# ---- crc_frame_arbiter ----
$ cat config.mk
export PLATFORM = sky130hd
export DESIGN_NAME = crc_frame_arbiter
export DESIGN_NICKNAME = d
export VERILOG_FILES = /design/src/rtl/crc_frame_arbiter.sv
export SDC_FILE = /design/constraint.sdc
export NUM_CORES = 1
export LEC_CHECK = 0
export ABC_AREA = 1
export ABC_CLOCK_PERIOD_IN_PS = 2500
export CELL_PAD_IN_SITES_DETAIL_PLACEMENT = 0
export CELL_PAD_IN_SITES_GLOBAL_PLACEMENT = 1
export CORE_MARGIN = 4
export CORE_UTILIZATION = 40
export DETAILED_ROUTE_END_ITERATION = 8
export PLACE_DENSITY_LB_ADDON = 0.15
export SYNTH_ARGS = -nofsm -noshare
export SYNTH_HDL_FRONTEND = slang
export SYNTH_SLANG_ARGS = --single-unit
export TNS_END_PERCENT = 20
$ cat constraint.sdc
create_clock -name clk -period 2.5 [get_ports clk]
set_clock_uncertainty 0.1 [all_clocks]
set_input_delay 0.625 -clock clk [delete_from_list [all_inputs] [get_ports clk]]
set_output_delay 0.625 -clock clk [all_outputs]
set_load 0.005 [all_outputs]
$ cat src/rtl/crc_frame_arbiter.sv
// Round-robin frame arbiter sharing one byte-wide CRC engine between two sources.
// Optional stall timeout abort is built when CRC_ARB_TIMEOUT_EN is defined.
module crc_frame_arbiter #(
  parameter int               WIDTH       = 32,
  parameter logic [WIDTH-1:0] POLY        = WIDTH'('h04C11DB7),
  parameter bit               REFLECT_IN  = 1'b1,
  parameter logic [WIDTH-1:0] XOR_IN      = '1,
  parameter bit               REFLECT_OUT = 1'b1,
  parameter logic [WIDTH-1:0] XOR_OUT     = '1
) (
  input  logic             clk,
  input  logic             rst,
  input  logic [7:0]       s0_data,
  input  logic             s0_valid,
  input  logic             s0_last,
  output logic             s0_ready,
  input  logic [7:0]       s1_data,
  input  logic             s1_valid,
  input  logic             s1_last,
  output logic             s1_ready,
  output logic [WIDTH-1:0] crc_out,
  output logic             crc_out_src,
  output logic [15:0]      crc_out_len,
  output logic             crc_out_err,
  output logic             crc_out_valid,
  input  logic             crc_out_ready
);

  typedef enum logic [1:0] {IDLE, BUSY, RESULT} state_t;

  function automatic logic [7:0] refl8(input logic [7:0] b);
    logic [7:0] r;
    for (int i = 0; i < 8; i++) r[i] = b[7-i];
    return r;
  endfunction

  function automatic logic [WIDTH-1:0] reflw(input logic [WIDTH-1:0] v);
    logic [WIDTH-1:0] r;
    for (int i = 0; i < WIDTH; i++) r[i] = v[WIDTH-1-i];
    return r;
  endfunction

  // MSB-first bytewise update: byte is folded into the top 8 bits, then 8 shifts.
  function automatic logic [WIDTH-1:0] crc_step(input logic [WIDTH-1:0] c,
                                                input logic [7:0] b);
    logic [WIDTH-1:0] r;
    logic [7:0]       d;
    d = REFLECT_IN ? refl8(b) : b;
    r = c;
    r[WIDTH-1 -: 8] = r[WIDTH-1 -: 8] ^ d;
    for (int i = 0; i < 8; i++) r = r[WIDTH-1] ? ((r << 1) ^ POLY) : (r << 1);
    return r;
  endfunction

  function automatic logic [WIDTH-1:0] crc_final(input logic [WIDTH-1:0] c);
    return (REFLECT_OUT ? reflw(c) : c) ^ XOR_OUT;
  endfunction

  function automatic logic [15:0] sat_inc(input logic [15:0] l);
    return (l == 16'hFFFF) ? l : l + 16'd1;
  endfunction

  state_t           r_state;
  logic             r_grant;
  logic             r_last_grant;
  logic             r_s0_ready;
  logic             r_s1_ready;
  logic [WIDTH-1:0] r_crc;
  logic [15:0]      r_len;
  logic [WIDTH-1:0] r_crc_out;
  logic             r_crc_out_src;
  logic [15:0]      r_crc_out_len;
  logic             r_crc_out_valid;

  logic             w_req;
  logic             w_pick;
  logic             w_acc;
  logic [7:0]       w_byte;
  logic             w_last;
  logic [WIDTH-1:0] w_crc_next;
  logic [15:0]      w_len_next;

  assign w_req      = s0_valid | s1_valid;
  assign w_pick     = (s0_valid & s1_valid) ? ~r_last_grant : s1_valid;
  assign w_acc      = (r_s0_ready & s0_valid) | (r_s1_ready & s1_valid);
  assign w_byte     = r_grant ? s1_data : s0_data;
  assign w_last     = r_grant ? s1_last : s0_last;
  assign w_crc_next = crc_step(r_crc, w_byte);
  assign w_len_next = sat_inc(r_len);

  // Accumulator datapath: seeded on grant, advanced on every accepted byte.
  always_ff @(posedge clk) begin
    if (r_state == IDLE && w_req) begin
      r_crc <= XOR_IN;
      r_len <= 16'd0;
    end else if (w_acc) begin
      r_crc <= w_crc_next;
      r_len <= w_len_next;
    end
  end

`ifdef CRC_ARB_TIMEOUT_EN
  logic [7:0] r_stall;
  logic       r_crc_out_err;
`endif

  always_ff @(posedge clk) begin
    if (rst) begin
      r_state         <= IDLE;
      r_grant         <= 1'b0;
      r_last_grant    <= 1'b1;
      r_s0_ready      <= 1'b0;
      r_s1_ready      <= 1'b0;
      r_crc_out       <= '0;
      r_crc_out_src   <= 1'b0;
      r_crc_out_len   <= 16'd0;
      r_crc_out_valid <= 1'b0;
`ifdef CRC_ARB_TIMEOUT_EN
      r_stall         <= 8'd0;
      r_crc_out_err   <= 1'b0;
`endif
    end else begin
      case (r_state)
        IDLE: begin
          if (w_req) begin
            r_grant      <= w_pick;
            r_last_grant <= w_pick;
            r_s0_ready   <= ~w_pick;
            r_s1_ready   <= w_pick;
            r_state      <= BUSY;
`ifdef CRC_ARB_TIMEOUT_EN
            r_stall      <= 8'd0;
`endif
          end
        end
        BUSY: begin
          if (w_acc && w_last) begin
            r_s0_ready      <= 1'b0;
            r_s1_ready      <= 1'b0;
            r_crc_out       <= crc_final(w_crc_next);
            r_crc_out_src   <= r_grant;
            r_crc_out_len   <= w_len_next;
            r_crc_out_valid <= 1'b1;
            r_state         <= RESULT;
`ifdef CRC_ARB_TIMEOUT_EN
            r_crc_out_err   <= 1'b0;
`endif
          end
`ifdef CRC_ARB_TIMEOUT_EN
          else if (w_acc) begin
            r_stall <= 8'd0;
          end else if (r_stall == 8'd254) begin
            // 255th consecutive idle cycle: abort with what has been accumulated.
            r_s0_ready      <= 1'b0;
            r_s1_ready      <= 1'b0;
            r_crc_out       <= crc_final(r_crc);
            r_crc_out_src   <= r_grant;
            r_crc_out_len   <= r_len;
            r_crc_out_err   <= 1'b1;
            r_crc_out_valid <= 1'b1;
            r_stall         <= 8'd255;
            r_state         <= RESULT;
          end else begin
            r_stall <= r_stall + 8'd1;
          end
`endif
        end
        RESULT: begin
          if (crc_out_ready) begin
            r_crc_out_valid <= 1'b0;
            r_state         <= IDLE;
          end
        end
        default: r_state <= IDLE;
      endcase
    end
  end

  assign s0_ready      = r_s0_ready;
  assign s1_ready      = r_s1_ready;
  assign crc_out       = r_crc_out;
  assign crc_out_src   = r_crc_out_src;
  assign crc_out_len   = r_crc_out_len;
  assign crc_out_valid = r_crc_out_valid;
`ifdef CRC_ARB_TIMEOUT_EN
  assign crc_out_err   = r_crc_out_err;
`else
  assign crc_out_err   = 1'b0;
`endif

endmodule

crc_frame_arbiter/met1.png
Bar = 50 um. Supply wires on this layer in gray.
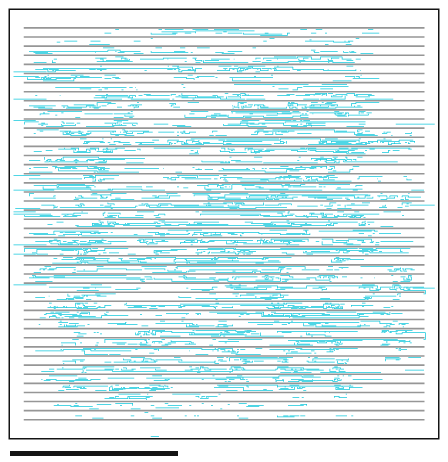
main direction	horizontal
share of all routed wire	45%
nets with wire on the layer	865
longest straight run	42.8 um

crc_frame_arbiter/met2.png
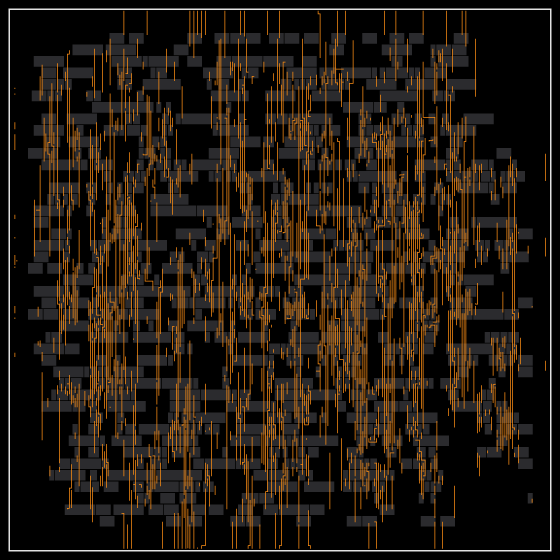
longest straight run	61.9 um
share of all routed wire	48%
wire length on this layer	7860 um
nets with wire on the layer	750

## state kept, by name, indices dropped and copies added (netlist names)
register / count
crc_out: 32
r_crc: 32
crc_out_len: 16
r_len: 16
r_state: 2
crc_out_src: 1
crc_out_valid: 1
r_grant: 1
r_last_grant: 1
s0_ready: 1
s1_ready: 1
## logic make-up after synthesis
logic type               synth area share, %
AND/OR/NAND/NOR                        32.44
buffers and inverters                  10.19
AND-OR/OR-AND                          13.37
flip-flops                             36.30
XOR/XNOR                               7.417
adder cells (fa/ha/maj)               0.2181
other                                0.06538
==> run summary <==
fresh numbers from the pnr run: status=completed, pwr/cell area=729.2 mW/mm^2, Data arrival, critical path=2.41 ns, TritonRoute pass-1 iters=5, final setup margin=roughly 0.25 ns, cell internal pwr=0.003380 W, number of global-route vias before repair=roughly 5.2k, delay of the slowest cell on the worst path=approximately 0.48 ns, CTS tree=done, Post-Route WL=16290 um, Power Total=0.005253 W, I/O pins=roughly 76, yosys stat cell total=812, RSZ-0062 raised after global routing=no, Top Metal Used=met4, routed wire length on met3=717 um, Comb. pwr=roughly 0.0018 W, GRT Overall Usage=20.43%, clk buf depth=2, CTS buffer count=9, Switching Power=~0.0019 W, yosys stat chip area=0.005736 sq mm, Worst Reg-to-Reg Cells=9, GR met3 Demand/Resource=3.042%, Worst path slowest cell=clkdlybuf4s50_1, Clock buffers and inverters, area share=4.307%, Synth Warn #=0, fraction of power consumed by the clock network=between 20 and 30%, kind of cell with the highest combined delay on the critical path=simple AND/OR/NAND/NOR gates, post-synthesis average cell area=7.063 sq um, Sequential Area=roughly 0.0021 sq mm, source of the worst hold timing path=crc_out_valid$_SDFFE_PP0P_, first-pass GRT wire length=~26000 um, net count after synthesis=836, routed metal-1 wire length=roughly 7400 um, global routing met2 resource utilization=a little over a third, tool warnings=26, Skew-Pair Late Insertion Delay=0.36 ns, Final Critical Period=2.253 ns, count of nets after finishing=925, Comb area share=42.69%

# ---- fetch_unit_flat ----
fetch_unit_flat/final_congestion.png
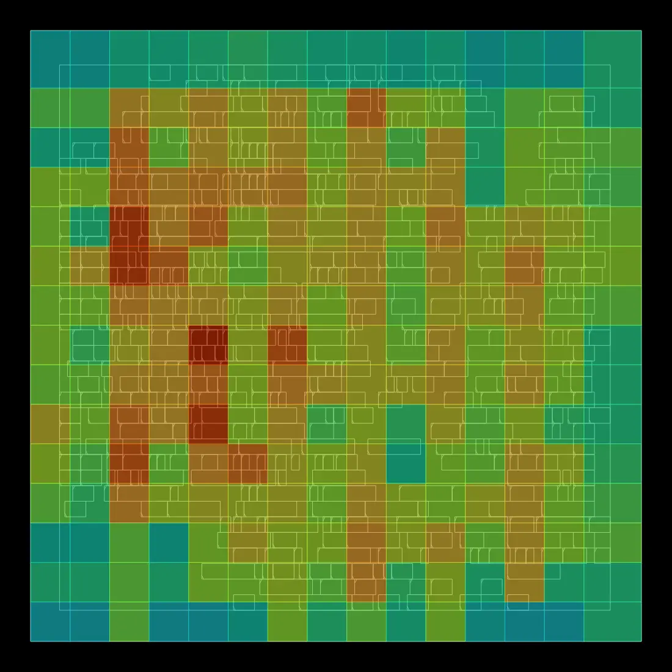
fetch_unit_flat/met1.png
Bar = 20 um. Supply wires on this layer in gray.
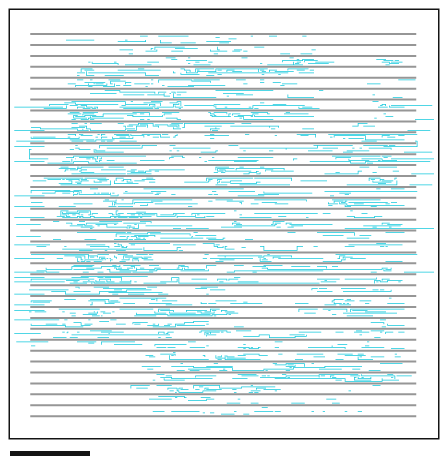
**config.mk**
```make
export PLATFORM = sky130hd
export DESIGN_NAME = fetch_unit_flat
export DESIGN_NICKNAME = d
export VERILOG_FILES = /design/src/rtl/fetch_unit_if.sv /design/src/rtl/fetch_unit.sv /design/src/flat_wrapper.sv
export SDC_FILE = /design/constraint.sdc
export NUM_CORES = 1
export LEC_CHECK = 0
export CORE_MARGIN = 5
export CORE_UTILIZATION = 51
export DETAILED_ROUTE_END_ITERATION = 10
export GPL_ROUTABILITY_DRIVEN = 0
export PLACE_DENSITY = 0.8
export SYNTH_ARGS = -nofsm -noshare
export SYNTH_HDL_FRONTEND = slang
export SYNTH_SLANG_ARGS = --single-unit
```
**constraint.sdc**
```tcl
create_clock -name clock -period 3.6 [get_ports clock]
set_input_delay 0.72 -clock clock [delete_from_list [all_inputs] [get_ports clock]]
set_output_delay 0.72 -clock clock [all_outputs]
set_load 0.005 [all_outputs]
```
**src/rtl/fetch_unit_if.sv**
```systemverilog
// Fetch-unit bus: the shared memory read port plus the decode-side instruction handshake.
// The fetch unit connects through the master view and the memory/decode side through the slave view.
interface fetch_unit_if #(
   parameter int DATA_WIDTH = 16,
   parameter int ADDR_WIDTH = 16
);
   logic                  mem_grant;
   logic [ADDR_WIDTH-1:0] mem_address;
   logic [DATA_WIDTH-1:0] mem_val;
   logic                  redirect;
   logic [ADDR_WIDTH-1:0] redirect_pc;
   logic [DATA_WIDTH-1:0] instr;
   logic [ADDR_WIDTH-1:0] instr_pc;
   logic                  instr_valid;
   logic                  instr_ready;
   logic [ADDR_WIDTH-1:0] pc;

   modport master (
      input  mem_grant, mem_val, redirect, redirect_pc, instr_ready,
      output mem_address, instr, instr_pc, instr_valid, pc
   );

   modport slave (
      output mem_grant, mem_val, redirect, redirect_pc, instr_ready,
      input  mem_address, instr, instr_pc, instr_valid, pc
   );
endinterface

```
**src/rtl/fetch_unit.sv**
```systemverilog
// Instruction fetch: PC, one-cycle memory read tracking and a 2-entry instruction buffer.
// Optional FETCH_BYPASS_EN presents the returning word directly to decode when the buffer is empty.
module fetch_unit #(
   parameter int                    DATA_WIDTH = 16,
   parameter int                    ADDR_WIDTH = 16,
   parameter logic [ADDR_WIDTH-1:0] RESET_PC   = '0
) (
   input  logic         clock,
   input  logic         reset,
   fetch_unit_if.master bus
);
   logic [ADDR_WIDTH-1:0] pc_reg;
   logic                  pending_reg;
   logic [ADDR_WIDTH-1:0] pending_pc_reg;
   logic [1:0]            count_reg;
   logic [DATA_WIDTH-1:0] word_reg  [2];
   logic [ADDR_WIDTH-1:0] addr_reg  [2];
   logic [DATA_WIDTH-1:0] word_next [2];
   logic [ADDR_WIDTH-1:0] addr_next [2];

   logic       bypass;
   logic       head_valid;
   logic       pop;
   logic       push;
   logic       shift;
   logic       issue;
   logic [2:0] occ;
   logic [1:0] wr_slot;

`ifdef FETCH_BYPASS_EN
   assign bypass = (count_reg == 2'd0) & pending_reg & ~bus.redirect;
`else
   assign bypass = 1'b0;
`endif

   assign head_valid = (count_reg != 2'd0) | bypass;
   assign pop        = head_valid & bus.instr_ready & ~bus.redirect;

   // Occupancy after this cycle, counting the read in flight as already buffered.
   assign occ   = {1'b0, count_reg} + {2'b0, pending_reg} - {2'b0, pop};
   assign issue = bus.mem_grant & ~bus.redirect & (occ < 3'd2);

   // A bypassed word that is accepted in its capture cycle never enters the buffer.
   assign push    = pending_reg & ~bus.redirect & ~(bypass & pop);
   assign shift   = pop & (count_reg == 2'd2);
   assign wr_slot = count_reg - {1'b0, pop};

   genvar gi;
   generate
      for (gi = 0; gi < 2; gi++) begin : g_entry
         logic load;
         assign load = push & (wr_slot == 2'(gi));
         assign word_next[gi] = load ? bus.mem_val :
                                ((gi == 0) && shift) ? word_reg[1] : word_reg[gi];
         assign addr_next[gi] = load ? pending_pc_reg :
                                ((gi == 0) && shift) ? addr_reg[1] : addr_reg[gi];
      end
   endgenerate

   always_ff @(posedge clock or negedge reset) begin
      if (!reset) begin
         pc_reg         <= RESET_PC;
         pending_reg    <= 1'b0;
         pending_pc_reg <= '0;
         count_reg      <= 2'd0;
         word_reg       <= '{default: '0};
         addr_reg       <= '{default: '0};
      end else begin
         if (bus.redirect) begin
            pc_reg      <= bus.redirect_pc;
            count_reg   <= 2'd0;
            pending_reg <= 1'b0;
         end else begin
            count_reg   <= occ[1:0];
            pending_reg <= issue;
            if (issue) begin
               pending_pc_reg <= pc_reg;
               pc_reg         <= pc_reg + ADDR_WIDTH'(1);
            end
         end
         word_reg <= word_next;
         addr_reg <= addr_next;
      end
   end

   assign bus.mem_address = pc_reg;
   assign bus.pc          = pc_reg;
   assign bus.instr_valid = head_valid;
   assign bus.instr       = bypass ? bus.mem_val    : word_reg[0];
   assign bus.instr_pc    = bypass ? pending_pc_reg : addr_reg[0];
endmodule

```
**src/flat_wrapper.sv**
```systemverilog
// flat-port wrapper written by rule: the top's interface ports become plain ports
module fetch_unit_flat 
#(
   parameter int                    DATA_WIDTH = 16,
   parameter int                    ADDR_WIDTH = 16,
   parameter logic [ADDR_WIDTH-1:0] RESET_PC   = '0
)
  (clock, reset, bus_mem_grant, bus_mem_val, bus_redirect, bus_redirect_pc, bus_instr_ready, bus_mem_address, bus_instr, bus_instr_pc, bus_instr_valid, bus_pc);
  fetch_unit_if #(.DATA_WIDTH(DATA_WIDTH), .ADDR_WIDTH(ADDR_WIDTH)) bus_i ();
  input  logic clock;
  input  logic reset;
  input wire logic [$bits(bus_i.mem_grant)-1:0] bus_mem_grant;
  input wire logic [$bits(bus_i.mem_val)-1:0] bus_mem_val;
  input wire logic [$bits(bus_i.redirect)-1:0] bus_redirect;
  input wire logic [$bits(bus_i.redirect_pc)-1:0] bus_redirect_pc;
  input wire logic [$bits(bus_i.instr_ready)-1:0] bus_instr_ready;
  output wire logic [$bits(bus_i.mem_address)-1:0] bus_mem_address;
  output wire logic [$bits(bus_i.instr)-1:0] bus_instr;
  output wire logic [$bits(bus_i.instr_pc)-1:0] bus_instr_pc;
  output wire logic [$bits(bus_i.instr_valid)-1:0] bus_instr_valid;
  output wire logic [$bits(bus_i.pc)-1:0] bus_pc;
  assign bus_i.mem_grant = bus_mem_grant;
  assign bus_i.mem_val = bus_mem_val;
  assign bus_i.redirect = bus_redirect;
  assign bus_i.redirect_pc = bus_redirect_pc;
  assign bus_i.instr_ready = bus_instr_ready;
  assign bus_mem_address = bus_i.mem_address;
  assign bus_instr = bus_i.instr;
  assign bus_instr_pc = bus_i.instr_pc;
  assign bus_instr_valid = bus_i.instr_valid;
  assign bus_pc = bus_i.pc;
  fetch_unit #(.DATA_WIDTH(DATA_WIDTH), .ADDR_WIDTH(ADDR_WIDTH), .RESET_PC(RESET_PC)) u_core (.clock(clock), .reset(reset), .bus(bus_i));
endmodule
```
==> run summary <==
fresh numbers from the pnr run: status=completed, pwr/cell area=approximately 710 mW/mm^2, Max Slew Vio Count=0, kind of cell with the highest combined delay on the critical path=simple AND/OR/NAND/NOR gates, peak fanout along the critical path=4, DR vias/cell=5.427, simple-gate area share of the yosys netlist=12.66%, Final Critical Period=3.271 ns, Worst Reg-to-Reg Cells=11, Data arrival, critical path=between 3 and 4 ns, Reg2Reg Capture Point=u_core.bus.mem_address[13]$_DFFE_PN0P_, sequence of cells on the critical path=clkdlybuf4s50_1 > inv_1 > and3_1 > ha_1 > inv_1 > ha_1 > fa_1 > nor3b_2 > nand3_2 > or3_1 > a221o_1, worst rel slew slack=58.47%, delay of the slowest cell on the worst path=0.48 ns, ys async rst share=100.0%, number of hold-repair buffers added at the cts stage=0, required time at the worst-slack endpoint=approximately 3.8 ns, maximum clock skew at final layout=0.01108 ns, switching fraction of total power=33.03%, dominant cell type by area after synthesis=dfrtp_1, number of buffers inserted to repair setup after CTS=0, area fraction in full adders, half adders and majority gates=1.471%, Synth Warn #=0, Sequential Area=roughly 0.0025 sq mm, number of standard-cell rows in the floorplan=35, commonest cells in the synthesized netlist=dfrtp_1, nand2_1, buf_4, setup slack at placement=-0.05584 ns, Worst path slowest cell=fa_1, count of placed standard cells in the final layout, fillers left out=just over 600, Comb. pwr=0.00155 W, DRC Markers=0, GR met3 Demand/Resource=4.275%, max-capacitance violation count=0, max frequency=0.3057 GHz, number of filler instances in the final layout=742, count of nets after finishing=540, routed wire length on met3=663 um
## Picture notes: fetch_unit_flat/final_congestion.png
final core utilization: 62.71%
GRT busiest layer: met2
met1 routing resource usage after global routing: 24.92%
GRT Overall Usage: 18.27%
global routing met2 resource utilization: 28.87%

## Picture notes: fetch_unit_flat/met1.png
wire length on this layer	4360 um
share of all routed wire	44%
nets with wire on the layer	479
longest straight run	35.0 um
main direction	horizontal
routed via count: 3332
Post-Route WL: 9895 um

==> worst register-to-register path, cell delays in order (launching register included) <==
cell and delay (ns):
dfrtp_1 0.46, inv_1 0.13, nand2_1 0.08, and3_1 0.21, ha_1 0.28, inv_1 0.04
ha_1 0.18, fa_1 0.48, nor3b_2 0.30, nand3_2 0.15, or3_1 0.36, a221o_1 0.30
==> final cells by class <==
cell class	instances	area share, %
clock inverters	7	1.003
well taps	111	2.420
flip-flops and latches	99	43.17
repair buffers	113	19.36
multi-input cells	265	31.24
inverters	10	0.6540
clock buffers	9	2.158

# ---- sram_avalon_arbiter ----
sram_avalon_arbiter/final_congestion.png
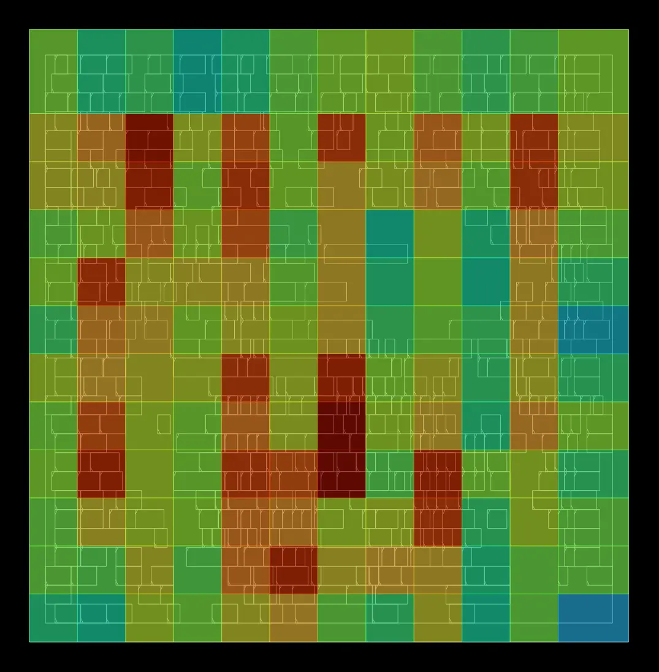
File: config.mk
export PLATFORM = sky130hd
export DESIGN_NAME = sram_avalon_arbiter
export DESIGN_NICKNAME = d
export VERILOG_FILES = /design/src/rtl/sram_avalon_arbiter.sv
export SDC_FILE = /design/constraint.sdc
export NUM_CORES = 1
export LEC_CHECK = 0
export ABC_AREA = 1
export CAP_MARGIN = 15
export CORE_AREA = 2 2 84 86
export DETAILED_ROUTE_END_ITERATION = 6
export DIE_AREA = 0 0 86 88
export PLACE_DENSITY = 0.81
export SYNTH_ARGS = -nofsm -noshare
export SYNTH_HDL_FRONTEND = slang
export SYNTH_SLANG_ARGS = --single-unit
File: constraint.sdc
create_clock -name clk -period 2.6 [get_ports clk]
set_input_delay 0.52 -clock clk [delete_from_list [all_inputs] [get_ports clk]]
set_output_delay 0.52 -clock clk [all_outputs]
set_load 0.005 [all_outputs]
File: src/rtl/sram_avalon_arbiter.sv
`default_nettype none
// ============================================================================
// Module   : sram_avalon_arbiter
// Purpose  : Shares one Avalon-MM SRAM slave port between two masters.
//            Commands are forwarded combinationally under round-robin
//            arbitration, and the grant is held while the slave stalls.
//            A tag FIFO records the owner of each outstanding read, so that
//            pipelined responses are returned, in order, to the master that
//            issued them.
// Ports    : clk, rst (async active-low)
//            m0_* / m1_*  master-side command inputs, plus waitrequest and
//                         read-response outputs
//            s_*          slave-side command outputs, plus waitrequest and
//                         read-response inputs
//            pending_count  number of outstanding reads
//            err_orphan     sticky: a response arrived with no outstanding tag
// Revision : 1.0  initial release
// ============================================================================
module sram_avalon_arbiter #(
    parameter int ADDR_W      = 32,
    parameter int DATA_W      = 16,
    parameter int MAX_PENDING = 4
) (
    input  logic                                 clk,
    input  logic                                 rst,
    input  logic                                 m0_read_n,
    input  logic                                 m0_write_n,
    input  logic [ADDR_W-1:0]                    m0_address,
    input  logic [DATA_W-1:0]                    m0_writeData,
    input  logic [1:0]                           m0_byteEnable_n,
    output logic                                 m0_waitrequest,
    output logic [DATA_W-1:0]                    m0_readData,
    output logic                                 m0_readdatavalid,
    input  logic                                 m1_read_n,
    input  logic                                 m1_write_n,
    input  logic [ADDR_W-1:0]                    m1_address,
    input  logic [DATA_W-1:0]                    m1_writeData,
    input  logic [1:0]                           m1_byteEnable_n,
    output logic                                 m1_waitrequest,
    output logic [DATA_W-1:0]                    m1_readData,
    output logic                                 m1_readdatavalid,
    output logic                                 s_read_n,
    output logic                                 s_write_n,
    output logic [ADDR_W-1:0]                    s_address,
    output logic [DATA_W-1:0]                    s_writeData,
    output logic [1:0]                           s_byteEnable_n,
    input  logic                                 s_waitrequest,
    input  logic [DATA_W-1:0]                    s_readData,
    input  logic                                 s_readdatavalid,
    output logic [$clog2(MAX_PENDING+1)-1:0]     pending_count,
    output logic                                 err_orphan
);

    localparam int PC_W = $clog2(MAX_PENDING + 1);

    localparam logic [1:0]      c_ST_OPEN  = 2'd0;
    localparam logic [1:0]      c_ST_LOCK0 = 2'd1;
    localparam logic [1:0]      c_ST_LOCK1 = 2'd2;
    localparam logic [PC_W-1:0] c_PEND_MAX = PC_W'(MAX_PENDING);
    localparam logic [PC_W-1:0] c_PEND_ONE = PC_W'(1);

    logic [1:0]             state_q,   state_d;
    logic                   rr_q,      rr_d;
    logic [MAX_PENDING-1:0] tag_q,     tag_d;     // bit 0 is the FIFO head
    logic [PC_W-1:0]        pending_q, pending_d;
    logic                   err_q,     err_d;

    logic            w_req0, w_req1, w_rdo0, w_rdo1, w_elig0, w_elig1;
    logic            w_fwd_valid, w_fwd_id;
    logic            w_accept, w_push, w_pop, w_orphan;
    logic [PC_W-1:0] w_wr_idx;

    // A request with both strobes low counts as a write: only read-only
    // requests consume a tag, so only they are throttled by the pending limit.
    assign w_req0  = ~m0_read_n | ~m0_write_n;
    assign w_req1  = ~m1_read_n | ~m1_write_n;
    assign w_rdo0  = ~m0_read_n & m0_write_n;
    assign w_rdo1  = ~m1_read_n & m1_write_n;
    assign w_elig0 = w_req0 & (~w_rdo0 | (pending_q < c_PEND_MAX));
    assign w_elig1 = w_req1 & (~w_rdo1 | (pending_q < c_PEND_MAX));

    // Grant selection. The rst gate keeps the slave command idle while
    // reset is held, even if a master is still requesting.
    always_comb begin
        w_fwd_valid = 1'b0;
        w_fwd_id    = 1'b0;
        if (rst) begin
            case (state_q)
                c_ST_LOCK0: begin w_fwd_valid = 1'b1; w_fwd_id = 1'b0; end
                c_ST_LOCK1: begin w_fwd_valid = 1'b1; w_fwd_id = 1'b1; end
                default: begin
                    w_fwd_valid = w_elig0 | w_elig1;
                    if (w_elig0 && w_elig1) w_fwd_id = rr_q;
                    else                    w_fwd_id = w_elig1;
                end
            endcase
        end
    end

    assign w_accept = w_fwd_valid & ~s_waitrequest;
    assign w_push   = w_accept & (w_fwd_id ? w_rdo1 : w_rdo0);
    assign w_pop    = s_readdatavalid & (pending_q != '0);
    assign w_orphan = s_readdatavalid & (pending_q == '0);

    // State register
    always_ff @(posedge clk or negedge rst) begin
        if (!rst) begin
            state_q   <= c_ST_OPEN;
            rr_q      <= 1'b0;
            tag_q     <= '0;
            pending_q <= '0;
            err_q     <= 1'b0;
        end else begin
            state_q   <= state_d;
            rr_q      <= rr_d;
            tag_q     <= tag_d;
            pending_q <= pending_d;
            err_q     <= err_d;
        end
    end

    // Next-state logic
    always_comb begin
        state_d   = state_q;
        rr_d      = rr_q;
        tag_d     = tag_q;
        pending_d = pending_q;
        err_d     = err_q | w_orphan;
        w_wr_idx  = pending_q;

        case (state_q)
            c_ST_OPEN: begin
                if (w_fwd_valid && s_waitrequest)
                    state_d = w_fwd_id ? c_ST_LOCK1 : c_ST_LOCK0;
            end
            c_ST_LOCK0, c_ST_LOCK1: begin
                if (!s_waitrequest) state_d = c_ST_OPEN;
            end
            default: state_d = c_ST_OPEN;
        endcase

        if (w_accept) rr_d = ~w_fwd_id;

        case ({w_push, w_pop})
            2'b10:   pending_d = pending_q + c_PEND_ONE;
            2'b01:   pending_d = pending_q - c_PEND_ONE;
            default: pending_d = pending_q;
        endcase

        // Pop shifts the queue toward bit 0; a push lands just behind the
        // last surviving entry, which is one slot lower when popping too.
        if (w_pop) begin
            tag_d    = tag_q >> 1;
            w_wr_idx = pending_q - c_PEND_ONE;
        end
        for (int i = 0; i < MAX_PENDING; i++) begin
            if (w_push && (PC_W'(i) == w_wr_idx)) tag_d[i] = w_fwd_id;
        end
    end

    // Output logic
    always_comb begin
        s_read_n         = 1'b1;
        s_write_n        = 1'b1;
        s_address        = '0;
        s_writeData      = '0;
        s_byteEnable_n   = 2'b11;
        m0_waitrequest   = w_req0;
        m1_waitrequest   = w_req1;
        if (w_fwd_valid) begin
            if (w_fwd_id) begin
                s_read_n       = m1_read_n;
                s_write_n      = m1_write_n;
                s_address      = m1_address;
                s_writeData    = m1_writeData;
                s_byteEnable_n = m1_byteEnable_n;
                m1_waitrequest = s_waitrequest;
            end else begin
                s_read_n       = m0_read_n;
                s_write_n      = m0_write_n;
                s_address      = m0_address;
                s_writeData    = m0_writeData;
                s_byteEnable_n = m0_byteEnable_n;
                m0_waitrequest = s_waitrequest;
            end
        end
        m0_readdatavalid = w_pop & ~tag_q[0];
        m1_readdatavalid = w_pop &  tag_q[0];
        m0_readData      = m0_readdatavalid ? s_readData : '0;
        m1_readData      = m1_readdatavalid ? s_readData : '0;
    end

    assign pending_count = pending_q;
    assign err_orphan    = err_q;

endmodule
`default_nettype wire
==> run summary <==
fresh numbers from the pnr run: delay of the slowest cell on the worst path=between 0.3 and 0.4 ns, most common library cell in the layout ignoring fill and taps=clkdlybuf4s50_1, fraction of power consumed by the clock network=5.1%, buffers plus inverters on the worst setup path=7, antenna violations before repair=0, xor-xnor portion of the synthesized cell area=1.509%, count of state elements after synthesis=11, Non-clock buffers=249, Gate Area=0.001230 sq mm, share of layout cells above drive strength 1=25.54%, required time at the worst-slack endpoint=2.08 ns, most frequently used cell type in the post-synthesis netlist=a22o_1, Flop pwr share=8.1%, number of hold-repair buffers added at the cts stage=0, leakage power=just over 2 nW, DR vias/cell=~4.8, 1st-iter DRT viols=76, peak fanout along the critical path=7, #MultiIn Comb=189, final count of negative-setup-slack endpoints=13, Post-Route WL=9450 um, kind of cell with the highest combined delay on the critical path=buffers and inverters, post-synthesis average cell area=6.622 sq um, Comb. pwr=0.00312 W, DRC Markers=0, routability cong.=0.8297, final setup margin=-0.08169 ns, fraction of area in registers=6.607%, first-pass GRT wire length=13480 um, violated checks=setup timing, Hold Slack=0.4061 ns, Final period util=103.1%, sequence of cells on the critical path=inv_2 > ha_4 > inv_2 > nand2_2 > nor2_1 > nand2_1 > nand2_2 > inv_2 > nand2_8 > buf_8 > buf_12 > inv_12 > a22o_1 > buf_2, Max Slew Vio Count=0, area fraction in full adders, half adders and majority gates=4.310%, ys async rst share=100.0%, status=finished, violations left, pwr/cell area=859.9 mW/mm^2, number of cells on the critical path=14, antenna diode count=0, half-perimeter wire length after placement=around 7500 um, power group with the largest share=combinational cells, Num Clock Sinks=11, gate count after technology mapping=263, switching fraction of total power=43.95%, count of nets after finishing=636, yosys stat cell total=between 200 and 300, dominant cell type by area after synthesis=a22o_1, actual transition at the worst max-transition pin=0.2044 ns, setup slack at placement=-0.5437 ns, Layout area overhead=140.3%, final number of hold-violating endpoints=0, number of levels in the clock H-tree=1, routed via count=2816, count of non-CTS inverters in the layout=52, crit path capture=s_address[4], largest net degree at the start of global routing=26, element type at the critical path end=primary output
## Picture notes: sram_avalon_arbiter/final_congestion.png
global routing met2 resource utilization: 44.19%
met1 routing resource usage after global routing: 23.86%
GR met3 Demand/Resource: 4.713%
GRT busiest layer: met2
final core utilization: 62.99%

==> what timing repair did <==
action / CTS / global route
setup endpoints to repair: 62 / 86
gates resized: 152 / 81
cloned: 4 / 1
pin swaps: 6 / 12
setup buffers: 7 / 7
==> state kept, by name (all words and copies together), names as in the netlist <==
signal,count
err_orphan,1
pending_count,3
state_q,2
tag_q,4
rr_q,1
==> layer usage <==
metal,vias to the layer above,track usage (%),part of all wire [%]
li1,1359,-,-
met1,1291,23.86,36
met2,148,44.19,54
met5,-,0,0
met4,0,8.802,3.0
met3,18,4.713,7.1

# ---- pc_fetch_unit ----
$ cat config.mk
export PLATFORM = sky130hd
export DESIGN_NAME = pc_fetch_unit
export DESIGN_NICKNAME = d
export VERILOG_FILES = /design/src/rtl/pc_fetch_unit.sv
export SDC_FILE = /design/constraint.sdc
export NUM_CORES = 1
export LEC_CHECK = 0
export ABC_CLOCK_PERIOD_IN_PS = 2500
export CAP_MARGIN = 20
export CORE_MARGIN = 5
export CORE_UTILIZATION = 40
export CTS_CLUSTER_DIAMETER = 50
export DETAILED_ROUTE_END_ITERATION = 16
export GPL_TIMING_DRIVEN = 0
export PLACE_DENSITY = 0.7
export SLEW_MARGIN = 25
export SYNTH_ARGS = -nofsm -noshare
export SYNTH_HDL_FRONTEND = slang
export SYNTH_SLANG_ARGS = --single-unit
$ cat constraint.sdc
create_clock -name clk -period 2.5 [get_ports clk]
set_clock_uncertainty 0.05 [all_clocks]
set_input_delay 0.5 -clock clk [delete_from_list [all_inputs] [get_ports clk]]
set_output_delay 0.5 -clock clk [all_outputs]
set_load 0.005 [all_outputs]
$ cat src/rtl/pc_fetch_unit.sv
// Instruction-fetch stage: owns the PC, issues one imem request at a time and
// holds the returned word with its PC and PC+step until decode takes it.
module pc_fetch_unit #(
    parameter int             WIDTH    = 32,
    parameter logic [WIDTH-1:0] RESET_PC = '0,
    parameter int             PC_STEP  = 4
) (
    input  logic             clk,
    input  logic             rst_n,
    input  logic             redirect_valid,
    input  logic [WIDTH-1:0] redirect_pc,
    output logic             req_valid,
    output logic [WIDTH-1:0] req_pc,
    input  logic             req_ready,
    input  logic             rsp_valid,
    input  logic [WIDTH-1:0] rsp_instr,
    output logic             out_valid,
    output logic [WIDTH-1:0] out_pc,
    output logic [WIDTH-1:0] out_pc_plus4,
    output logic [WIDTH-1:0] out_instr,
    input  logic             out_ready,
    output logic [31:0]      fetch_count
);

    typedef enum logic [1:0] {S_IDLE, S_REQ, S_WAIT, S_HOLD} state_t;

    state_t           r_state, w_state_next;
    logic [WIDTH-1:0] r_pc, w_pc_next;
    logic             r_kill, w_kill_next;
    logic             r_out_valid, w_out_valid_next;
    logic [WIDTH-1:0] r_out_pc, w_out_pc_next;
    logic [WIDTH-1:0] r_out_pc_plus4, w_out_pc_plus4_next;
    logic [WIDTH-1:0] r_out_instr, w_out_instr_next;
    logic [31:0]      r_fetch_count, w_fetch_count_next;

    logic [WIDTH-1:0] w_target;
    logic [WIDTH-1:0] w_pc_inc;
    logic             w_unused_bits;

    assign w_target      = {redirect_pc[WIDTH-1:2], 2'b00};
    assign w_pc_inc      = r_pc + WIDTH'(PC_STEP);
    assign w_unused_bits = ^redirect_pc[1:0];

    always_ff @(posedge clk or negedge rst_n) begin
        if (!rst_n) begin
            r_state        <= S_IDLE;
            r_pc           <= RESET_PC;
            r_kill         <= 1'b0;
            r_out_valid    <= 1'b0;
            r_out_pc       <= '0;
            r_out_pc_plus4 <= '0;
            r_out_instr    <= '0;
            r_fetch_count  <= '0;
        end else begin
            r_state        <= w_state_next;
            r_pc           <= w_pc_next;
            r_kill         <= w_kill_next;
            r_out_valid    <= w_out_valid_next;
            r_out_pc       <= w_out_pc_next;
            r_out_pc_plus4 <= w_out_pc_plus4_next;
            r_out_instr    <= w_out_instr_next;
            r_fetch_count  <= w_fetch_count_next;
        end
    end

    always_comb begin
        w_state_next        = r_state;
        w_pc_next           = r_pc;
        w_kill_next         = r_kill;
        w_out_valid_next    = r_out_valid;
        w_out_pc_next       = r_out_pc;
        w_out_pc_plus4_next = r_out_pc_plus4;
        w_out_instr_next    = r_out_instr;
        w_fetch_count_next  = r_fetch_count;
        case (r_state)
            S_IDLE: begin
                if (redirect_valid) w_pc_next = w_target;
                w_state_next = S_REQ;
            end
            S_REQ: begin
                if (redirect_valid) w_pc_next = w_target;
                if (req_ready) begin
                    // A redirect racing the accept leaves a stale request in flight.
                    w_kill_next  = redirect_valid;
                    w_state_next = S_WAIT;
                end
            end
            S_WAIT: begin
                if (redirect_valid) begin
                    w_pc_next = w_target;
                    if (rsp_valid) begin
                        w_kill_next  = 1'b0;
                        w_state_next = S_REQ;
                    end else begin
                        w_kill_next = 1'b1;
                    end
                end else if (rsp_valid) begin
                    if (r_kill) begin
                        w_kill_next  = 1'b0;
                        w_state_next = S_REQ;
                    end else begin
                        w_out_instr_next    = rsp_instr;
                        w_out_pc_next       = r_pc;
                        w_out_pc_plus4_next = w_pc_inc;
                        w_pc_next           = w_pc_inc;
                        w_out_valid_next    = 1'b1;
                        w_state_next        = S_HOLD;
                    end
                end
            end
            S_HOLD: begin
                // A redirect squashes the held instruction even if decode takes it.
                if (redirect_valid) begin
                    w_out_valid_next = 1'b0;
                    w_pc_next        = w_target;
                    w_state_next     = S_REQ;
                end else if (out_ready) begin
                    w_out_valid_next   = 1'b0;
                    w_fetch_count_next = r_fetch_count + 32'd1;
                    w_state_next       = S_REQ;
                end
            end
            default: w_state_next = S_IDLE;
        endcase
    end

    assign req_valid    = (r_state == S_REQ);
    assign req_pc       = r_pc;
    assign out_valid    = r_out_valid;
    assign out_pc       = r_out_pc;
    assign out_pc_plus4 = r_out_pc_plus4;
    assign out_instr    = r_out_instr;
    assign fetch_count  = r_fetch_count;

endmodule

pc_fetch_unit/met1.png
Bar = 50 um. Supply wires on this layer in gray.
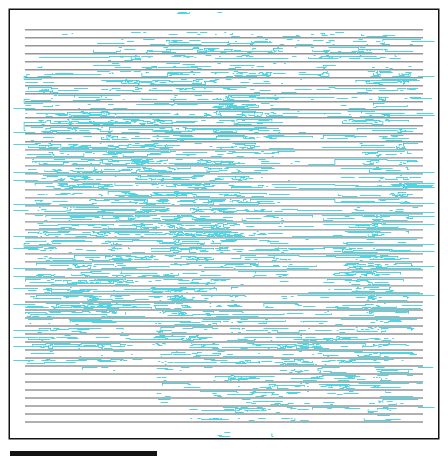
main direction	horizontal
wire length on this layer	9690 um
share of all routed wire	44%
longest straight run	40.5 um

==> run summary <==
fresh numbers from the pnr run: status=completed, final count of negative-setup-slack endpoints=0, Layout area overhead=44.37%, register-to-register path setup slack=between 0.1 and 0.15 ns, die area=0.02115 sq mm, Data arrival, critical path=2.64 ns, Top Metal Used=met5, total core area=0.01802 sq mm, power group with the largest share=sequential cells, ys async rst share=100.0%, RSZ-0062 raised after global routing=no, routed wire length on met3=roughly 1900 um, Power Total=roughly 0.0090 W, GRT Overall Usage=between 20% and 30%, commonest cells in the synthesized netlist=nand2_1, dfrtp_1, xnor2_1, number of standard-cell rows in the floorplan=49, cell area reported after detailed placement=approximately 0.01 sq mm, count of nets after finishing=1099, Final non-clock buffer share=24.08%, Post-Synthesis Cell Area=approximately 0.0073 sq mm, element type at the critical path end=register, delay of the slowest cell on the worst path=0.60 ns, dominant cell type by area after synthesis=dfrtp_1, Power Clock=0.00267 W, Worst path slowest cell=or4_4, sort of element at the start of the critical path=register, final core utilization=58.77%, number of cells traversed by the worst hold path=2, category of the critical setup timing path=register to register, fraction of area in registers=between 30% and 40%, fraction of power consumed by the clock network=29.6%, CTS buffer count=17, DR vias/cell=5.070, buffers plus inverters on the worst setup path=0, share of layout cells above drive strength 1=roughly 8.9%, Num Clock Sinks=approximately 160, yosys stat cell total=772, top cells by area=dfrtp_1, nand2_1, xnor2_1, o21ai_0, xor2_1, Max IR drop VDD=0.5340 mV, crit path capture=req_pc[24]$_DFFE_PN0P_, number of nets with antenna violations after routing=0, final setup margin=0.1279 ns, post-synth tally of flip-flops with integrated enable=0, clock slew at reported path FFs=roughly 0.07 ns, count of state elements after synthesis=158, clk buf depth=2, I/O pins=about 230, terminating pin of the worst hold path=out_pc[27]$_DFFE_PN0P_, number of global-route vias before repair=6356, Clock buffers and inverters, area share=around 5.7%
pc_fetch_unit/met2.png
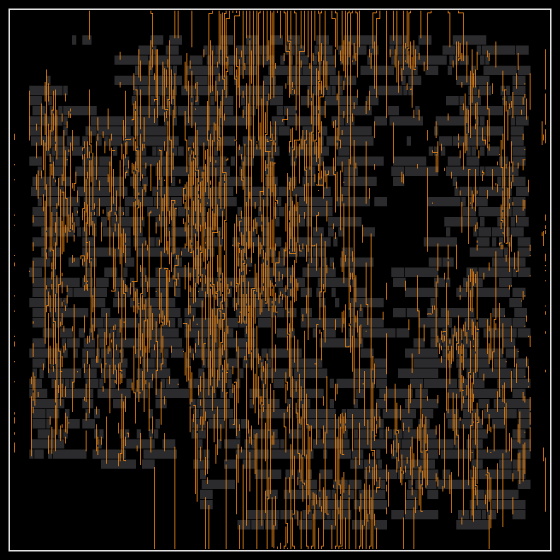
nets with wire on the layer	899
share of all routed wire	46%

-- what timing repair did --
item                       4_1_cts  5_1_grt
setup buffers                    4        0
gates resized                   10        9
pin swaps                        1        1
setup endpoints to repair      103       68
hold buffers                     1        0
hold endpoints to repair        40        0
-- state kept, by name, indices dropped and copies added (netlist names) --
signal / cells
out_pc: 30
r_kill: 1
out_pc_plus4: 30
fetch_count: 32
out_valid: 1
r_state: 2
req_pc: 30
out_instr: 32
-- per-layer routing --
layer	vias to the layer above	track usage [%]
met3	29	7.038
met2	233	33.26
li1	3084	-
met4	4	5.644
met5	-	0
met1	3068	27.65

# ---- mux_4_1_rr_arb ----
mux_4_1_rr_arb/wire_density.png
The die is cut into 10 by 12 equal tiles; dark blue is low, red is high, scaled to the fullest tile. Values are wire area over tile area, all layers added.
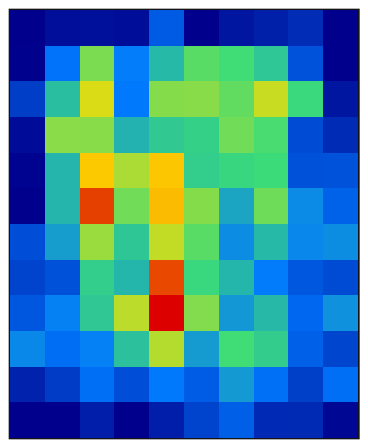
<file path="src/rtl/mux_4_1_rr_arb.sv">
// Round-robin arbitrated 4:1 mux: one requester at a time owns the registered output Y.
// Optional forced rotation after MAX_HOLD cycles is compiled in with MUX_RR_TIMEOUT_EN.
module mux_4_1_rr_arb #(
  parameter int MAX_HOLD = 4
) (
  input  logic       clk,
  input  logic       rst_n,
  input  logic [3:0] REQ,
  input  logic [3:0] I,
  output logic [3:0] GNT,
  output logic [1:0] S,
  output logic       Y,
  output logic       Y_VALID
);

`ifdef MUX_RR_TIMEOUT_EN
  localparam bit TIMEOUT_EN = 1'b1;
`else
  localparam bit TIMEOUT_EN = 1'b0;
`endif

  typedef enum logic {IDLE = 1'b0, GRANT = 1'b1} state_t;

  state_t     state;
  logic [1:0] ptr;
  logic [3:0] hold_cnt;
  logic [1:0] rst_sync;
  logic       rst_int_n;

  logic [3:0] others;
  logic [2:0] pick_idle;
  logic [2:0] pick_next;
  logic       timeout_hit;
  logic       do_grant;
  logic       go_idle;
  logic [1:0] win;

  // First set bit of req scanning upward from start (mod 4); MSB flags a hit.
  function automatic logic [2:0] rr_pick(input logic [3:0] req, input logic [1:0] start);
    logic [2:0] pick;
    logic [1:0] idx;
    pick = 3'b000;
    for (int k = 3; k >= 0; k--) begin
      idx = start + 2'(k);
      if (req[idx]) pick = {1'b1, idx};
    end
    return pick;
  endfunction

  // Reset asserts immediately but is released on a clock edge.
  always_ff @(posedge clk or negedge rst_n) begin
    if (!rst_n) rst_sync <= 2'b00;
    else        rst_sync <= {rst_sync[0], 1'b1};
  end
  assign rst_int_n = rst_sync[1];

  // GNT is one-hot at S while granted, so masking it leaves the competing requests.
  assign others      = REQ & ~GNT;
  assign pick_idle   = rr_pick(REQ, ptr);
  assign pick_next   = rr_pick(others, S + 2'd1);
  assign timeout_hit = TIMEOUT_EN && (hold_cnt == 4'(MAX_HOLD)) && (|others);

  always_comb begin
    do_grant = 1'b0;
    go_idle  = 1'b0;
    win      = pick_idle[1:0];
    if (state == IDLE) begin
      do_grant = pick_idle[2];
    end else if (!REQ[S] || timeout_hit) begin
      if (pick_next[2]) begin
        do_grant = 1'b1;
        win      = pick_next[1:0];
      end else begin
        go_idle = 1'b1;
      end
    end
  end

  always_ff @(posedge clk or negedge rst_int_n) begin
    if (!rst_int_n) begin
      state    <= IDLE;
      GNT      <= 4'b0000;
      S        <= 2'b00;
      ptr      <= 2'b00;
      hold_cnt <= 4'd0;
      Y        <= 1'b0;
      Y_VALID  <= 1'b0;
    end else begin
      Y       <= (state == GRANT) ? I[S] : 1'b0;
      Y_VALID <= (state == GRANT);
      if (do_grant) begin
        state    <= GRANT;
        GNT      <= 4'b0001 << win;
        S        <= win;
        ptr      <= win + 2'd1;
        hold_cnt <= 4'd1;
      end else if (go_idle) begin
        state    <= IDLE;
        GNT      <= 4'b0000;
        hold_cnt <= 4'd0;
      end else if (state == GRANT && hold_cnt != 4'd15) begin
        hold_cnt <= hold_cnt + 4'd1;
      end
    end
  end

endmodule

</file>
<file path="config.mk">
export PLATFORM = sky130hd
export DESIGN_NAME = mux_4_1_rr_arb
export DESIGN_NICKNAME = d
export VERILOG_FILES = /design/src/rtl/mux_4_1_rr_arb.sv
export SDC_FILE = /design/constraint.sdc
export NUM_CORES = 1
export LEC_CHECK = 0
export ABC_CLOCK_PERIOD_IN_PS = 800
export CAP_MARGIN = 20
export CELL_PAD_IN_SITES_DETAIL_PLACEMENT = 1
export CELL_PAD_IN_SITES_GLOBAL_PLACEMENT = 2
export CORE_ASPECT_RATIO = 1.25
export CORE_MARGIN = 2
export CORE_UTILIZATION = 32
export DETAILED_ROUTE_END_ITERATION = 10
export PLACE_DENSITY_LB_ADDON = 0.1
export SLEW_MARGIN = 0
export SYNTH_ARGS = -nofsm -noshare
export SYNTH_HDL_FRONTEND = slang
export SYNTH_SLANG_ARGS = --single-unit
</file>
<file path="constraint.sdc">
create_clock -name clk -period 0.8 [get_ports clk]
set_input_delay 0.16 -clock clk [delete_from_list [all_inputs] [get_ports clk]]
set_output_delay 0.16 -clock clk [all_outputs]
set_load 0.03 [all_outputs]
</file>
==> run summary <==
fresh numbers from the pnr run: initial cell density of the core=between 30% and 40%, violated checks=setup timing, post-CTS resize count=24, Worst Reg-to-Reg Cells=4, routed metal-1 wire length=1089 um, Gate Area=501.7 sq um, register-to-register path setup slack=-1.01 ns, Post-Synthesis Cell Area=804.5 sq um, Largest area class, layout=logic gates, Top cell area share=40.44%, DRC Markers=0, count of state elements after synthesis=13, sequential cell count=13, status=finished, violations left, delay of the slowest cell on the worst path=0.57 ns, element type at the critical path end=register, number of standard-cell rows in the floorplan=20, Final Critical Period=around 1.8 ns, routed via count=821, gate count after technology mapping=80, half-perimeter wire length after placement=2018 um, final setup margin=-1.011 ns, final count of negative-setup-slack endpoints=18
Notes on mux_4_1_rr_arb/wire_density.png above:
fullest tile	0.44
nearly empty tiles	9.2%
mean over tiles	0.14
emptiest ninth of the die	south-west
tiles over half the peak	24%

kinds of logic after synthesis:
logic type / synth area share (%)
DFF: 40.44
other: 0.4661
AOI/OAI and AO/OA: 22.71
and+or+nand+nor: 23.33
buffers and inverters: 4.508
muxes: 8.554
critical path, delay by kind of cell (launching register included):
| kind | cells | cell delay [ns] |
|---|---|---|
| AND/OR/NAND/NOR | 1 | 0.28 |
| multiplexers | 1 | 0.57 |
| flip-flops | 1 | 0.42 |
| AND-OR/OR-AND | 2 | 0.44 |
power by group:
group	switching, W	internal [W]
clock network	0.000221	0.000194
registers	0.000329	0.000932
logic	0.00166	0.00189
total	0.00221	0.00302

# ---- pop_topk_selector ----
`config.mk`:
```
export PLATFORM = sky130hd
export DESIGN_NAME = pop_topk_selector
export DESIGN_NICKNAME = d
export VERILOG_FILES = /design/src/rtl/pop_topk_selector.sv
export SDC_FILE = /design/constraint.sdc
export NUM_CORES = 2
export LEC_CHECK = 0
export CAP_MARGIN = 10
export CORE_MARGIN = 5
export CORE_UTILIZATION = 45
export CTS_BUF_LIST = sky130_fd_sc_hd__clkbuf_16
export CTS_CLUSTER_SIZE = 40
export DETAILED_ROUTE_END_ITERATION = 10
export GPL_TIMING_DRIVEN = 0
export PLACE_DENSITY = 0.62
export SYNTH_ARGS = -nofsm -noshare
export SYNTH_HDL_FRONTEND = slang
export SYNTH_SLANG_ARGS = --single-unit
export TNS_END_PERCENT = 1
```
`constraint.sdc`:
```
create_clock -name clk -period 8.3 [get_ports clk]
set_clock_uncertainty 0.15 [all_clocks]
set_input_delay 0.83 -clock clk [delete_from_list [all_inputs] [get_ports clk]]
set_output_delay 0.83 -clock clk [all_outputs]
set_load 0.02 [all_outputs]
```
`src/rtl/pop_topk_selector.sv`:
```
// Streaming top-K selector: keeps the best K individuals in a sorted register list while
// a population streams in, then emits them in rank order over a valid/ready stream.
module pop_topk_selector #(
   parameter int GENE_W   = 150,
   parameter int FIT_W    = 16,
   parameter int K        = 10,
   parameter int IDX_W    = 8,
   parameter bit MAXIMIZE = 1'b0,
   localparam int RANK_W  = $clog2(K + 1)
) (
   input  logic              clk,
   input  logic              rst_n,
   input  logic              start,
   input  logic              in_valid,
   output logic              in_ready,
   input  logic [GENE_W-1:0] in_gene,
   input  logic [FIT_W-1:0]  in_fit,
   input  logic              in_last,
   output logic              out_valid,
   input  logic              out_ready,
   output logic [GENE_W-1:0] out_gene,
   output logic [FIT_W-1:0]  out_fit,
   output logic [IDX_W-1:0]  out_idx,
   output logic [RANK_W-1:0] out_rank,
   output logic              out_last,
   output logic              done
);

   localparam int RSEL_W = (K > 1) ? $clog2(K) : 1;
   localparam logic [RANK_W-1:0] K_R = RANK_W'(K);

   typedef enum logic [1:0] {S_IDLE, S_COLLECT, S_EMIT} state_t;

   state_t             state_q, state_d;
   logic [RANK_W-1:0]  fill_q, fill_d;
   logic [RANK_W-1:0]  r_q, r_d;
   logic [IDX_W-1:0]   cnt_q, cnt_d;
   logic               done_q, done_d;

   logic [GENE_W-1:0]  gene_q [K];
   logic [FIT_W-1:0]   fit_q  [K];
   logic [IDX_W-1:0]   idx_q  [K];

   logic [K-1:0]       ge;
   logic               accept;
   logic               emit;
   logic               last_ent;
   logic [RSEL_W-1:0]  rsel;

   assign accept   = (state_q == S_COLLECT) && in_valid;
   assign emit     = (state_q == S_EMIT);
   assign last_ent = (r_q == fill_q - 1'b1);

   // The list is kept sorted, so ge[] is a prefix of ones; the first zero is the insert slot.
   // Using >=/<= keeps an earlier equal score ahead of the newcomer.
   for (genvar i = 0; i < K; i++) begin : g_slot
      assign ge[i] = (i < int'(fill_q)) &&
                     (MAXIMIZE ? (fit_q[i] >= in_fit) : (fit_q[i] <= in_fit));

      if (i == 0) begin : g_head
         always_ff @(posedge clk) begin
            if (accept && !ge[0]) begin
               gene_q[0] <= in_gene;
               fit_q[0]  <= in_fit;
               idx_q[0]  <= cnt_q;
            end
         end
      end else begin : g_body
         always_ff @(posedge clk) begin
            if (accept && !ge[i]) begin
               if (ge[i-1]) begin
                  gene_q[i] <= in_gene;
                  fit_q[i]  <= in_fit;
                  idx_q[i]  <= cnt_q;
               end else begin
                  gene_q[i] <= gene_q[i-1];
                  fit_q[i]  <= fit_q[i-1];
                  idx_q[i]  <= idx_q[i-1];
               end
            end
         end
      end
   end

   always_comb begin
      state_d   = state_q;
      fill_d    = fill_q;
      r_d       = r_q;
      cnt_d     = cnt_q;
      done_d    = 1'b0;
      in_ready  = 1'b0;
      out_valid = 1'b0;
      case (state_q)
         S_IDLE: begin
            if (start) begin
               fill_d  = '0;
               cnt_d   = '0;
               r_d     = '0;
               state_d = S_COLLECT;
            end
         end
         S_COLLECT: begin
            in_ready = 1'b1;
            if (in_valid) begin
               cnt_d  = cnt_q + 1'b1;
               fill_d = (fill_q == K_R) ? fill_q : fill_q + 1'b1;
               if (in_last) begin
                  r_d     = '0;
                  state_d = S_EMIT;
               end
            end
         end
         S_EMIT: begin
            out_valid = 1'b1;
            if (out_ready) begin
               if (last_ent) begin
                  r_d     = '0;
                  done_d  = 1'b1;
                  state_d = S_IDLE;
               end else begin
                  r_d = r_q + 1'b1;
               end
            end
         end
         default: state_d = S_IDLE;
      endcase
   end

   always_ff @(posedge clk or negedge rst_n) begin
      if (!rst_n) begin
         state_q <= S_IDLE;
         fill_q  <= '0;
         r_q     <= '0;
         cnt_q   <= '0;
         done_q  <= 1'b0;
      end else begin
         state_q <= state_d;
         fill_q  <= fill_d;
         r_q     <= r_d;
         cnt_q   <= cnt_d;
         done_q  <= done_d;
      end
   end

   // Outputs are forced to zero outside EMIT so a reset clears them without a clock.
   assign rsel     = r_q[RSEL_W-1:0];
   assign out_gene = emit ? gene_q[rsel] : '0;
   assign out_fit  = emit ? fit_q[rsel]  : '0;
   assign out_idx  = emit ? idx_q[rsel]  : '0;
   assign out_rank = emit ? r_q          : '0;
   assign out_last = emit && last_ent;
   assign done     = done_q;

endmodule

```
pop_topk_selector/met1.png
Bar = 100 um. Supply wires on this layer in gray.
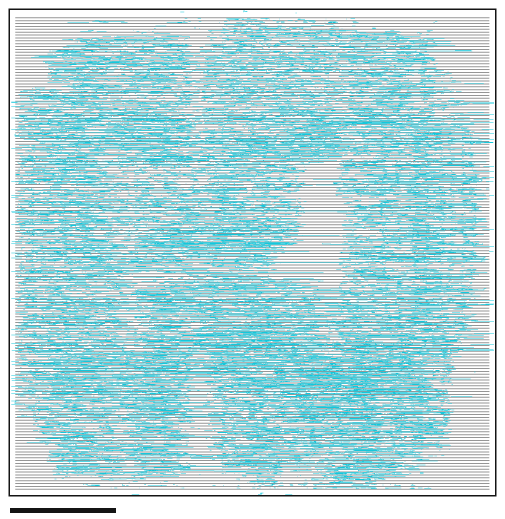
wire length on this layer	113 mm
longest straight run	210 um
nets with wire on the layer	6070
met1 routing resource usage after global routing: 34.39%
Post-Route WL: 269100 um
routed via count: 53.30k

==> run summary <==
fresh numbers from the pnr run: reg2reg start=fill_q[3]$_DFFE_PN0P_, Overflow after GRT=0, Max IR drop VDD=0.2639 mV, number of hold-repair buffers added at the cts stage=0, post-synth tally of flip-flops with integrated enable=1740, number of standard-cell rows in the floorplan=around 160, Worst path slowest cell=a211oi_1, RSZ-0062 raised after global routing=no, Tap Cells=around 2.7k, Seq share, synth=around three fifths, status=completed, post-synthesis average cell area=17.07 sq um, ys async rst share=1.080%, simple-gate area share of the yosys netlist=under 10%, pwr/cell area=336.3 mW/mm^2, sort of element at the start of the critical path=register, Worst Reg-to-Reg Cells=10, GR met3 Demand/Resource=5.841%, net count after synthesis=around 5.7k, clock slew at reported path FFs=0.06 ns, clk buf depth=3, tool warnings=30, die outline width=around 460 um, most frequently placed logic cells in the final layout=edfxtp_1, mux2_2, mux2_1, routed metal-1 wire length=113300 um, first-pass GRT wire length=roughly 400000 um, 1st-iter DRT viols=5288, mux contribution to synthesized area=30.68%, DR vias/cell=6.079, Gate Area=approximately 0.036 sq mm, dominant cell type by area after synthesis=edfxtp_1, yosys stat chip area=0.09069 sq mm, count of non-CTS inverters in the layout=30, Layout area overhead=16.11%, number of clock buffer instances in the layout=a little under 200, sum of negative setup slack=0 ns
pop_topk_selector/met2.png
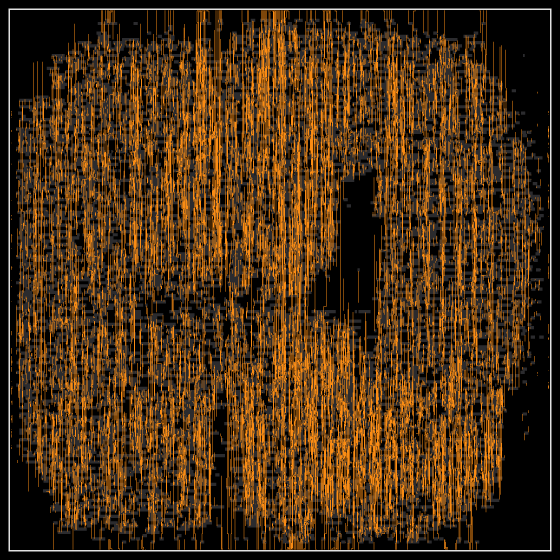
wire length on this layer	125 mm
main direction	vertical
share of all routed wire	46%
nets with wire on the layer	5756
global routing met2 resource utilization: 39.40%

[power by group through the flow]
stage,Combinational (W),Sequential [W],Clock [W]
2_1_floorplan,0.00850,0.0141,0
3_3_place_gp,0.0124,0.0150,0
3_5_place_dp,0.0131,0.0141,0
4_1_cts,0.0132,0.0140,0.00852
5_1_grt,0.0138,0.0142,0.00888
6_report,0.0131,0.0140,0.00838
[registers in the layout (all words and copies together) (netlist names)]
name and count:
state_q 2, gene_q 1500, fill_q 4, r_q 4, fit_q 160, cnt_q 8, idx_q 80, done 1

# ---- alu_arbiter ----
alu_arbiter/met1.png
Bar = 50 um. Supply wires on this layer in gray.
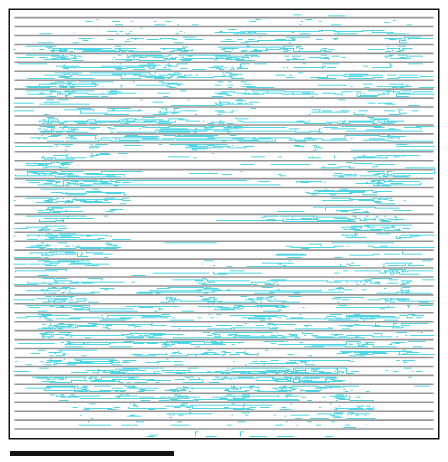
alu_arbiter/met2.png
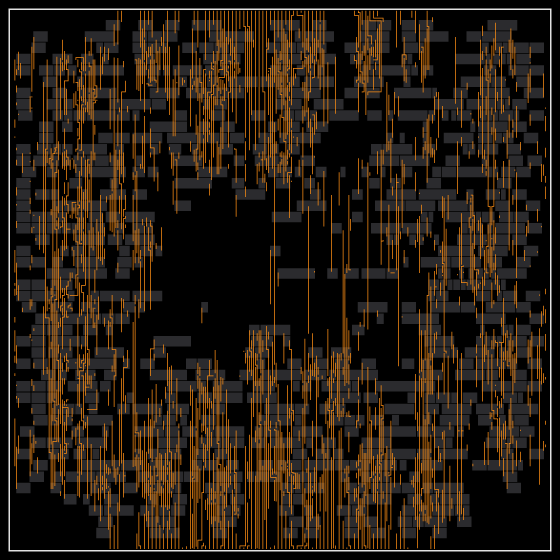
alu_arbiter/met3.png
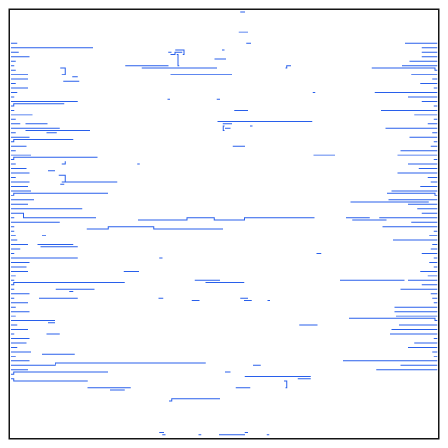
<file path="src/rtl/alu_arbiter.sv">
// alu_arbiter: two-requester round-robin arbiter and two-stage issue
// sequencer in front of a shared combinational ALU.
//   S1: granted operands registered onto the ALU input port.
//   S2: ALU result captured into a tagged response register.
// Optional feature: define ALU_ARB_DIVZ_CHK_EN to trap divide-by-zero
// (ctrl == 5 with b == 0) and report it through rsp_err.
//
// Handshake semantics (both sides): a transfer happens on a rising edge
// where valid and ready are both high. On the request side valid is reqN
// and ready is gntN; the requester holds reqN and its operands stable
// until that edge. On the response side valid is rsp_valid and ready is
// rsp_ready; rsp_* stays stable while rsp_valid is high and rsp_ready is
// low. A response that is accepted may be replaced on the same edge.
module alu_arbiter #(
  parameter int WIDTH  = 32,
  parameter int CTRL_W = 4
) (
  input  logic              clk,
  input  logic              reset,
  input  logic              req0,
  input  logic              req1,
  input  logic [WIDTH-1:0]  a0,
  input  logic [WIDTH-1:0]  b0,
  input  logic [WIDTH-1:0]  a1,
  input  logic [WIDTH-1:0]  b1,
  input  logic [CTRL_W-1:0] ctrl0,
  input  logic [CTRL_W-1:0] ctrl1,
  output logic              gnt0,
  output logic              gnt1,
  output logic [WIDTH-1:0]  alu_a,
  output logic [WIDTH-1:0]  alu_b,
  output logic [CTRL_W-1:0] alu_ctrl,
  input  logic [WIDTH-1:0]  alu_out,
  input  logic              alu_zero,
  output logic              rsp_valid,
  output logic              rsp_id,
  output logic [WIDTH-1:0]  rsp_data,
  output logic              rsp_zero,
  output logic              rsp_err,
  input  logic              rsp_ready,
  output logic              busy
);

  logic              stall;
  logic              xfer;
  logic              last_id;
  logic              s1_v;
  logic              s1_id;
  logic [WIDTH-1:0]  sel_a;
  logic [WIDTH-1:0]  sel_b;
  logic [CTRL_W-1:0] sel_ctrl;

  // The whole pipeline freezes while a response waits for its consumer.
  assign stall = rsp_valid & ~rsp_ready;
  assign xfer  = gnt0 | gnt1;
  assign busy  = s1_v | rsp_valid;

  // Round-robin grant: a lone requester wins; on a tie the requester that
  // did not win last time is served. No grants under stall or reset.
  always_comb begin
    gnt0 = 1'b0;
    gnt1 = 1'b0;
    if (!stall && !reset) begin
      gnt0 = req0 & (~req1 | last_id);
      gnt1 = req1 & (~req0 | ~last_id);
    end
  end

  // Operand mux driven by the winning grant.
  always_comb begin
    sel_a    = a0;
    sel_b    = b0;
    sel_ctrl = ctrl0;
    if (gnt1) begin
      sel_a    = a1;
      sel_b    = b1;
      sel_ctrl = ctrl1;
    end
  end

  // Round-robin history: remembers the id of the most recent transfer.
  always_ff @(posedge clk) begin
    if (reset) begin
      last_id <= 1'b1;
    end else if (xfer) begin
      last_id <= gnt1;
    end
  end

`ifdef ALU_ARB_DIVZ_CHK_EN
  localparam logic [CTRL_W-1:0] OP_DIV = CTRL_W'(5);

  logic sel_dz;
  logic s1_dz;
  logic dz_cap;

  // A divide by zero still flows through the ALU, but with a safe divisor.
  assign sel_dz = (sel_ctrl == OP_DIV) && (sel_b == '0);
  assign dz_cap = s1_v & s1_dz;

  // S1: load the granted op; a cycle without a transfer empties the stage.
  always_ff @(posedge clk) begin
    if (reset) begin
      s1_v     <= 1'b0;
      s1_id    <= 1'b0;
      s1_dz    <= 1'b0;
      alu_a    <= '0;
      alu_b    <= '0;
      alu_ctrl <= '0;
    end else if (!stall) begin
      s1_v <= xfer;
      if (xfer) begin
        s1_id    <= gnt1;
        s1_dz    <= sel_dz;
        alu_a    <= sel_a;
        alu_b    <= sel_dz ? WIDTH'(1) : sel_b;
        alu_ctrl <= sel_ctrl;
      end
    end
  end

  // S2: capture the ALU result, overriding it for a trapped divide.
  always_ff @(posedge clk) begin
    if (reset) begin
      rsp_valid <= 1'b0;
      rsp_id    <= 1'b0;
      rsp_data  <= '0;
      rsp_zero  <= 1'b0;
      rsp_err   <= 1'b0;
    end else if (!stall) begin
      rsp_valid <= s1_v;
      rsp_id    <= s1_id;
      rsp_data  <= dz_cap ? '1 : alu_out;
      rsp_zero  <= dz_cap ? 1'b0 : alu_zero;
      rsp_err   <= dz_cap;
    end
  end
`else
  assign rsp_err = 1'b0;

  // S1: load the granted op; a cycle without a transfer empties the stage.
  always_ff @(posedge clk) begin
    if (reset) begin
      s1_v     <= 1'b0;
      s1_id    <= 1'b0;
      alu_a    <= '0;
      alu_b    <= '0;
      alu_ctrl <= '0;
    end else if (!stall) begin
      s1_v <= xfer;
      if (xfer) begin
        s1_id    <= gnt1;
        alu_a    <= sel_a;
        alu_b    <= sel_b;
        alu_ctrl <= sel_ctrl;
      end
    end
  end

  // S2: capture the ALU result tagged with its owner.
  always_ff @(posedge clk) begin
    if (reset) begin
      rsp_valid <= 1'b0;
      rsp_id    <= 1'b0;
      rsp_data  <= '0;
      rsp_zero  <= 1'b0;
    end else if (!stall) begin
      rsp_valid <= s1_v;
      rsp_id    <= s1_id;
      rsp_data  <= alu_out;
      rsp_zero  <= alu_zero;
    end
  end
`endif

endmodule

</file>
<file path="config.mk">
export PLATFORM = sky130hd
export DESIGN_NAME = alu_arbiter
export DESIGN_NICKNAME = d
export VERILOG_FILES = /design/src/rtl/alu_arbiter.sv
export SDC_FILE = /design/constraint.sdc
export NUM_CORES = 1
export LEC_CHECK = 0
export CAP_MARGIN = 15
export CORE_UTILIZATION = 31
export CTS_CLUSTER_SIZE = 12
export DETAILED_ROUTE_END_ITERATION = 8
export PLACE_DENSITY_LB_ADDON = 0.2
export SLEW_MARGIN = 30
export SYNTH_ARGS = -nofsm -noshare
export SYNTH_HDL_FRONTEND = slang
export SYNTH_SLANG_ARGS = --single-unit
</file>
<file path="constraint.sdc">
create_clock -name clk -period 3.1 [get_ports clk]
set_clock_uncertainty 0.05 [all_clocks]
set_input_delay 0.62 -clock clk [delete_from_list [all_inputs] [get_ports clk]]
set_output_delay 0.62 -clock clk [all_outputs]
set_load 0.01 [all_outputs]
</file>
==> run summary <==
fresh numbers from the pnr run: max-capacitance violation count=0, final core utilization=51.62%, synth unique cells=27, source of the worst hold timing path=rsp_data[15]$_SDFFE_PP0N_, area fraction in full adders, half adders and majority gates=0%, pwr/cell area=approximately 440 mW/mm^2, Flop pwr share=41.9%, #MultiIn Comb=about 400, register-to-register path setup slack=~1.0 ns, Synth Flop Type=dfxtp_1, Layout area overhead=61.66%, largest net degree at the start of global routing=172, Reg2Reg Capture Point=alu_b[25]$_SDFFE_PP0P_, xor-xnor portion of the synthesized cell area=0%, Post-Route WL=19420 um, commonest cells in the synthesized netlist=dfxtp_1, a21oi_1, nand2_1, most frequently placed logic cells in the final layout=clkdlybuf4s50_1, dfxtp_1, a21oi_1, Hold Slack=0.3996 ns, share of layout cells above drive strength 1=7.485%, power in sequential cells=about 0.0015 W, count of nets after finishing=984, switching fraction of total power=28.21%, total core area=0.01594 sq mm, dominant cell type by area after synthesis=dfxtp_1, leakage power=2.789 nW, sequential cell count=106, number of filler instances in the final layout=around 1.5k, Top cell area share=41.68%, Post-Synthesis Cell Area=0.005091 sq mm, RSZ-0062 raised after global routing=no, number of levels in the clock H-tree=3, DR vias/cell=5.584, clk buf depth=2, max frequency=0.3458 GHz, DRC Markers=0, CTS buffer count=9, Gate Area=roughly 0.0026 sq mm, Comb area share=31.24%, AND-OR/OR-AND Cells, Area Fraction=35.19%, kind of cell with the highest combined delay on the critical path=buffers and inverters, critical path's most frequent cell=clkdlybuf4s50_1, Skew-Pair Late Insertion Delay=0.34 ns, Synth Warn #=0, count of non-CTS inverters in the layout=2, power group with the largest share=sequential cells, CTS tree=done, status=completed, buffers plus inverters on the worst setup path=2, Max IR drop VDD=0.2493 mV, delay of the slowest cell on the worst path=0.58 ns, required time at the worst-slack endpoint=2.43 ns, count of placed standard cells in the final layout, fillers left out=roughly 1.0k, Non-clock buffers=~290, sequence of cells on the critical path=clkdlybuf4s50_1 > nand2b_4 > nand2_1 > nor3_1 > clkdlybuf4s50_1, yosys stat chip area=0.005091 sq mm, setup slack at placement=0.2195 ns, Critical path origin=rsp_ready, sum of negative setup slack=0 ns, top cells by area=dfxtp_1, a21oi_1, o31ai_1, nand4_1, a311oi_1, Seq share, synth=41.68%, share of total power in combinational logic=25.2%, first-pass GRT wire length=28970 um, antenna violations before repair=2, number of buffers inserted to repair setup after CTS=0, Worst Reg-to-Reg Cells=5, cell internal pwr=~0.0026 W, half-perimeter wire length after placement=~12000 um, Max Slew Vio Count=0, Worst path slowest cell=clkdlybuf4s50_1
## Picture notes: alu_arbiter/met1.png
longest straight run	55.7 um
main direction	horizontal
share of all routed wire	40%

## Picture notes: alu_arbiter/met2.png
nets with wire on the layer	809
wire length on this layer	9380 um
main direction	vertical

## Picture notes: alu_arbiter/met3.png
share of all routed wire	8.6%
nets with wire on the layer	192

layer usage:
layer,vias to the layer above,track usage (%),routed length (um)
li1,2737,-,-
met1,2712,25.96,7811
met2,276,37.39,9383
met3,36,5.822,1665
met4,2,10.47,547
met5,-,0,14
worst register-to-register path, stage by stage (launching register included):
cell and delay, ns:
dfxtp_1 0.37, nand2b_4 0.12, buf_12 0.49, and2_2 0.44
buf_12 0.27, a311oi_2 0.17
sequential cells by signal, summed over array words and instances, names as in the netlist, 4 cells and up:
name,count
rsp_data,32
alu_a,32
alu_ctrl,4
alu_b,32

# ---- mux8_rr_arbiter_flat ----
mux8_rr_arbiter_flat/met1.png
Bar = 20 um. Supply wires on this layer in gray.
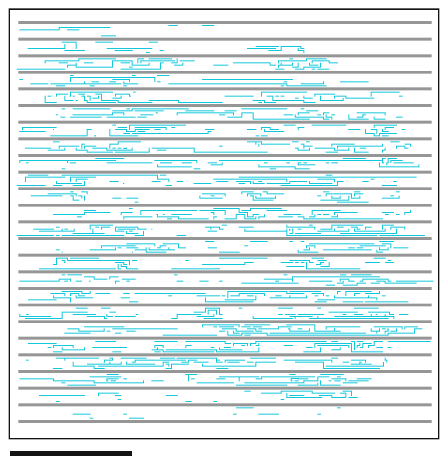
mux8_rr_arbiter_flat/met3.png
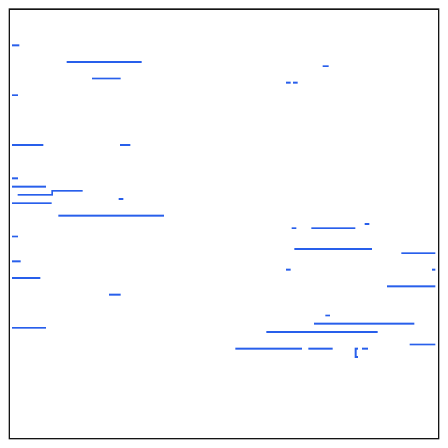
**config.mk**
```make
export PLATFORM = sky130hd
export DESIGN_NAME = mux8_rr_arbiter_flat
export DESIGN_NICKNAME = d
export VERILOG_FILES = /design/src/rtl/mux8_rr_arbiter_pkg.sv /design/src/rtl/mux8_rr_arbiter_if.sv /design/src/rtl/mux8_rr_arbiter_rr_pick8.sv /design/src/rtl/mux8_rr_arbiter.sv /design/src/flat_wrapper.sv
export SDC_FILE = /design/constraint.sdc
export NUM_CORES = 1
export LEC_CHECK = 0
export ABC_AREA = 1
export ABC_CLOCK_PERIOD_IN_PS = 3400
export CORE_MARGIN = 1
export CORE_UTILIZATION = 40
export CTS_CLUSTER_DIAMETER = 150
export DETAILED_ROUTE_END_ITERATION = 6
export GPL_ROUTABILITY_DRIVEN = 0
export PLACE_DENSITY_LB_ADDON = 0.05
export REMOVE_ABC_BUFFERS = 1
export SLEW_MARGIN = 20
export SYNTH_ARGS = -nofsm -noshare
export SYNTH_HDL_FRONTEND = slang
export SYNTH_SLANG_ARGS = --single-unit
```
**constraint.sdc**
```tcl
create_clock -name clk -period 3.4 [get_ports clk]
set_input_delay 0.34 -clock clk [delete_from_list [all_inputs] [get_ports clk]]
set_output_delay 0.34 -clock clk [all_outputs]
set_load 0.02 [all_outputs]
```
**src/rtl/mux8_rr_arbiter_pkg.sv**
```systemverilog
`default_nettype none
// ============================================================================
// Module   : mux8_rr_arbiter_pkg
// Purpose  : Shared constants and helpers for the 8-way round-robin
//            mux arbiter.
// Revision : 1.0 - initial release
// ============================================================================
package mux8_rr_arbiter_pkg;

  localparam int NREQ  = 8;
  localparam int IDX_W = 3;

  // Arbiter state encoding
  localparam logic [0:0] ST_IDLE = 1'b0;
  localparam logic [0:0] ST_BUSY = 1'b1;

  // Convert a requester index into its one-hot grant pattern
  function automatic logic [NREQ-1:0] idx2onehot(input logic [IDX_W-1:0] idx);
    return NREQ'(1) << idx;
  endfunction

endpackage
`default_nettype wire

```
**src/rtl/mux8_rr_arbiter_if.sv**
```systemverilog
`default_nettype none
// ============================================================================
// Module   : mux8_rr_arbiter_if
// Purpose  : Request / grant / select / beat-handshake bundle between the
//            arbiter and its requesters plus downstream consumer.
// Revision : 1.0 - initial release
// ============================================================================
interface mux8_rr_arbiter_if #(
  parameter int CNT_W = 4
) ();
  import mux8_rr_arbiter_pkg::*;

  logic [NREQ-1:0]  req;
  logic             out_ready;
  logic [NREQ-1:0]  grant;
  logic             s2;
  logic             s1;
  logic             s0;
  logic             out_valid;
  logic [CNT_W-1:0] beat_cnt;

  // Arbiter side
  modport master (
    input  req, out_ready,
    output grant, s2, s1, s0, out_valid, beat_cnt
  );

  // Requesters and downstream consumer side
  modport slave (
    output req, out_ready,
    input  grant, s2, s1, s0, out_valid, beat_cnt
  );

endinterface
`default_nettype wire

```
**src/rtl/mux8_rr_arbiter_rr_pick8.sv**
```systemverilog
`default_nettype none
// ============================================================================
// Module   : rr_pick8
// Purpose  : Combinational round-robin pick. Rotates req so the index after
//            last_idx sits at bit 0, priority-encodes the lowest set bit and
//            rotates the result back to an absolute index.
// Revision : 1.0 - initial release
// ============================================================================
module rr_pick8
  import mux8_rr_arbiter_pkg::*;
(
  input  logic [NREQ-1:0]  req,
  input  logic [IDX_W-1:0] last_idx,
  output logic [IDX_W-1:0] pick_idx,
  output logic             pick_vld
);

  logic [IDX_W-1:0] start_idx;
  logic [NREQ-1:0]  req_rot;
  logic [IDX_W-1:0] offset;

  // Rotate, priority-encode lowest set bit, then un-rotate
  always_comb begin
    start_idx = last_idx + IDX_W'(1);
    req_rot   = '0;
    offset    = '0;
    for (int k = 0; k < NREQ; k++) begin
      // 3-bit addition wraps mod 8, so bit k is requester (last_idx+1+k)
      req_rot[k] = req[start_idx + IDX_W'(k)];
    end
    // Scanning downward lets the lowest set bit win
    for (int k = NREQ - 1; k >= 0; k--) begin
      if (req_rot[k]) begin
        offset = IDX_W'(k);
      end
    end
    pick_vld = |req_rot;
    pick_idx = start_idx + offset;
  end

endmodule
`default_nettype wire

```
**src/rtl/mux8_rr_arbiter.sv**
```systemverilog
`default_nettype none
// ============================================================================
// Module   : mux8_rr_arbiter
// Purpose  : Round-robin arbiter sharing one 8-to-1 mux among 8 requesters,
//            with a valid/ready beat handshake and a bounded burst per grant.
// Revision : 1.0 - initial release
// ============================================================================
module mux8_rr_arbiter
  import mux8_rr_arbiter_pkg::*;
#(
  parameter int MAX_BEATS = 4,
  parameter int CNT_W     = 4
) (
  input  logic                clk,
  input  logic                rst_n,
  mux8_rr_arbiter_if.master   bus
);

  logic [0:0]       state_q,    state_d;
  logic [IDX_W-1:0] gnt_idx_q,  gnt_idx_d;
  logic [IDX_W-1:0] last_idx_q, last_idx_d;
  logic [CNT_W-1:0] beat_cnt_q, beat_cnt_d;
  logic [NREQ-1:0]  grant_q,    grant_d;

  logic             out_valid;
  logic             beat;
  logic             last_beat;
  logic             grant_end;
  logic [IDX_W-1:0] pick_ptr;
  logic [IDX_W-1:0] pick_idx;
  logic             pick_vld;

  // At end of grant the pointer moves to the current holder in the same
  // cycle, so the pick already sees the updated pointer.
  assign pick_ptr = (state_q == ST_BUSY) ? gnt_idx_q : last_idx_q;

  rr_pick8 u_pick (
    .req      (bus.req),
    .last_idx (pick_ptr),
    .pick_idx (pick_idx),
    .pick_vld (pick_vld)
  );

  // State and datapath registers, synchronous active-low reset
  always_ff @(posedge clk) begin
    if (!rst_n) begin
      state_q    <= ST_IDLE;
      gnt_idx_q  <= '0;
      last_idx_q <= IDX_W'(NREQ - 1);
      beat_cnt_q <= '0;
      grant_q    <= '0;
    end else begin
      state_q    <= state_d;
      gnt_idx_q  <= gnt_idx_d;
      last_idx_q <= last_idx_d;
      beat_cnt_q <= beat_cnt_d;
      grant_q    <= grant_d;
    end
  end

  // Next state: arbitrate from IDLE, count beats and re-arbitrate in BUSY
  always_comb begin
    state_d    = state_q;
    gnt_idx_d  = gnt_idx_q;
    last_idx_d = last_idx_q;
    beat_cnt_d = beat_cnt_q;
    grant_d    = grant_q;
    case (state_q)
      ST_IDLE: begin
        if (pick_vld) begin
          state_d    = ST_BUSY;
          gnt_idx_d  = pick_idx;
          beat_cnt_d = '0;
          grant_d    = idx2onehot(pick_idx);
        end
      end
      ST_BUSY: begin
        if (grant_end) begin
          last_idx_d = gnt_idx_q;
          beat_cnt_d = '0;
          if (pick_vld) begin
            gnt_idx_d = pick_idx;
            grant_d   = idx2onehot(pick_idx);
          end else begin
            // Select lines keep the last index because gnt_idx holds
            state_d = ST_IDLE;
            grant_d = '0;
          end
        end else if (beat) begin
          beat_cnt_d = beat_cnt_q + CNT_W'(1);
        end
      end
      default: begin
        state_d = ST_IDLE;
        grant_d = '0;
      end
    endcase
  end

  // Outputs: handshake is combinational from the registered grant index
  always_comb begin
    out_valid = (state_q == ST_BUSY) && bus.req[gnt_idx_q];
    beat      = out_valid && bus.out_ready;
    last_beat = beat && (beat_cnt_q == CNT_W'(MAX_BEATS - 1));
    grant_end = (state_q == ST_BUSY) && (!bus.req[gnt_idx_q] || last_beat);
  end

  assign bus.grant              = grant_q;
  assign {bus.s2, bus.s1, bus.s0} = gnt_idx_q;
  assign bus.out_valid          = out_valid;
  assign bus.beat_cnt           = beat_cnt_q;

endmodule
`default_nettype wire

```
**src/flat_wrapper.sv**
```systemverilog
// flat-port wrapper written by rule: the top's interface ports become plain ports
module mux8_rr_arbiter_flat import mux8_rr_arbiter_pkg::*;
#(
  parameter int MAX_BEATS = 4,
  parameter int CNT_W     = 4
)
  (clk, rst_n, bus_req, bus_out_ready, bus_grant, bus_s2, bus_s1, bus_s0, bus_out_valid, bus_beat_cnt);
  mux8_rr_arbiter_if #(.CNT_W(CNT_W)) bus_i ();
  input  logic clk;
  input  logic rst_n;
  input wire logic [$bits(bus_i.req)-1:0] bus_req;
  input wire logic [$bits(bus_i.out_ready)-1:0] bus_out_ready;
  output wire logic [$bits(bus_i.grant)-1:0] bus_grant;
  output wire logic [$bits(bus_i.s2)-1:0] bus_s2;
  output wire logic [$bits(bus_i.s1)-1:0] bus_s1;
  output wire logic [$bits(bus_i.s0)-1:0] bus_s0;
  output wire logic [$bits(bus_i.out_valid)-1:0] bus_out_valid;
  output wire logic [$bits(bus_i.beat_cnt)-1:0] bus_beat_cnt;
  assign bus_i.req = bus_req;
  assign bus_i.out_ready = bus_out_ready;
  assign bus_grant = bus_i.grant;
  assign bus_s2 = bus_i.s2;
  assign bus_s1 = bus_i.s1;
  assign bus_s0 = bus_i.s0;
  assign bus_out_valid = bus_i.out_valid;
  assign bus_beat_cnt = bus_i.beat_cnt;
  mux8_rr_arbiter #(.MAX_BEATS(MAX_BEATS), .CNT_W(CNT_W)) u_core (.clk(clk), .rst_n(rst_n), .bus(bus_i));
endmodule
```
==> run summary <==
fresh numbers from the pnr run: terminating pin of the worst hold path=u_core.last_idx_q[1]$_SDFFE_PN1P_, Sequential Area=384.1 sq um, Final Critical Period=3.312 ns, class of the worst hold path=register to register, crit path capture=u_core.bus.grant[4]$_SDFFE_PN0P_, delay of the slowest cell on the worst path=0.61 ns, largest net degree at the start of global routing=15, Post-Synthesis Cell Area=0.001852 sq mm, post-synth tally of flip-flops with integrated enable=0, leakage power=1.351 nW, required time at the worst-slack endpoint=approximately 3.6 ns, routed wire length on met3=about 170 um, half-perimeter wire length after placement=between 4000 and 5000 um, clock slew at reported path FFs=about 0.070 ns, register-to-register path setup slack=just under 0.09 ns, actual transition at the worst max-transition pin=0.7472 ns, status=completed, Max Slew Vio Count=0, antenna diode count=0, yosys stat chip area=0.001852 sq mm
About mux8_rr_arbiter_flat/met1.png:
wire length on this layer	2410 um
share of all routed wire	44%

About mux8_rr_arbiter_flat/met3.png:
longest straight run	17.9 um
share of all routed wire	3.0%
nets with wire on the layer	28
Post-Route WL: 5491 um
GR met3 Demand/Resource: 1.010%
routed via count: 2239

==> area by class of cell <==
| cell class | count | share of cell area (%) |
|---|---|---|
| multi-input combinational | 260 | 55.14 |
| timing repair buffer | 63 | 21.36 |
| sequential | 19 | 14.23 |
| inverter | 36 | 5.190 |
| tap | 52 | 2.410 |
| clock buffer | 4 | 1.668 |
==> cell families (layout without fill, tap and decap cells) <==
kind of cell	after synthesis	count (layout)	share of synthesized area (%)
and+or+nand+nor	214	215	54.59
DFF	19	19	20.54
buffers and inverters	41	103	9.122
xor gates and xnor gates	3	3	1.419
adders and majority gates	5	5	3.784
AOI/OAI and AO/OA	37	37	10.54

# ---- alu_muldiv_seq ----
alu_muldiv_seq/final_congestion.png
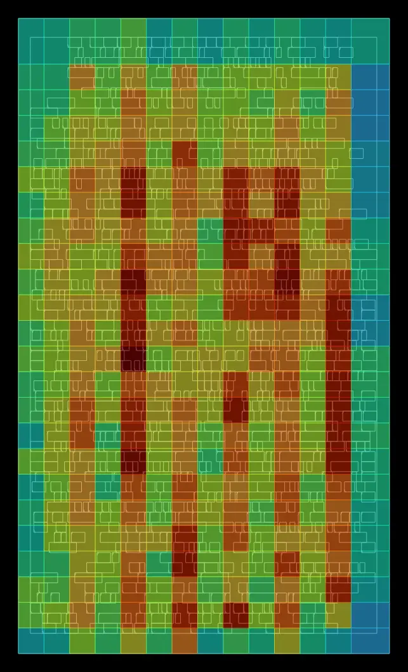
alu_muldiv_seq/met4.png
Supply wires on this layer in gray.
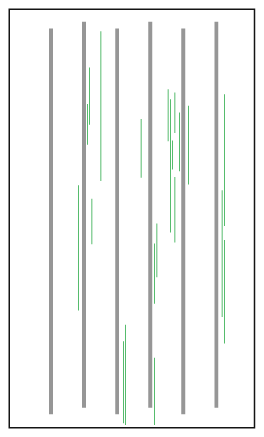
<file path="src/rtl/alu_muldiv_seq.sv">
// rtl/alu_muldiv_seq.sv - sequential MUL/MULHU/DIVU/REMU unit, one adder reused over WIDTH steps
// Divide datapath compiled only when MULDIV_DIV_EN is defined; otherwise op 10/11 return 0 at full latency.
module alu_muldiv_seq #(
  parameter int WIDTH = 32
) (
  input  logic             clk,
  input  logic             rst,
  input  logic             start,
  input  logic [1:0]       op,
  input  logic [WIDTH-1:0] a,
  input  logic [WIDTH-1:0] b,
  input  logic             flush,
  output logic             busy,
  output logic             done,
  output logic [WIDTH-1:0] result
);

  localparam int CNT_W = $clog2(WIDTH + 1);

  typedef enum logic [1:0] {
    S_IDLE = 2'd0,
    S_RUN  = 2'd1,
    S_DONE = 2'd2
  } state_t;

  state_t             state_q, state_d;
  logic [CNT_W-1:0]   cnt_q, cnt_d;
  logic [1:0]         op_q, op_d;
  logic [WIDTH-1:0]   hi_q, hi_d;
  logic [WIDTH-1:0]   lo_q, lo_d;
  logic [WIDTH-1:0]   opnd_q, opnd_d;
  logic [WIDTH-1:0]   result_q, result_d;

  logic [WIDTH:0]     add_a;
  logic [WIDTH:0]     add_b;
  logic               add_cin;
  logic [WIDTH:0]     add_sum;
  logic [WIDTH-1:0]   hi_step;
  logic [WIDTH-1:0]   lo_step;
  logic [WIDTH-1:0]   sel_result;

  // hi/lo hold {product_hi, multiplier} for multiply and {remainder, quotient} for divide.
`ifdef MULDIV_DIV_EN
  logic [WIDTH:0] rem_sh;

  always_comb begin
    rem_sh  = {hi_q, lo_q[WIDTH-1]};
    add_a   = {1'b0, hi_q};
    add_b   = {1'b0, (lo_q[0] ? opnd_q : {WIDTH{1'b0}})};
    add_cin = 1'b0;
    if (op_q[1]) begin
      add_a   = rem_sh;
      add_b   = ~{1'b0, opnd_q};
      add_cin = 1'b1;
    end
  end

  always_comb begin
    add_sum = add_a + add_b + {{WIDTH{1'b0}}, add_cin};
    hi_step = add_sum[WIDTH:1];
    lo_step = {add_sum[0], lo_q[WIDTH-1:1]};
    if (op_q[1]) begin
      // A clear sign bit means the trial subtraction did not borrow.
      if (!add_sum[WIDTH]) begin
        hi_step = add_sum[WIDTH-1:0];
        lo_step = {lo_q[WIDTH-2:0], 1'b1};
      end else begin
        hi_step = rem_sh[WIDTH-1:0];
        lo_step = {lo_q[WIDTH-2:0], 1'b0};
      end
    end
  end

  always_comb begin
    sel_result = op_q[0] ? hi_q : lo_q;
  end
`else
  always_comb begin
    add_a   = {1'b0, hi_q};
    add_b   = {1'b0, (lo_q[0] ? opnd_q : {WIDTH{1'b0}})};
    add_cin = 1'b0;
  end

  always_comb begin
    add_sum = add_a + add_b + {{WIDTH{1'b0}}, add_cin};
    hi_step = add_sum[WIDTH:1];
    lo_step = {add_sum[0], lo_q[WIDTH-1:1]};
  end

  always_comb begin
    sel_result = op_q[1] ? {WIDTH{1'b0}} : (op_q[0] ? hi_q : lo_q);
  end
`endif

  always_comb begin
    state_d  = state_q;
    cnt_d    = cnt_q;
    op_d     = op_q;
    hi_d     = hi_q;
    lo_d     = lo_q;
    opnd_d   = opnd_q;
    result_d = result_q;
    case (state_q)
      S_IDLE: begin
        if (start && !flush) begin
          state_d = S_RUN;
          cnt_d   = CNT_W'(WIDTH);
          op_d    = op;
          hi_d    = {WIDTH{1'b0}};
`ifdef MULDIV_DIV_EN
          lo_d    = op[1] ? a : b;
          opnd_d  = op[1] ? b : a;
`else
          lo_d    = b;
          opnd_d  = a;
`endif
        end
      end
      S_RUN: begin
        if (flush) begin
          state_d = S_IDLE;
        end else begin
          hi_d  = hi_step;
          lo_d  = lo_step;
          cnt_d = cnt_q - CNT_W'(1);
          if (cnt_q == CNT_W'(1)) begin
            state_d = S_DONE;
          end
        end
      end
      S_DONE: begin
        state_d = S_IDLE;
        if (!flush) begin
          result_d = sel_result;
        end
      end
      default: begin
        state_d = S_IDLE;
      end
    endcase
  end

  // The done-cycle result is driven straight from hi/lo so a flush there leaves result untouched.
  always_comb begin
    busy   = (state_q == S_RUN);
    done   = (state_q == S_DONE) && !flush;
    result = done ? sel_result : result_q;
  end

  always_ff @(posedge clk) begin
    if (rst) begin
      state_q  <= S_IDLE;
      cnt_q    <= '0;
      op_q     <= '0;
      hi_q     <= '0;
      lo_q     <= '0;
      opnd_q   <= '0;
      result_q <= '0;
    end else begin
      state_q  <= state_d;
      cnt_q    <= cnt_d;
      op_q     <= op_d;
      hi_q     <= hi_d;
      lo_q     <= lo_d;
      opnd_q   <= opnd_d;
      result_q <= result_d;
    end
  end

endmodule

</file>
<file path="config.mk">
export PLATFORM = sky130hd
export DESIGN_NAME = alu_muldiv_seq
export DESIGN_NICKNAME = d
export VERILOG_FILES = /design/src/rtl/alu_muldiv_seq.sv
export SDC_FILE = /design/constraint.sdc
export NUM_CORES = 1
export LEC_CHECK = 0
export CORE_AREA = 3 3 97 168
export CTS_CLUSTER_SIZE = 12
export DETAILED_ROUTE_END_ITERATION = 8
export DIE_AREA = 0 0 100 171
export HOLD_SLACK_MARGIN = 0.05
export PLACE_DENSITY_LB_ADDON = 0.1
export SLEW_MARGIN = 20
export SYNTH_ARGS = -nofsm -noshare
export SYNTH_HDL_FRONTEND = slang
export SYNTH_SLANG_ARGS = --single-unit
</file>
<file path="constraint.sdc">
create_clock -name clk -period 4.19 [get_ports clk]
set_input_delay 0.838 -clock clk [delete_from_list [all_inputs] [get_ports clk]]
set_output_delay 0.838 -clock clk [all_outputs]
set_load 0.02 [all_outputs]
</file>
==> run summary <==
fresh numbers from the pnr run: status=completed, initial cell density of the core=49.99%, number of buffers inserted to repair setup after CTS=0, final count of negative-setup-slack endpoints=0, leakage power=3.282 nW, sum of negative setup slack=0 ns, synth unique cells=66, CTS root buffer=clkbuf_16, final core utilization=between 60% and 70%, area fraction in full adders, half adders and majority gates=about 6%, TritonRoute pass-1 iters=5, net count after synthesis=about 1.0k, Post-Synthesis Cell Area=0.007491 sq mm, routability cong.=0.9158, Max Slew Vio Count=0, required time at the worst-slack endpoint=between 3 and 4 ns, max-capacitance violation count=0, post-synth tally of flip-flops with integrated enable=0, main logic family after synthesis=AND-OR/OR-AND gates, crit path capture=result[13], class of the worst hold path=register to register, max frequency=approximately 0.27 GHz, Reg2Reg Capture Point=hi_q[29]$_SDFFE_PP0P_, Seq share, synth=a little under two fifths, Power Clock=0.00142 W, share of total power in combinational logic=slightly above 8%, share of layout cells above drive strength 1=7.150%, simple-gate area share of the yosys netlist=21.48%, ys async rst share=0%, number of nets with antenna violations after routing=0, Synth Warn #=0, die area=0.01710 sq mm, yosys stat chip area=0.007491 sq mm, tool warnings=27, height of the die=171 um, final number of hold-violating endpoints=0, Max IR drop VDD=~0.26 mV, routed via count=roughly 6.7k, Worst Reg-to-Reg Cells=11, Data arrival, critical path=2.91 ns, Flop pwr share=45.3%, post-route standard cell area excluding fillers=0.009090 sq mm, DRC Markers=0
## Picture notes: alu_muldiv_seq/final_congestion.png
GRT Overall Usage: 24.58%
met1 routing resource usage after global routing: 26.25%

## Picture notes: alu_muldiv_seq/met4.png
wire length on this layer	675 um
main direction	vertical
nets with wire on the layer	18
longest straight run	61.2 um
share of all routed wire	3.3%

-- layer usage --
| layer | vias to the layer above | GRT usage, % | routed length, um |
|---|---|---|---|
| li1 | 3392 | - | - |
| met1 | 3142 | 26.25 | 8096 |
| met2 | 128 | 47.16 | 11150 |
| met3 | 47 | 3.550 | 540 |
| met4 | 0 | 10.26 | 674 |
| met5 | - | 0 | 0 |
-- cell type report --
cell class | instances | area (sq um)
fillers | 1426 | 5896
multi-input cells | 712 | 4380
clock inverters | 12 | 88.84
flip-flops and latches | 138 | 2764
clock buffers | 20 | 466.7
inverters | 12 | 45.04
well taps | 183 | 229.0
repair buffers | 113 | 1116

# ---- kggramas_to_gramas ----
## src/rtl/kggramas_to_gramas.sv

```systemverilog
// Converts packed BCD kg/grams digits (kg, hundreds, tens, units) into a saturated binary gram count.
// Latency: start sampled at edge E0, done pulses in the cycle after edge E0+NDIG.
// Backpressure: none; start is ignored while busy and is never queued.
module kggramas_to_gramas #(
    parameter int NDIG  = 4,
    parameter int OUT_W = 12,
    parameter int MAX_G = 4095
) (
    input  logic                 clk,
    input  logic                 rst_n,
    input  logic                 start,
    input  logic [4*NDIG-1:0]    kggramas,
    output logic                 busy,
    output logic                 done,
    output logic [OUT_W-1:0]     gramas,
    output logic                 erro,
    output logic                 sat
);

    localparam int ACC_W = $clog2(10 ** NDIG);
    localparam int IDX_W = (NDIG > 1) ? $clog2(NDIG) : 1;
    localparam logic [ACC_W-1:0] MAX_ACC = ACC_W'(MAX_G);
    localparam logic [OUT_W-1:0] MAX_OUT = OUT_W'(MAX_G);

    typedef enum logic {
        IDLE = 1'b0,
        CONV = 1'b1
    } state_t;

    state_t              state;
    state_t              state_nxt;
    logic [4*NDIG-1:0]   lat;
    logic [ACC_W-1:0]    acc;
    logic [ACC_W-1:0]    acc_nxt;
    logic [IDX_W-1:0]    idx;
    logic                err_acc;
    logic                err_nxt;
    logic [3:0]          dig;
    logic                last;

    // Digit currently being folded in, most significant first.
    always_comb begin
        dig     = lat[{idx, 2'b00} +: 4];
        acc_nxt = acc * ACC_W'(10) + ACC_W'(dig);
        err_nxt = err_acc | (dig > 4'd9);
        last    = (idx == '0);
    end

    always_ff @(posedge clk or negedge rst_n) begin
        if (!rst_n) begin
            state <= IDLE;
        end else begin
            state <= state_nxt;
        end
    end

    always_comb begin
        state_nxt = state;
        busy      = 1'b0;
        case (state)
            IDLE: begin
                if (start) begin
                    state_nxt = CONV;
                end
            end
            CONV: begin
                busy = 1'b1;
                if (last) begin
                    state_nxt = IDLE;
                end
            end
            default: state_nxt = IDLE;
        endcase
    end

    always_ff @(posedge clk or negedge rst_n) begin
        if (!rst_n) begin
            lat     <= '0;
            acc     <= '0;
            idx     <= '0;
            err_acc <= 1'b0;
            done    <= 1'b0;
            gramas  <= '0;
            erro    <= 1'b0;
            sat     <= 1'b0;
        end else begin
            done <= 1'b0;
            case (state)
                IDLE: begin
                    if (start) begin
                        lat     <= kggramas;
                        acc     <= '0;
                        idx     <= IDX_W'(NDIG - 1);
                        err_acc <= 1'b0;
                    end
                end
                CONV: begin
                    acc     <= acc_nxt;
                    err_acc <= err_nxt;
                    idx     <= idx - IDX_W'(1);
                    if (last) begin
                        done <= 1'b1;
                        // An invalid digit outranks saturation.
                        if (err_nxt) begin
                            gramas <= '0;
                            erro   <= 1'b1;
                            sat    <= 1'b0;
                        end else if (acc_nxt > MAX_ACC) begin
                            gramas <= MAX_OUT;
                            erro   <= 1'b0;
                            sat    <= 1'b1;
                        end else begin
                            gramas <= acc_nxt[OUT_W-1:0];
                            erro   <= 1'b0;
                            sat    <= 1'b0;
                        end
                    end
                end
                default: ;
            endcase
        end
    end

endmodule
```

## config.mk

```make
export PLATFORM = sky130hd
export DESIGN_NAME = kggramas_to_gramas
export DESIGN_NICKNAME = d
export VERILOG_FILES = /design/src/rtl/kggramas_to_gramas.sv
export SDC_FILE = /design/constraint.sdc
export NUM_CORES = 1
export LEC_CHECK = 0
export CORE_MARGIN = 5
export CORE_UTILIZATION = 56
export CTS_CLUSTER_SIZE = 28
export DETAILED_ROUTE_END_ITERATION = 8
export PLACE_DENSITY = 0.87
export SLEW_MARGIN = 15
export SYNTH_ARGS = -nofsm -noshare
export SYNTH_HDL_FRONTEND = slang
export SYNTH_SLANG_ARGS = --single-unit
```

## constraint.sdc

```tcl
create_clock -name clk -period 4.6 [get_ports clk]
set_input_delay 1.38 -clock clk [delete_from_list [all_inputs] [get_ports clk]]
set_output_delay 1.38 -clock clk [all_outputs]
set_load 0.1 [all_outputs]
```

kggramas_to_gramas/met1.png
Bar = 20 um. Supply wires on this layer in gray.
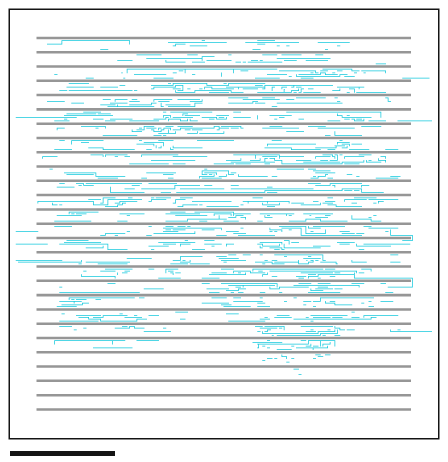
longest straight run	28.5 um
main direction	horizontal
wire length on this layer	2310 um
nets with wire on the layer	296
share of all routed wire	40%
met1 routing resource usage after global routing: 21.80%
routed via count: 2072

==> run summary <==
fresh numbers from the pnr run: net count after synthesis=290, peak fanout along the critical path=13, number of filler instances in the final layout=379, ys async rst share=100.0%, Synth Flop Type=dfrtp_1, Layout area overhead=15.74%, yosys stat chip area=0.002861 sq mm, largest net degree at the start of global routing=49, die outline width=81.48 um, tool warnings=26, terminating pin of the worst hold path=erro$_DFFE_PN0P_, half-perimeter wire length after placement=between 4000 and 5000 um, crit path capture=gramas[4]$_DFFE_PN0P_, status=completed, antenna violations before repair=0, reg2reg start=idx[0]$_DFFE_PN0P_, AND-OR/OR-AND Cells, Area Fraction=~18%, Max Slew Vio Count=0, number of standard-cell rows in the floorplan=26, element type at the critical path end=register, register-to-register path setup slack=~0.93 ns, count of non-CTS inverters in the layout=6, most frequently placed logic cells in the final layout=dfrtp_1, clkdlybuf4s50_1, ha_1, I/O pins=35, number of clock buffer instances in the layout=6, xor-xnor portion of the synthesized cell area=under 10%, number of buffers inserted by port buffering=34, max-capacitance violation count=0, share of layout cells above drive strength 1=18.41%, CTS buffer count=5, Seq share, synth=41.98%, height of the die=81.48 um, Largest area class, layout=logic gates, Data arrival, critical path=3.83 ns, placed instance count=339, Hold Slack=around 0.5 ns, Top cell area share=41.98%, DR vias/cell=5.971, post-synthesis average cell area=11.63 sq um, number of buffers inserted to repair setup after CTS=0, Gate Area=0.001560 sq mm, max frequency=0.2724 GHz, Synth Warn #=0, Comb area share=between 40% and 50%, Final period util=79.80%
-- state kept, by name (all words and copies together) (netlist names) --
register and cells:
acc 13, lat 16, gramas 12, done 1, sat 1, err_acc 1
idx 2, erro 1, state 1
-- metal layers --
metal	GRT usage, %	wire length (um)
met1	21.80	2314
met2	34.77	3022
met3	4.934	257
met4	6.419	122
met5	0	0

# ---- alu_result_stage ----
<file path="src/rtl/alu_result_stage.sv">
`default_nettype none
// ============================================================================
// Module   : alu_result_stage
// Brief    : ALU result queue. It computes {C,Z,N,V} flags when a result is
//            pushed and returns entries in FIFO order. Defining the macro
//            ALU_RESULT_STAGE_STICKY_FLAGS_EN enables the sticky flag register.
// Revision : 1.0 - initial release
// ============================================================================
module alu_result_stage #(
    parameter int DEPTH = 2
) (
    input  logic        clk,
    input  logic        rst_n,
    input  logic        in_valid,
    output logic        in_ready,
    input  logic [31:0] in_a,
    input  logic [31:0] in_b,
    input  logic [3:0]  in_op,
    input  logic [31:0] in_result,
    output logic        out_valid,
    input  logic        out_ready,
    output logic [31:0] out_result,
    output logic [3:0]  out_op,
    output logic [3:0]  out_flags,
    input  logic        sticky_clr,
    output logic [3:0]  sticky_flags
);

    localparam int                 c_ptr_w   = $clog2(DEPTH);
    localparam logic [c_ptr_w:0]   c_full    = (c_ptr_w + 1)'(DEPTH);
    localparam logic [c_ptr_w:0]   c_cnt_one = (c_ptr_w + 1)'(1);
    localparam logic [c_ptr_w-1:0] c_ptr_one = c_ptr_w'(1);
    localparam logic [3:0]         c_op_add  = 4'b0010;
    localparam logic [3:0]         c_op_addx = 4'b1010;
    localparam logic [3:0]         c_op_sub  = 4'b0110;

    logic [31:0]        r_mem_result [DEPTH];
    logic [3:0]         r_mem_op     [DEPTH];
    logic [3:0]         r_mem_flags  [DEPTH];
    logic [c_ptr_w-1:0] r_wptr;
    logic [c_ptr_w-1:0] r_rptr;
    logic [c_ptr_w:0]   r_count;

    logic        w_push;
    logic        w_pop;
    logic        w_add_carry;
    logic [31:0] w_unused_sum;
    logic        w_c;
    logic        w_v;
    logic [3:0]  w_flags;

    // in_ready depends only on the registered count, never on out_ready
    assign in_ready  = (r_count < c_full);
    assign out_valid = (r_count != '0);
    assign w_push    = in_valid & in_ready;
    assign w_pop     = out_valid & out_ready;

    assign {w_add_carry, w_unused_sum} = {1'b0, in_a} + {1'b0, in_b};

    always_comb begin
        w_c = 1'b0;
        w_v = 1'b0;
        if (in_op == c_op_add || in_op == c_op_addx) begin
            w_c = w_add_carry;
            w_v = (in_a[31] == in_b[31]) & (in_result[31] != in_a[31]);
        end else if (in_op == c_op_sub) begin
            w_c = (in_a >= in_b);
            w_v = (in_a[31] != in_b[31]) & (in_result[31] != in_a[31]);
        end
        w_flags = {w_c, (in_result == 32'd0), in_result[31], w_v};
    end

    always_ff @(posedge clk or negedge rst_n) begin
        if (!rst_n) begin
            r_wptr  <= '0;
            r_rptr  <= '0;
            r_count <= '0;
        end else begin
            if (w_push) begin
                r_wptr <= r_wptr + c_ptr_one;
            end
            if (w_pop) begin
                r_rptr <= r_rptr + c_ptr_one;
            end
            case ({w_push, w_pop})
                2'b10:   r_count <= r_count + c_cnt_one;
                2'b01:   r_count <= r_count - c_cnt_one;
                default: r_count <= r_count;
            endcase
        end
    end

    // Storage is cleared so the head fields read zero after reset
    always_ff @(posedge clk or negedge rst_n) begin
        if (!rst_n) begin
            for (int i = 0; i < DEPTH; i++) begin
                r_mem_result[i] <= '0;
                r_mem_op[i]     <= '0;
                r_mem_flags[i]  <= '0;
            end
        end else if (w_push) begin
            r_mem_result[r_wptr] <= in_result;
            r_mem_op[r_wptr]     <= in_op;
            r_mem_flags[r_wptr]  <= w_flags;
        end
    end

    assign out_result = r_mem_result[r_rptr];
    assign out_op     = r_mem_op[r_rptr];
    assign out_flags  = r_mem_flags[r_rptr];

`ifdef ALU_RESULT_STAGE_STICKY_FLAGS_EN
    logic [3:0] r_sticky;

    always_ff @(posedge clk or negedge rst_n) begin
        if (!rst_n) begin
            r_sticky <= 4'b0000;
        end else if (sticky_clr) begin
            r_sticky <= 4'b0000;
        end else if (w_pop) begin
            r_sticky <= r_sticky | out_flags;
        end
    end

    assign sticky_flags = r_sticky;
`else
    logic w_unused_clr;

    assign w_unused_clr = sticky_clr;
    assign sticky_flags = 4'b0000;
`endif

endmodule
`default_nettype wire
</file>
<file path="config.mk">
export PLATFORM = sky130hd
export DESIGN_NAME = alu_result_stage
export DESIGN_NICKNAME = d
export VERILOG_FILES = /design/src/rtl/alu_result_stage.sv
export SDC_FILE = /design/constraint.sdc
export NUM_CORES = 1
export LEC_CHECK = 0
export CAP_MARGIN = 20
export CORE_MARGIN = 2
export CORE_UTILIZATION = 52
export DETAILED_ROUTE_END_ITERATION = 10
export PLACE_DENSITY_LB_ADDON = 0.3
export SLEW_MARGIN = 0
export SYNTH_ARGS = -nofsm -noshare
export SYNTH_HDL_FRONTEND = slang
export SYNTH_SLANG_ARGS = --single-unit
</file>
<file path="constraint.sdc">
create_clock -name clk -period 3.3 [get_ports clk]
set_input_delay 0.33 -clock clk [delete_from_list [all_inputs] [get_ports clk]]
set_output_delay 0.33 -clock clk [all_outputs]
set_load 0.1 [all_outputs]
</file>
alu_result_stage/met4.png
Supply wires on this layer in gray.
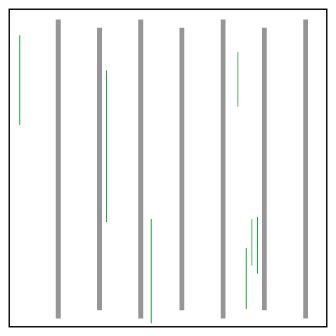
longest straight run	49.6 um
wire length on this layer	184 um
nets with wire on the layer	7
share of all routed wire	1.5%
main direction	vertical
Post-Route WL: 12470 um
routed via count: 4258

alu_result_stage/final_congestion.png
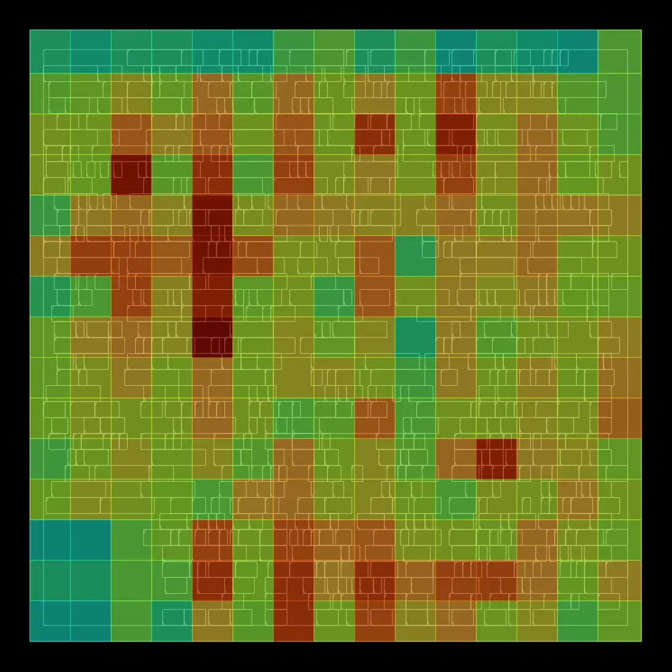
met1 routing resource usage after global routing: 28.61%
final core utilization: 71.06%
GRT Overall Usage: 23.47%
GRT busiest layer: met2

registers in the layout (all words and copies together) (netlist names):
signal,count
r_rptr,1
r_mem_flags,8
r_wptr,1
r_count,2
r_mem_op,8
r_mem_result,62
metal layers:
layer | vias up | share of wire (%) | wire, um | GRT usage (%)
met2 | 113 | 51 | 6369 | 41.35
met3 | 16 | 5.3 | 664 | 6.015
met1 | 2043 | 42 | 5256 | 28.61
met5 | - | 0 | 0 | 0
met4 | 0 | 1.5 | 183 | 6.178
li1 | 2086 | - | - | -
==> run summary <==
fresh numbers from the pnr run: buffers plus inverters on the worst setup path=2, count of state elements after synthesis=82, mux contribution to synthesized area=between 10% and 20%, Hold Slack=around 0.34 ns, commonest cells in the synthesized netlist=nand2_1, dfrtp_1, mux2_2, share of layout cells above drive strength 1=21.32%, Clock buffers and inverters, area share=3.004%, Sequential Area=a little over 0.002 sq mm, setup slack at placement=0.3765 ns, post-CTS resize count=0, status=completed, number of filler instances in the final layout=729, antenna diode count=0, Final non-clock buffer share=20.52%, kind of cell with the highest combined delay on the critical path=AND-OR/OR-AND gates, detailed-route wire length per cell=approximately 15 um, CTS root buffer=clkbuf_8, Gate Area=0.002903 sq mm, delay of the slowest cell on the worst path=0.49 ns

# ---- decoder_2to4_stream ----
**src/rtl/decoder_pkg.sv**
```systemverilog
// Shared code map for the 2-to-4 stream decoder; matches the 4-to-2 encoder.
package decoder_pkg;

    typedef enum logic [1:0] {
        CODE_D = 2'b00,
        CODE_C = 2'b01,
        CODE_B = 2'b10,
        CODE_A = 2'b11
    } code_e;

    // Returns {a,b,c,d}; exactly one bit set for every code.
    function automatic logic [3:0] code_to_onehot(input logic [1:0] code);
        logic [3:0] oh;
        oh = '0;
        case (code)
            CODE_A:  oh = 4'b1000;
            CODE_B:  oh = 4'b0100;
            CODE_C:  oh = 4'b0010;
            default: oh = 4'b0001;
        endcase
        return oh;
    endfunction

endpackage

```
**src/rtl/decoder_2to4_stream_fifo.sv**
```systemverilog
// Synchronous FIFO with extra-MSB pointers; head word is read combinationally.
module sync_fifo #(
    parameter int unsigned WIDTH = 2,
    parameter int unsigned DEPTH = 4
) (
    input  logic             clk,
    input  logic             rst,
    input  logic             push,
    input  logic [WIDTH-1:0] wdata,
    input  logic             pop,
    output logic             full,
    output logic             empty,
    output logic [WIDTH-1:0] head
);

    localparam int unsigned AW = $clog2(DEPTH);

    logic [AW:0]      wr_ptr;
    logic [AW:0]      rd_ptr;
    logic [WIDTH-1:0] mem [DEPTH];
    logic             do_push;
    logic             do_pop;

    assign empty   = (wr_ptr == rd_ptr);
    assign full    = (wr_ptr[AW] != rd_ptr[AW]) && (wr_ptr[AW-1:0] == rd_ptr[AW-1:0]);
    assign do_push = push && !full;
    assign do_pop  = pop && !empty;
    assign head    = mem[rd_ptr[AW-1:0]];

    always_ff @(posedge clk or posedge rst) begin
        if (rst) begin
            wr_ptr <= '0;
            rd_ptr <= '0;
        end else begin
            if (do_push) wr_ptr <= wr_ptr + 1'b1;
            if (do_pop)  rd_ptr <= rd_ptr + 1'b1;
        end
    end

    // Storage is not reset; emptiness is carried entirely by the pointers.
    always_ff @(posedge clk) begin
        if (do_push) mem[wr_ptr[AW-1:0]] <= wdata;
    end

endmodule

```
**src/rtl/decoder_2to4_stream.sv**
```systemverilog
// Streaming 2-to-4 decoder: buffered valid/ready codes out as one-hot a/b/c/d
// with saturating per-line delivery counters.
module decoder_2to4_stream
    import decoder_pkg::*;
#(
    parameter int unsigned DEPTH = 4,
    parameter int unsigned CNT_W = 8
) (
    input  logic             clk,
    input  logic             rst,
    input  logic             in_valid,
    output logic             in_ready,
    input  logic             e1,
    input  logic             e0,
    output logic             out_valid,
    input  logic             out_ready,
    output logic             a,
    output logic             b,
    output logic             c,
    output logic             d,
    input  logic             clr,
    output logic [CNT_W-1:0] cnt_a,
    output logic [CNT_W-1:0] cnt_b,
    output logic [CNT_W-1:0] cnt_c,
    output logic [CNT_W-1:0] cnt_d
);

    logic       full;
    logic       empty;
    logic [1:0] head;
    logic [3:0] onehot;
    logic       pop_fire;

    sync_fifo #(
        .WIDTH (2),
        .DEPTH (DEPTH)
    ) u_fifo (
        .clk   (clk),
        .rst   (rst),
        .push  (in_valid),
        .wdata ({e1, e0}),
        .pop   (out_ready),
        .full  (full),
        .empty (empty),
        .head  (head)
    );

    assign in_ready     = !full;
    assign out_valid    = !empty;
    assign pop_fire     = out_valid && out_ready;
    assign onehot       = out_valid ? code_to_onehot(head) : '0;
    assign {a, b, c, d} = onehot;

    function automatic logic [CNT_W-1:0] sat_inc(input logic [CNT_W-1:0] v);
        return (v == '1) ? v : v + 1'b1;
    endfunction

    // clr takes priority over a coincident pop.
    always_ff @(posedge clk or posedge rst) begin
        if (rst) begin
            cnt_a <= '0;
            cnt_b <= '0;
            cnt_c <= '0;
            cnt_d <= '0;
        end else if (clr) begin
            cnt_a <= '0;
            cnt_b <= '0;
            cnt_c <= '0;
            cnt_d <= '0;
        end else if (pop_fire) begin
            if (onehot[3]) cnt_a <= sat_inc(cnt_a);
            if (onehot[2]) cnt_b <= sat_inc(cnt_b);
            if (onehot[1]) cnt_c <= sat_inc(cnt_c);
            if (onehot[0]) cnt_d <= sat_inc(cnt_d);
        end
    end

endmodule

```
**config.mk**
```make
export PLATFORM = sky130hd
export DESIGN_NAME = decoder_2to4_stream
export DESIGN_NICKNAME = d
export VERILOG_FILES = /design/src/rtl/decoder_pkg.sv /design/src/rtl/decoder_2to4_stream_fifo.sv /design/src/rtl/decoder_2to4_stream.sv
export SDC_FILE = /design/constraint.sdc
export NUM_CORES = 1
export LEC_CHECK = 0
export ABC_CLOCK_PERIOD_IN_PS = 6450
export CAP_MARGIN = 20
export CORE_AREA = 3 3 82 84
export DETAILED_ROUTE_END_ITERATION = 8
export DIE_AREA = 0 0 85 87
export DONT_BUFFER_PORTS = 1
export GPL_TIMING_DRIVEN = 0
export SLEW_MARGIN = 20
export SYNTH_ARGS = -nofsm -noshare
export SYNTH_HDL_FRONTEND = slang
export SYNTH_SLANG_ARGS = --single-unit
```
**constraint.sdc**
```tcl
create_clock -name clk -period 6.45 [get_ports clk]
set_input_delay 1.29 -clock clk [delete_from_list [all_inputs] [get_ports clk]]
set_output_delay 1.29 -clock clk [all_outputs]
set_load 0.01 [all_outputs]
```
==> run summary <==
fresh numbers from the pnr run: simple-gate area share of the yosys netlist=23.98%, post-synth tally of flip-flops with integrated enable=8, Reg2Reg Capture Point=cnt_d[5]$_DFFE_PP0P_, total core area=about 0.006 sq mm, #MultiIn Comb=165, tool warnings=29, yosys stat chip area=around 0.0024 sq mm, top cells by area=dfrtp_1, edfxtp_1, xnor2_1, nor2_1, ha_1, status=completed, power in sequential cells=0.000392 W, sort of element at the start of the critical path=register, Switching Power=0.0003746 W, Comb area share=44.63%, number of hold-repair buffers added at the cts stage=0, first-pass GRT wire length=8383 um, max frequency=0.3046 GHz, Seq share, synth=roughly half, final count of negative-setup-slack endpoints=0, pwr/cell area=~350 mW/mm^2, Synth Flop Type=dfrtp_1, Final Critical Period=about 3.3 ns, antenna violations before repair=0, area fraction in full adders, half adders and majority gates=4.670%, routability cong.=0.7739, Overflow after GRT=0, kind of cell with the highest combined delay on the critical path=multiplexers, die area=around 0.0074 sq mm, final setup margin=3.167 ns, Tap Cells=about 75, initial cell density of the core=40.25%, Hold Slack=between 0.4 and 0.5 ns, post-CTS resize count=0, actual transition at the worst max-transition pin=0.5324 ns, cell internal pwr=about 0.00055 W, final core utilization=between 40% and 50%, dominant cell type by area after synthesis=dfrtp_1, synth unique cells=40, register-to-register path setup slack=4.24 ns
[per-layer routing]
layer | GRT usage [%] | wire length [um] | vias up
li1 | - | - | 811
met1 | 18.24 | 2247 | 803
met4 | 6.331 | 110 | 0
met3 | 4.636 | 354 | 10
met2 | 22.10 | 2228 | 55
met5 | 0 | 0 | -
[sequential cells by signal (all words and copies together), names as in the netlist]
signal         count
cnt_d              8
cnt_b              8
u_fifo.wr_ptr      3
u_fifo.mem         8
cnt_a              8
cnt_c              8
u_fifo.rd_ptr      3
decoder_2to4_stream/met1.png
Bar = 20 um. Supply wires on this layer in gray.
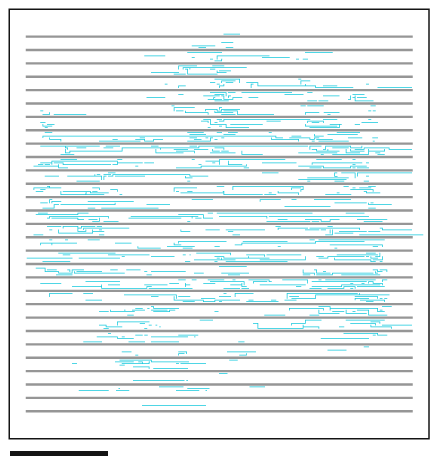
share of all routed wire	45%
longest straight run	47.4 um
wire length on this layer	2250 um
Post-Route WL: 4940 um
met1 routing resource usage after global routing: 18.24%
routed via count: 1679

decoder_2to4_stream/met2.png
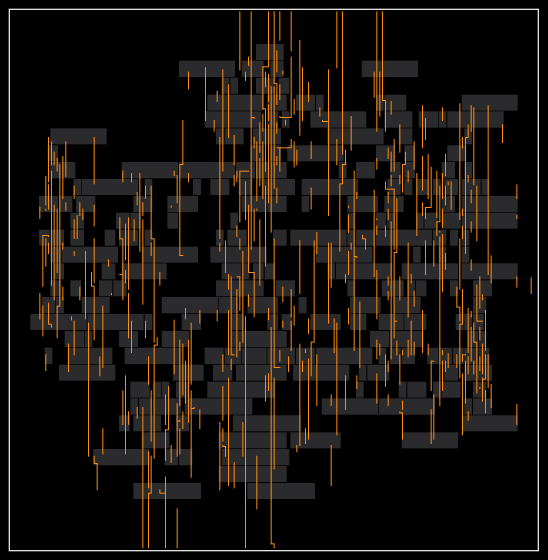
main direction	vertical
nets with wire on the layer	199
share of all routed wire	45%
wire length on this layer	2230 um
longest straight run	38.2 um
global routing met2 resource utilization: 22.10%

decoder_2to4_stream/met3.png
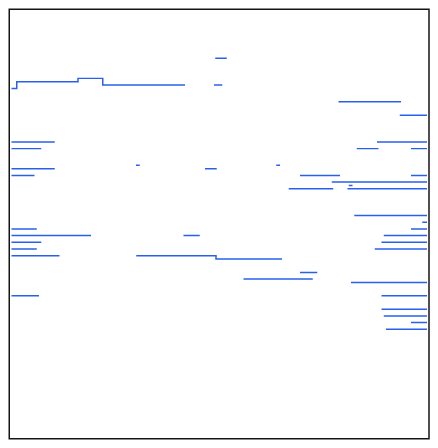
longest straight run	19.1 um
share of all routed wire	7.2%
wire length on this layer	354 um
main direction	horizontal
nets with wire on the layer	34
GR met3 Demand/Resource: 4.636%


# ---- afifo_wr_logic ----
afifo_wr_logic/met1.png
Bar = 50 um. Supply wires on this layer in gray.
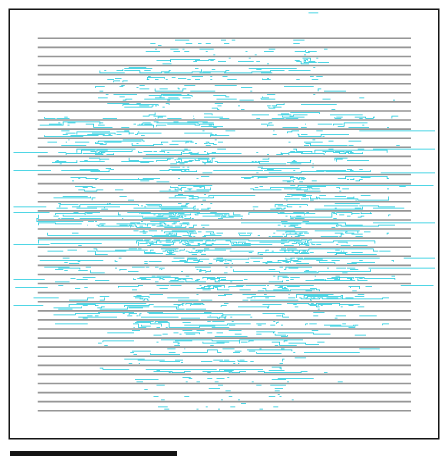
### src/rtl/afifo_pkg.sv
// Shared parameters for both sides of the async FIFO.
// Keeping the pointer-width derivation here makes both sides agree on it.
package afifo_pkg;

    localparam int AFIFO_AW_DEF = 27;

    // One wrap bit above the address separates full from empty.
    function automatic int afifo_pw(input int aw);
        return aw + 1;
    endfunction

endpackage

### src/rtl/bin2gray.sv
// Binary to Gray code conversion, purely combinational.
module bin2gray #(
    parameter int W = 4
) (
    input  logic [W-1:0] bin,
    output logic [W-1:0] gray
);

    assign gray = bin ^ (bin >> 1);

endmodule

### src/rtl/gray2bin.sv
// Gray to binary code conversion, purely combinational.
module gray2bin #(
    parameter int W = 4
) (
    input  logic [W-1:0] gray,
    output logic [W-1:0] bin
);

    // Each binary bit is the XOR of all Gray bits at or above it.
    always_comb begin
        bin = '0;
        for (int i = 0; i < W; i++) begin
            bin[i] = ^(gray >> i);
        end
    end

endmodule

### src/rtl/afifo_wr_logic.sv
// Write-side control of the async FIFO: write pointer, Gray export, full/almost-full,
// occupancy and a sticky overflow flag, all in the wclk domain.
module afifo_wr_logic
    import afifo_pkg::*;
#(
    parameter int AW        = AFIFO_AW_DEF,
    parameter int PW        = afifo_pw(AW),
    parameter int AF_THRESH = (2**AW) - 2
) (
    input  logic          wclk,
    input  logic          rst_n,
    input  logic          push,
    input  logic          ovf_clr,
    input  logic [PW-1:0] rd_gray_ptr,
    output logic          wr_en,
    output logic [AW-1:0] wr_addr,
    output logic [PW-1:0] wr_gray_ptr,
    output logic          full,
    output logic          almost_full,
    output logic [PW-1:0] wr_count,
    output logic          overflow
);

    localparam logic [PW-1:0] AF_LVL = PW'(AF_THRESH);

    logic [PW-1:0] wr_ptr_q;
    logic [PW-1:0] wr_ptr_nxt;
    logic [PW-1:0] wr_gray_nxt;
    logic [PW-1:0] rd_bin;
    logic [PW-1:0] rd_ptr_q;

    assign wr_en      = push && !full;
    assign wr_addr    = wr_ptr_q[AW-1:0];
    assign wr_ptr_nxt = wr_ptr_q + PW'(wr_en);

    bin2gray #(.W(PW)) u_bin2gray (
        .bin  (wr_ptr_nxt),
        .gray (wr_gray_nxt)
    );

    gray2bin #(.W(PW)) u_gray2bin (
        .gray (rd_gray_ptr),
        .bin  (rd_bin)
    );

    // Status uses the registered read pointer, so it can only lag toward "fuller".
    assign full        = (wr_ptr_q[PW-1] != rd_ptr_q[PW-1]) &&
                         (wr_ptr_q[AW-1:0] == rd_ptr_q[AW-1:0]);
    assign wr_count    = wr_ptr_q - rd_ptr_q;
    assign almost_full = (wr_count >= AF_LVL);

    always_ff @(posedge wclk or negedge rst_n) begin
        if (!rst_n) begin
            wr_ptr_q    <= '0;
            wr_gray_ptr <= '0;
            rd_ptr_q    <= '0;
            overflow    <= 1'b0;
        end else begin
            wr_ptr_q    <= wr_ptr_nxt;
            wr_gray_ptr <= wr_gray_nxt;
            rd_ptr_q    <= rd_bin;
            if (push && full) begin
                overflow <= 1'b1;
            end else if (ovf_clr) begin
                overflow <= 1'b0;
            end
        end
    end

endmodule

### config.mk
export PLATFORM = sky130hd
export DESIGN_NAME = afifo_wr_logic
export DESIGN_NICKNAME = d
export VERILOG_FILES = /design/src/rtl/afifo_pkg.sv /design/src/rtl/bin2gray.sv /design/src/rtl/gray2bin.sv /design/src/rtl/afifo_wr_logic.sv
export SDC_FILE = /design/constraint.sdc
export NUM_CORES = 1
export LEC_CHECK = 0
export CORE_MARGIN = 8
export CORE_UTILIZATION = 39
export CTS_CLUSTER_SIZE = 28
export DETAILED_ROUTE_END_ITERATION = 7
export PLACE_DENSITY = 0.69
export RECOVER_POWER = 25
export SLEW_MARGIN = 15
export SYNTH_ARGS = -nofsm -noshare
export SYNTH_HDL_FRONTEND = slang
export SYNTH_SLANG_ARGS = --single-unit
### constraint.sdc
create_clock -name wclk -period 8.82 [get_ports wclk]
set_input_delay 0.882 -clock wclk [delete_from_list [all_inputs] [get_ports wclk]]
set_output_delay 0.882 -clock wclk [all_outputs]
set_load 0.01 [all_outputs]
==> run summary <==
fresh numbers from the pnr run: routed wire length on met3=1021 um, net count after synthesis=546, Num Clock Sinks=84, ys async rst share=100.0%, count of placed standard cells in the final layout, fillers left out=784, CTS buffer count=9, yosys stat cell total=484, post-route standard cell area excluding fillers=0.006559 sq mm, commonest cells in the synthesized netlist=dfrtp_1, inv_1, xnor2_1, actual transition at the worst max-transition pin=~2.7 ns, area fraction in full adders, half adders and majority gates=roughly 7.8%, kind of cell with the highest combined delay on the critical path=AND-OR/OR-AND gates, 1st-iter DRT viols=284, source of the worst hold timing path=overflow$_DFFE_PN0P_, final setup margin=3.488 ns, max-capacitance violation count=2, height of the die=between 100 and 150 um, CTS tree=done, main logic family after synthesis=XOR/XNOR gates, Largest area class, layout=logic gates, largest net degree at the start of global routing=53, Max IR drop VDD=between 0.1 and 0.15 mV, max frequency=0.1875 GHz, Final non-clock buffer share=17.97%, xor-xnor portion of the synthesized cell area=22.93%, Top Metal Used=met4, simple-gate area share of the yosys netlist=around a tenth, die area=0.01642 sq mm, Gate Area=0.002511 sq mm, antenna diode count=0, peak fanout along the critical path=6, status=finished, violations left, total core area=0.01247 sq mm, reg2reg start=wr_ptr_q[7]$_DFF_PN0_, placed instance count=roughly 770, Worst path slowest cell=clkdlybuf4s50_1, DR vias/cell=4.740, Max Slew Vio Count=87, Seq share, synth=42.85%, TritonRoute pass-1 iters=4, DRC Markers=0, buffers plus inverters on the worst setup path=1, Post-Synthesis Cell Area=0.004906 sq mm, Clock buffers and inverters, area share=4.235%, sort of element at the start of the critical path=register, leakage power=3.269 nW, CTS root buffer=clkbuf_16, fraction of area in registers=around 32%, Power Total=0.001907 W, final count of negative-setup-slack endpoints=0, violated checks=capacitance limit, slew limit, critical path's most frequent cell=a21o_1, clk buf depth=2, top cells by area=dfrtp_1, xnor2_1, xor2_1, ha_1, inv_1, Comb area share=38.29%, setup slack at placement=between 3 and 4 ns
Notes on afifo_wr_logic/met1.png above:
share of all routed wire	41%
wire length on this layer	4800 um
main direction	horizontal
longest straight run	40.5 um

[flip-flops by register name (all words and copies together) (netlist names)]
signal,cells
overflow,1
rd_ptr_q,28
wr_gray_ptr,28
wr_ptr_q,27
[final timing paths]
kind                                              to  slack (ns)  depth (start not counted)
hold / removal                  overflow$_DFFE_PN0P_        0.53                          2
setup / recovery                         almost_full        3.49                         14
setup reg to reg           wr_gray_ptr[24]$_DFF_PN0_        4.63                         17
hold reg to reg                 overflow$_DFFE_PN0P_        0.53                          2
max in group asynchronous  wr_gray_ptr[21]$_DFF_PN0_        4.53                          2
min in group asynchronous      wr_ptr_q[8]$_DFF_PN0_        0.99                          1


==> layout pictures side by side <==
Met3 routing.
(a)
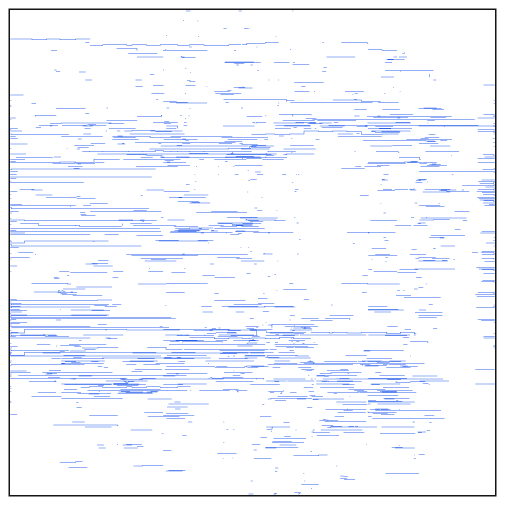
(b)
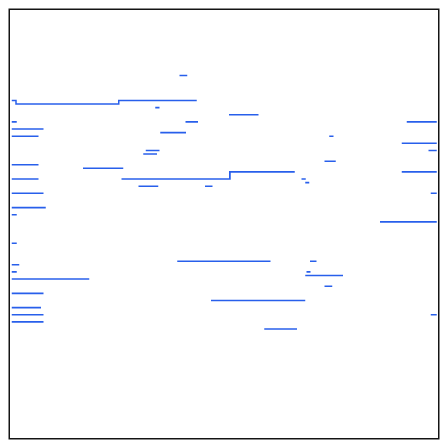
(c)
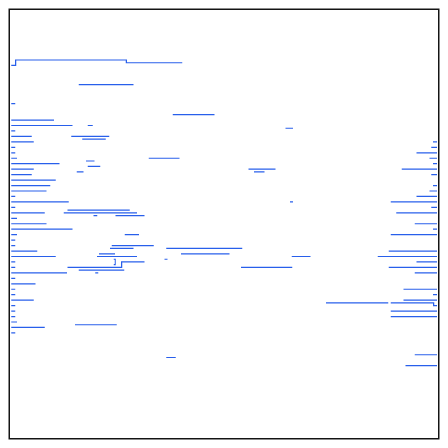
(d)
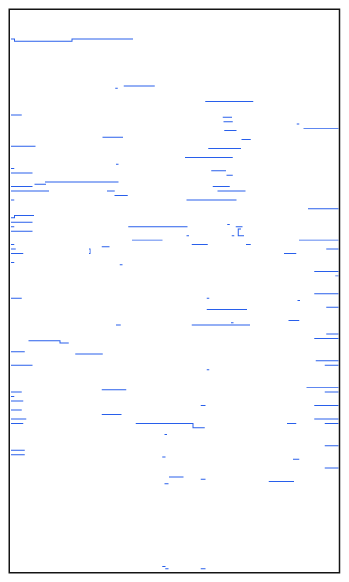
(e)
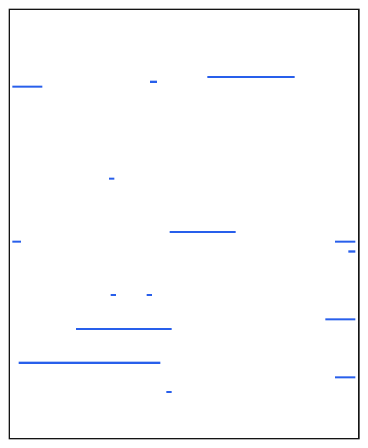
(f)
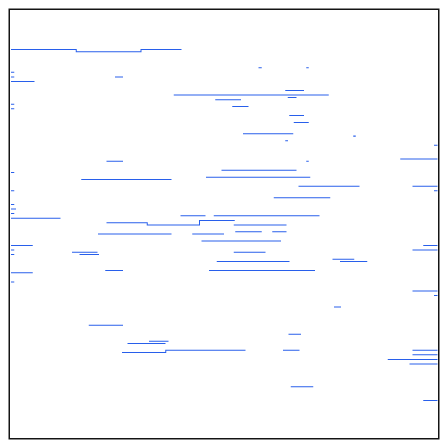
| picture | from |
|---|---|
| (a) | pop_topk_selector |
| (d) | alu_muldiv_seq |
| (f) | crc_frame_arbiter |
| (b) | kggramas_to_gramas |
| (c) | fetch_unit_flat |
| (e) | mux_4_1_rr_arb |


==> screenshots <==
Signal wires on met2.
Plate I
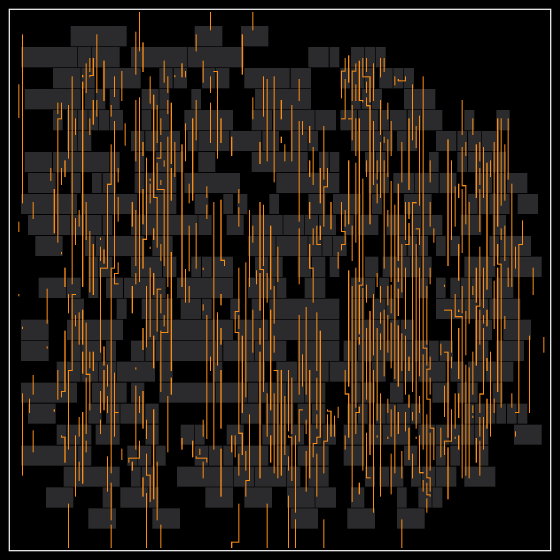
Plate II
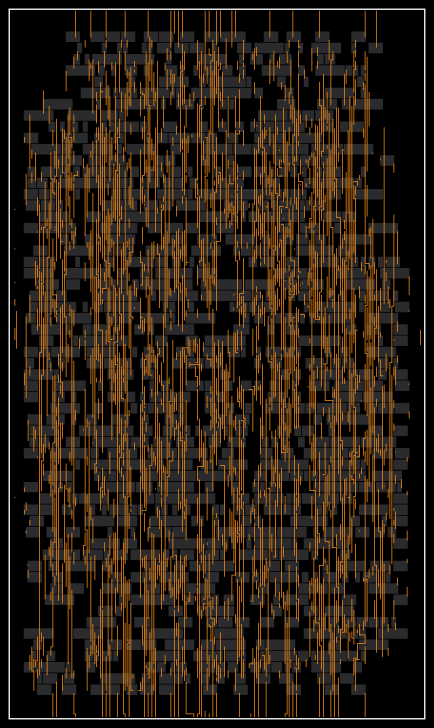
Plate III
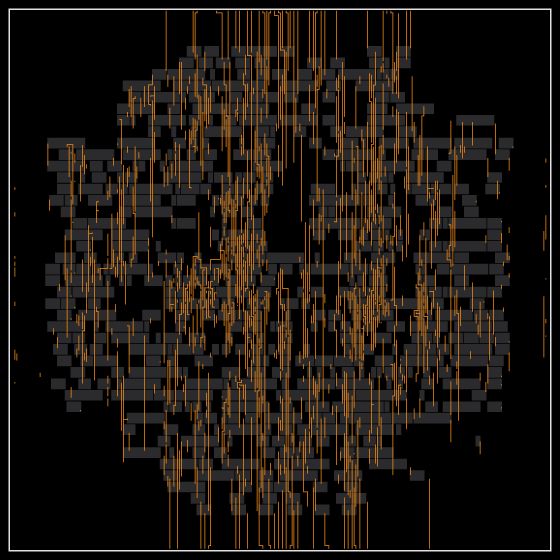
Plate IV
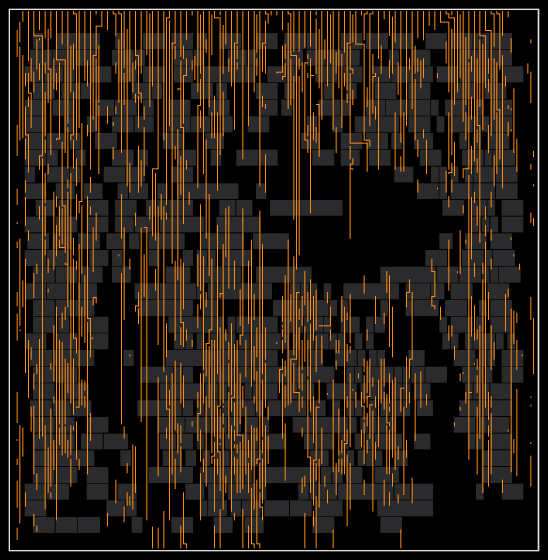
Plate V
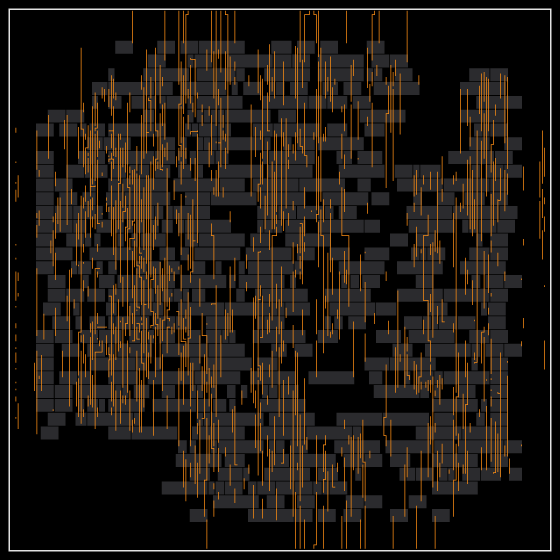
Plate IV is sram_avalon_arbiter.
Plate V is fetch_unit_flat.
Plate III is afifo_wr_logic.
Plate I is mux8_rr_arbiter_flat.
Plate II is alu_muldiv_seq.

Power figures rest on the tool's default switching activity, not on a simulated workload.
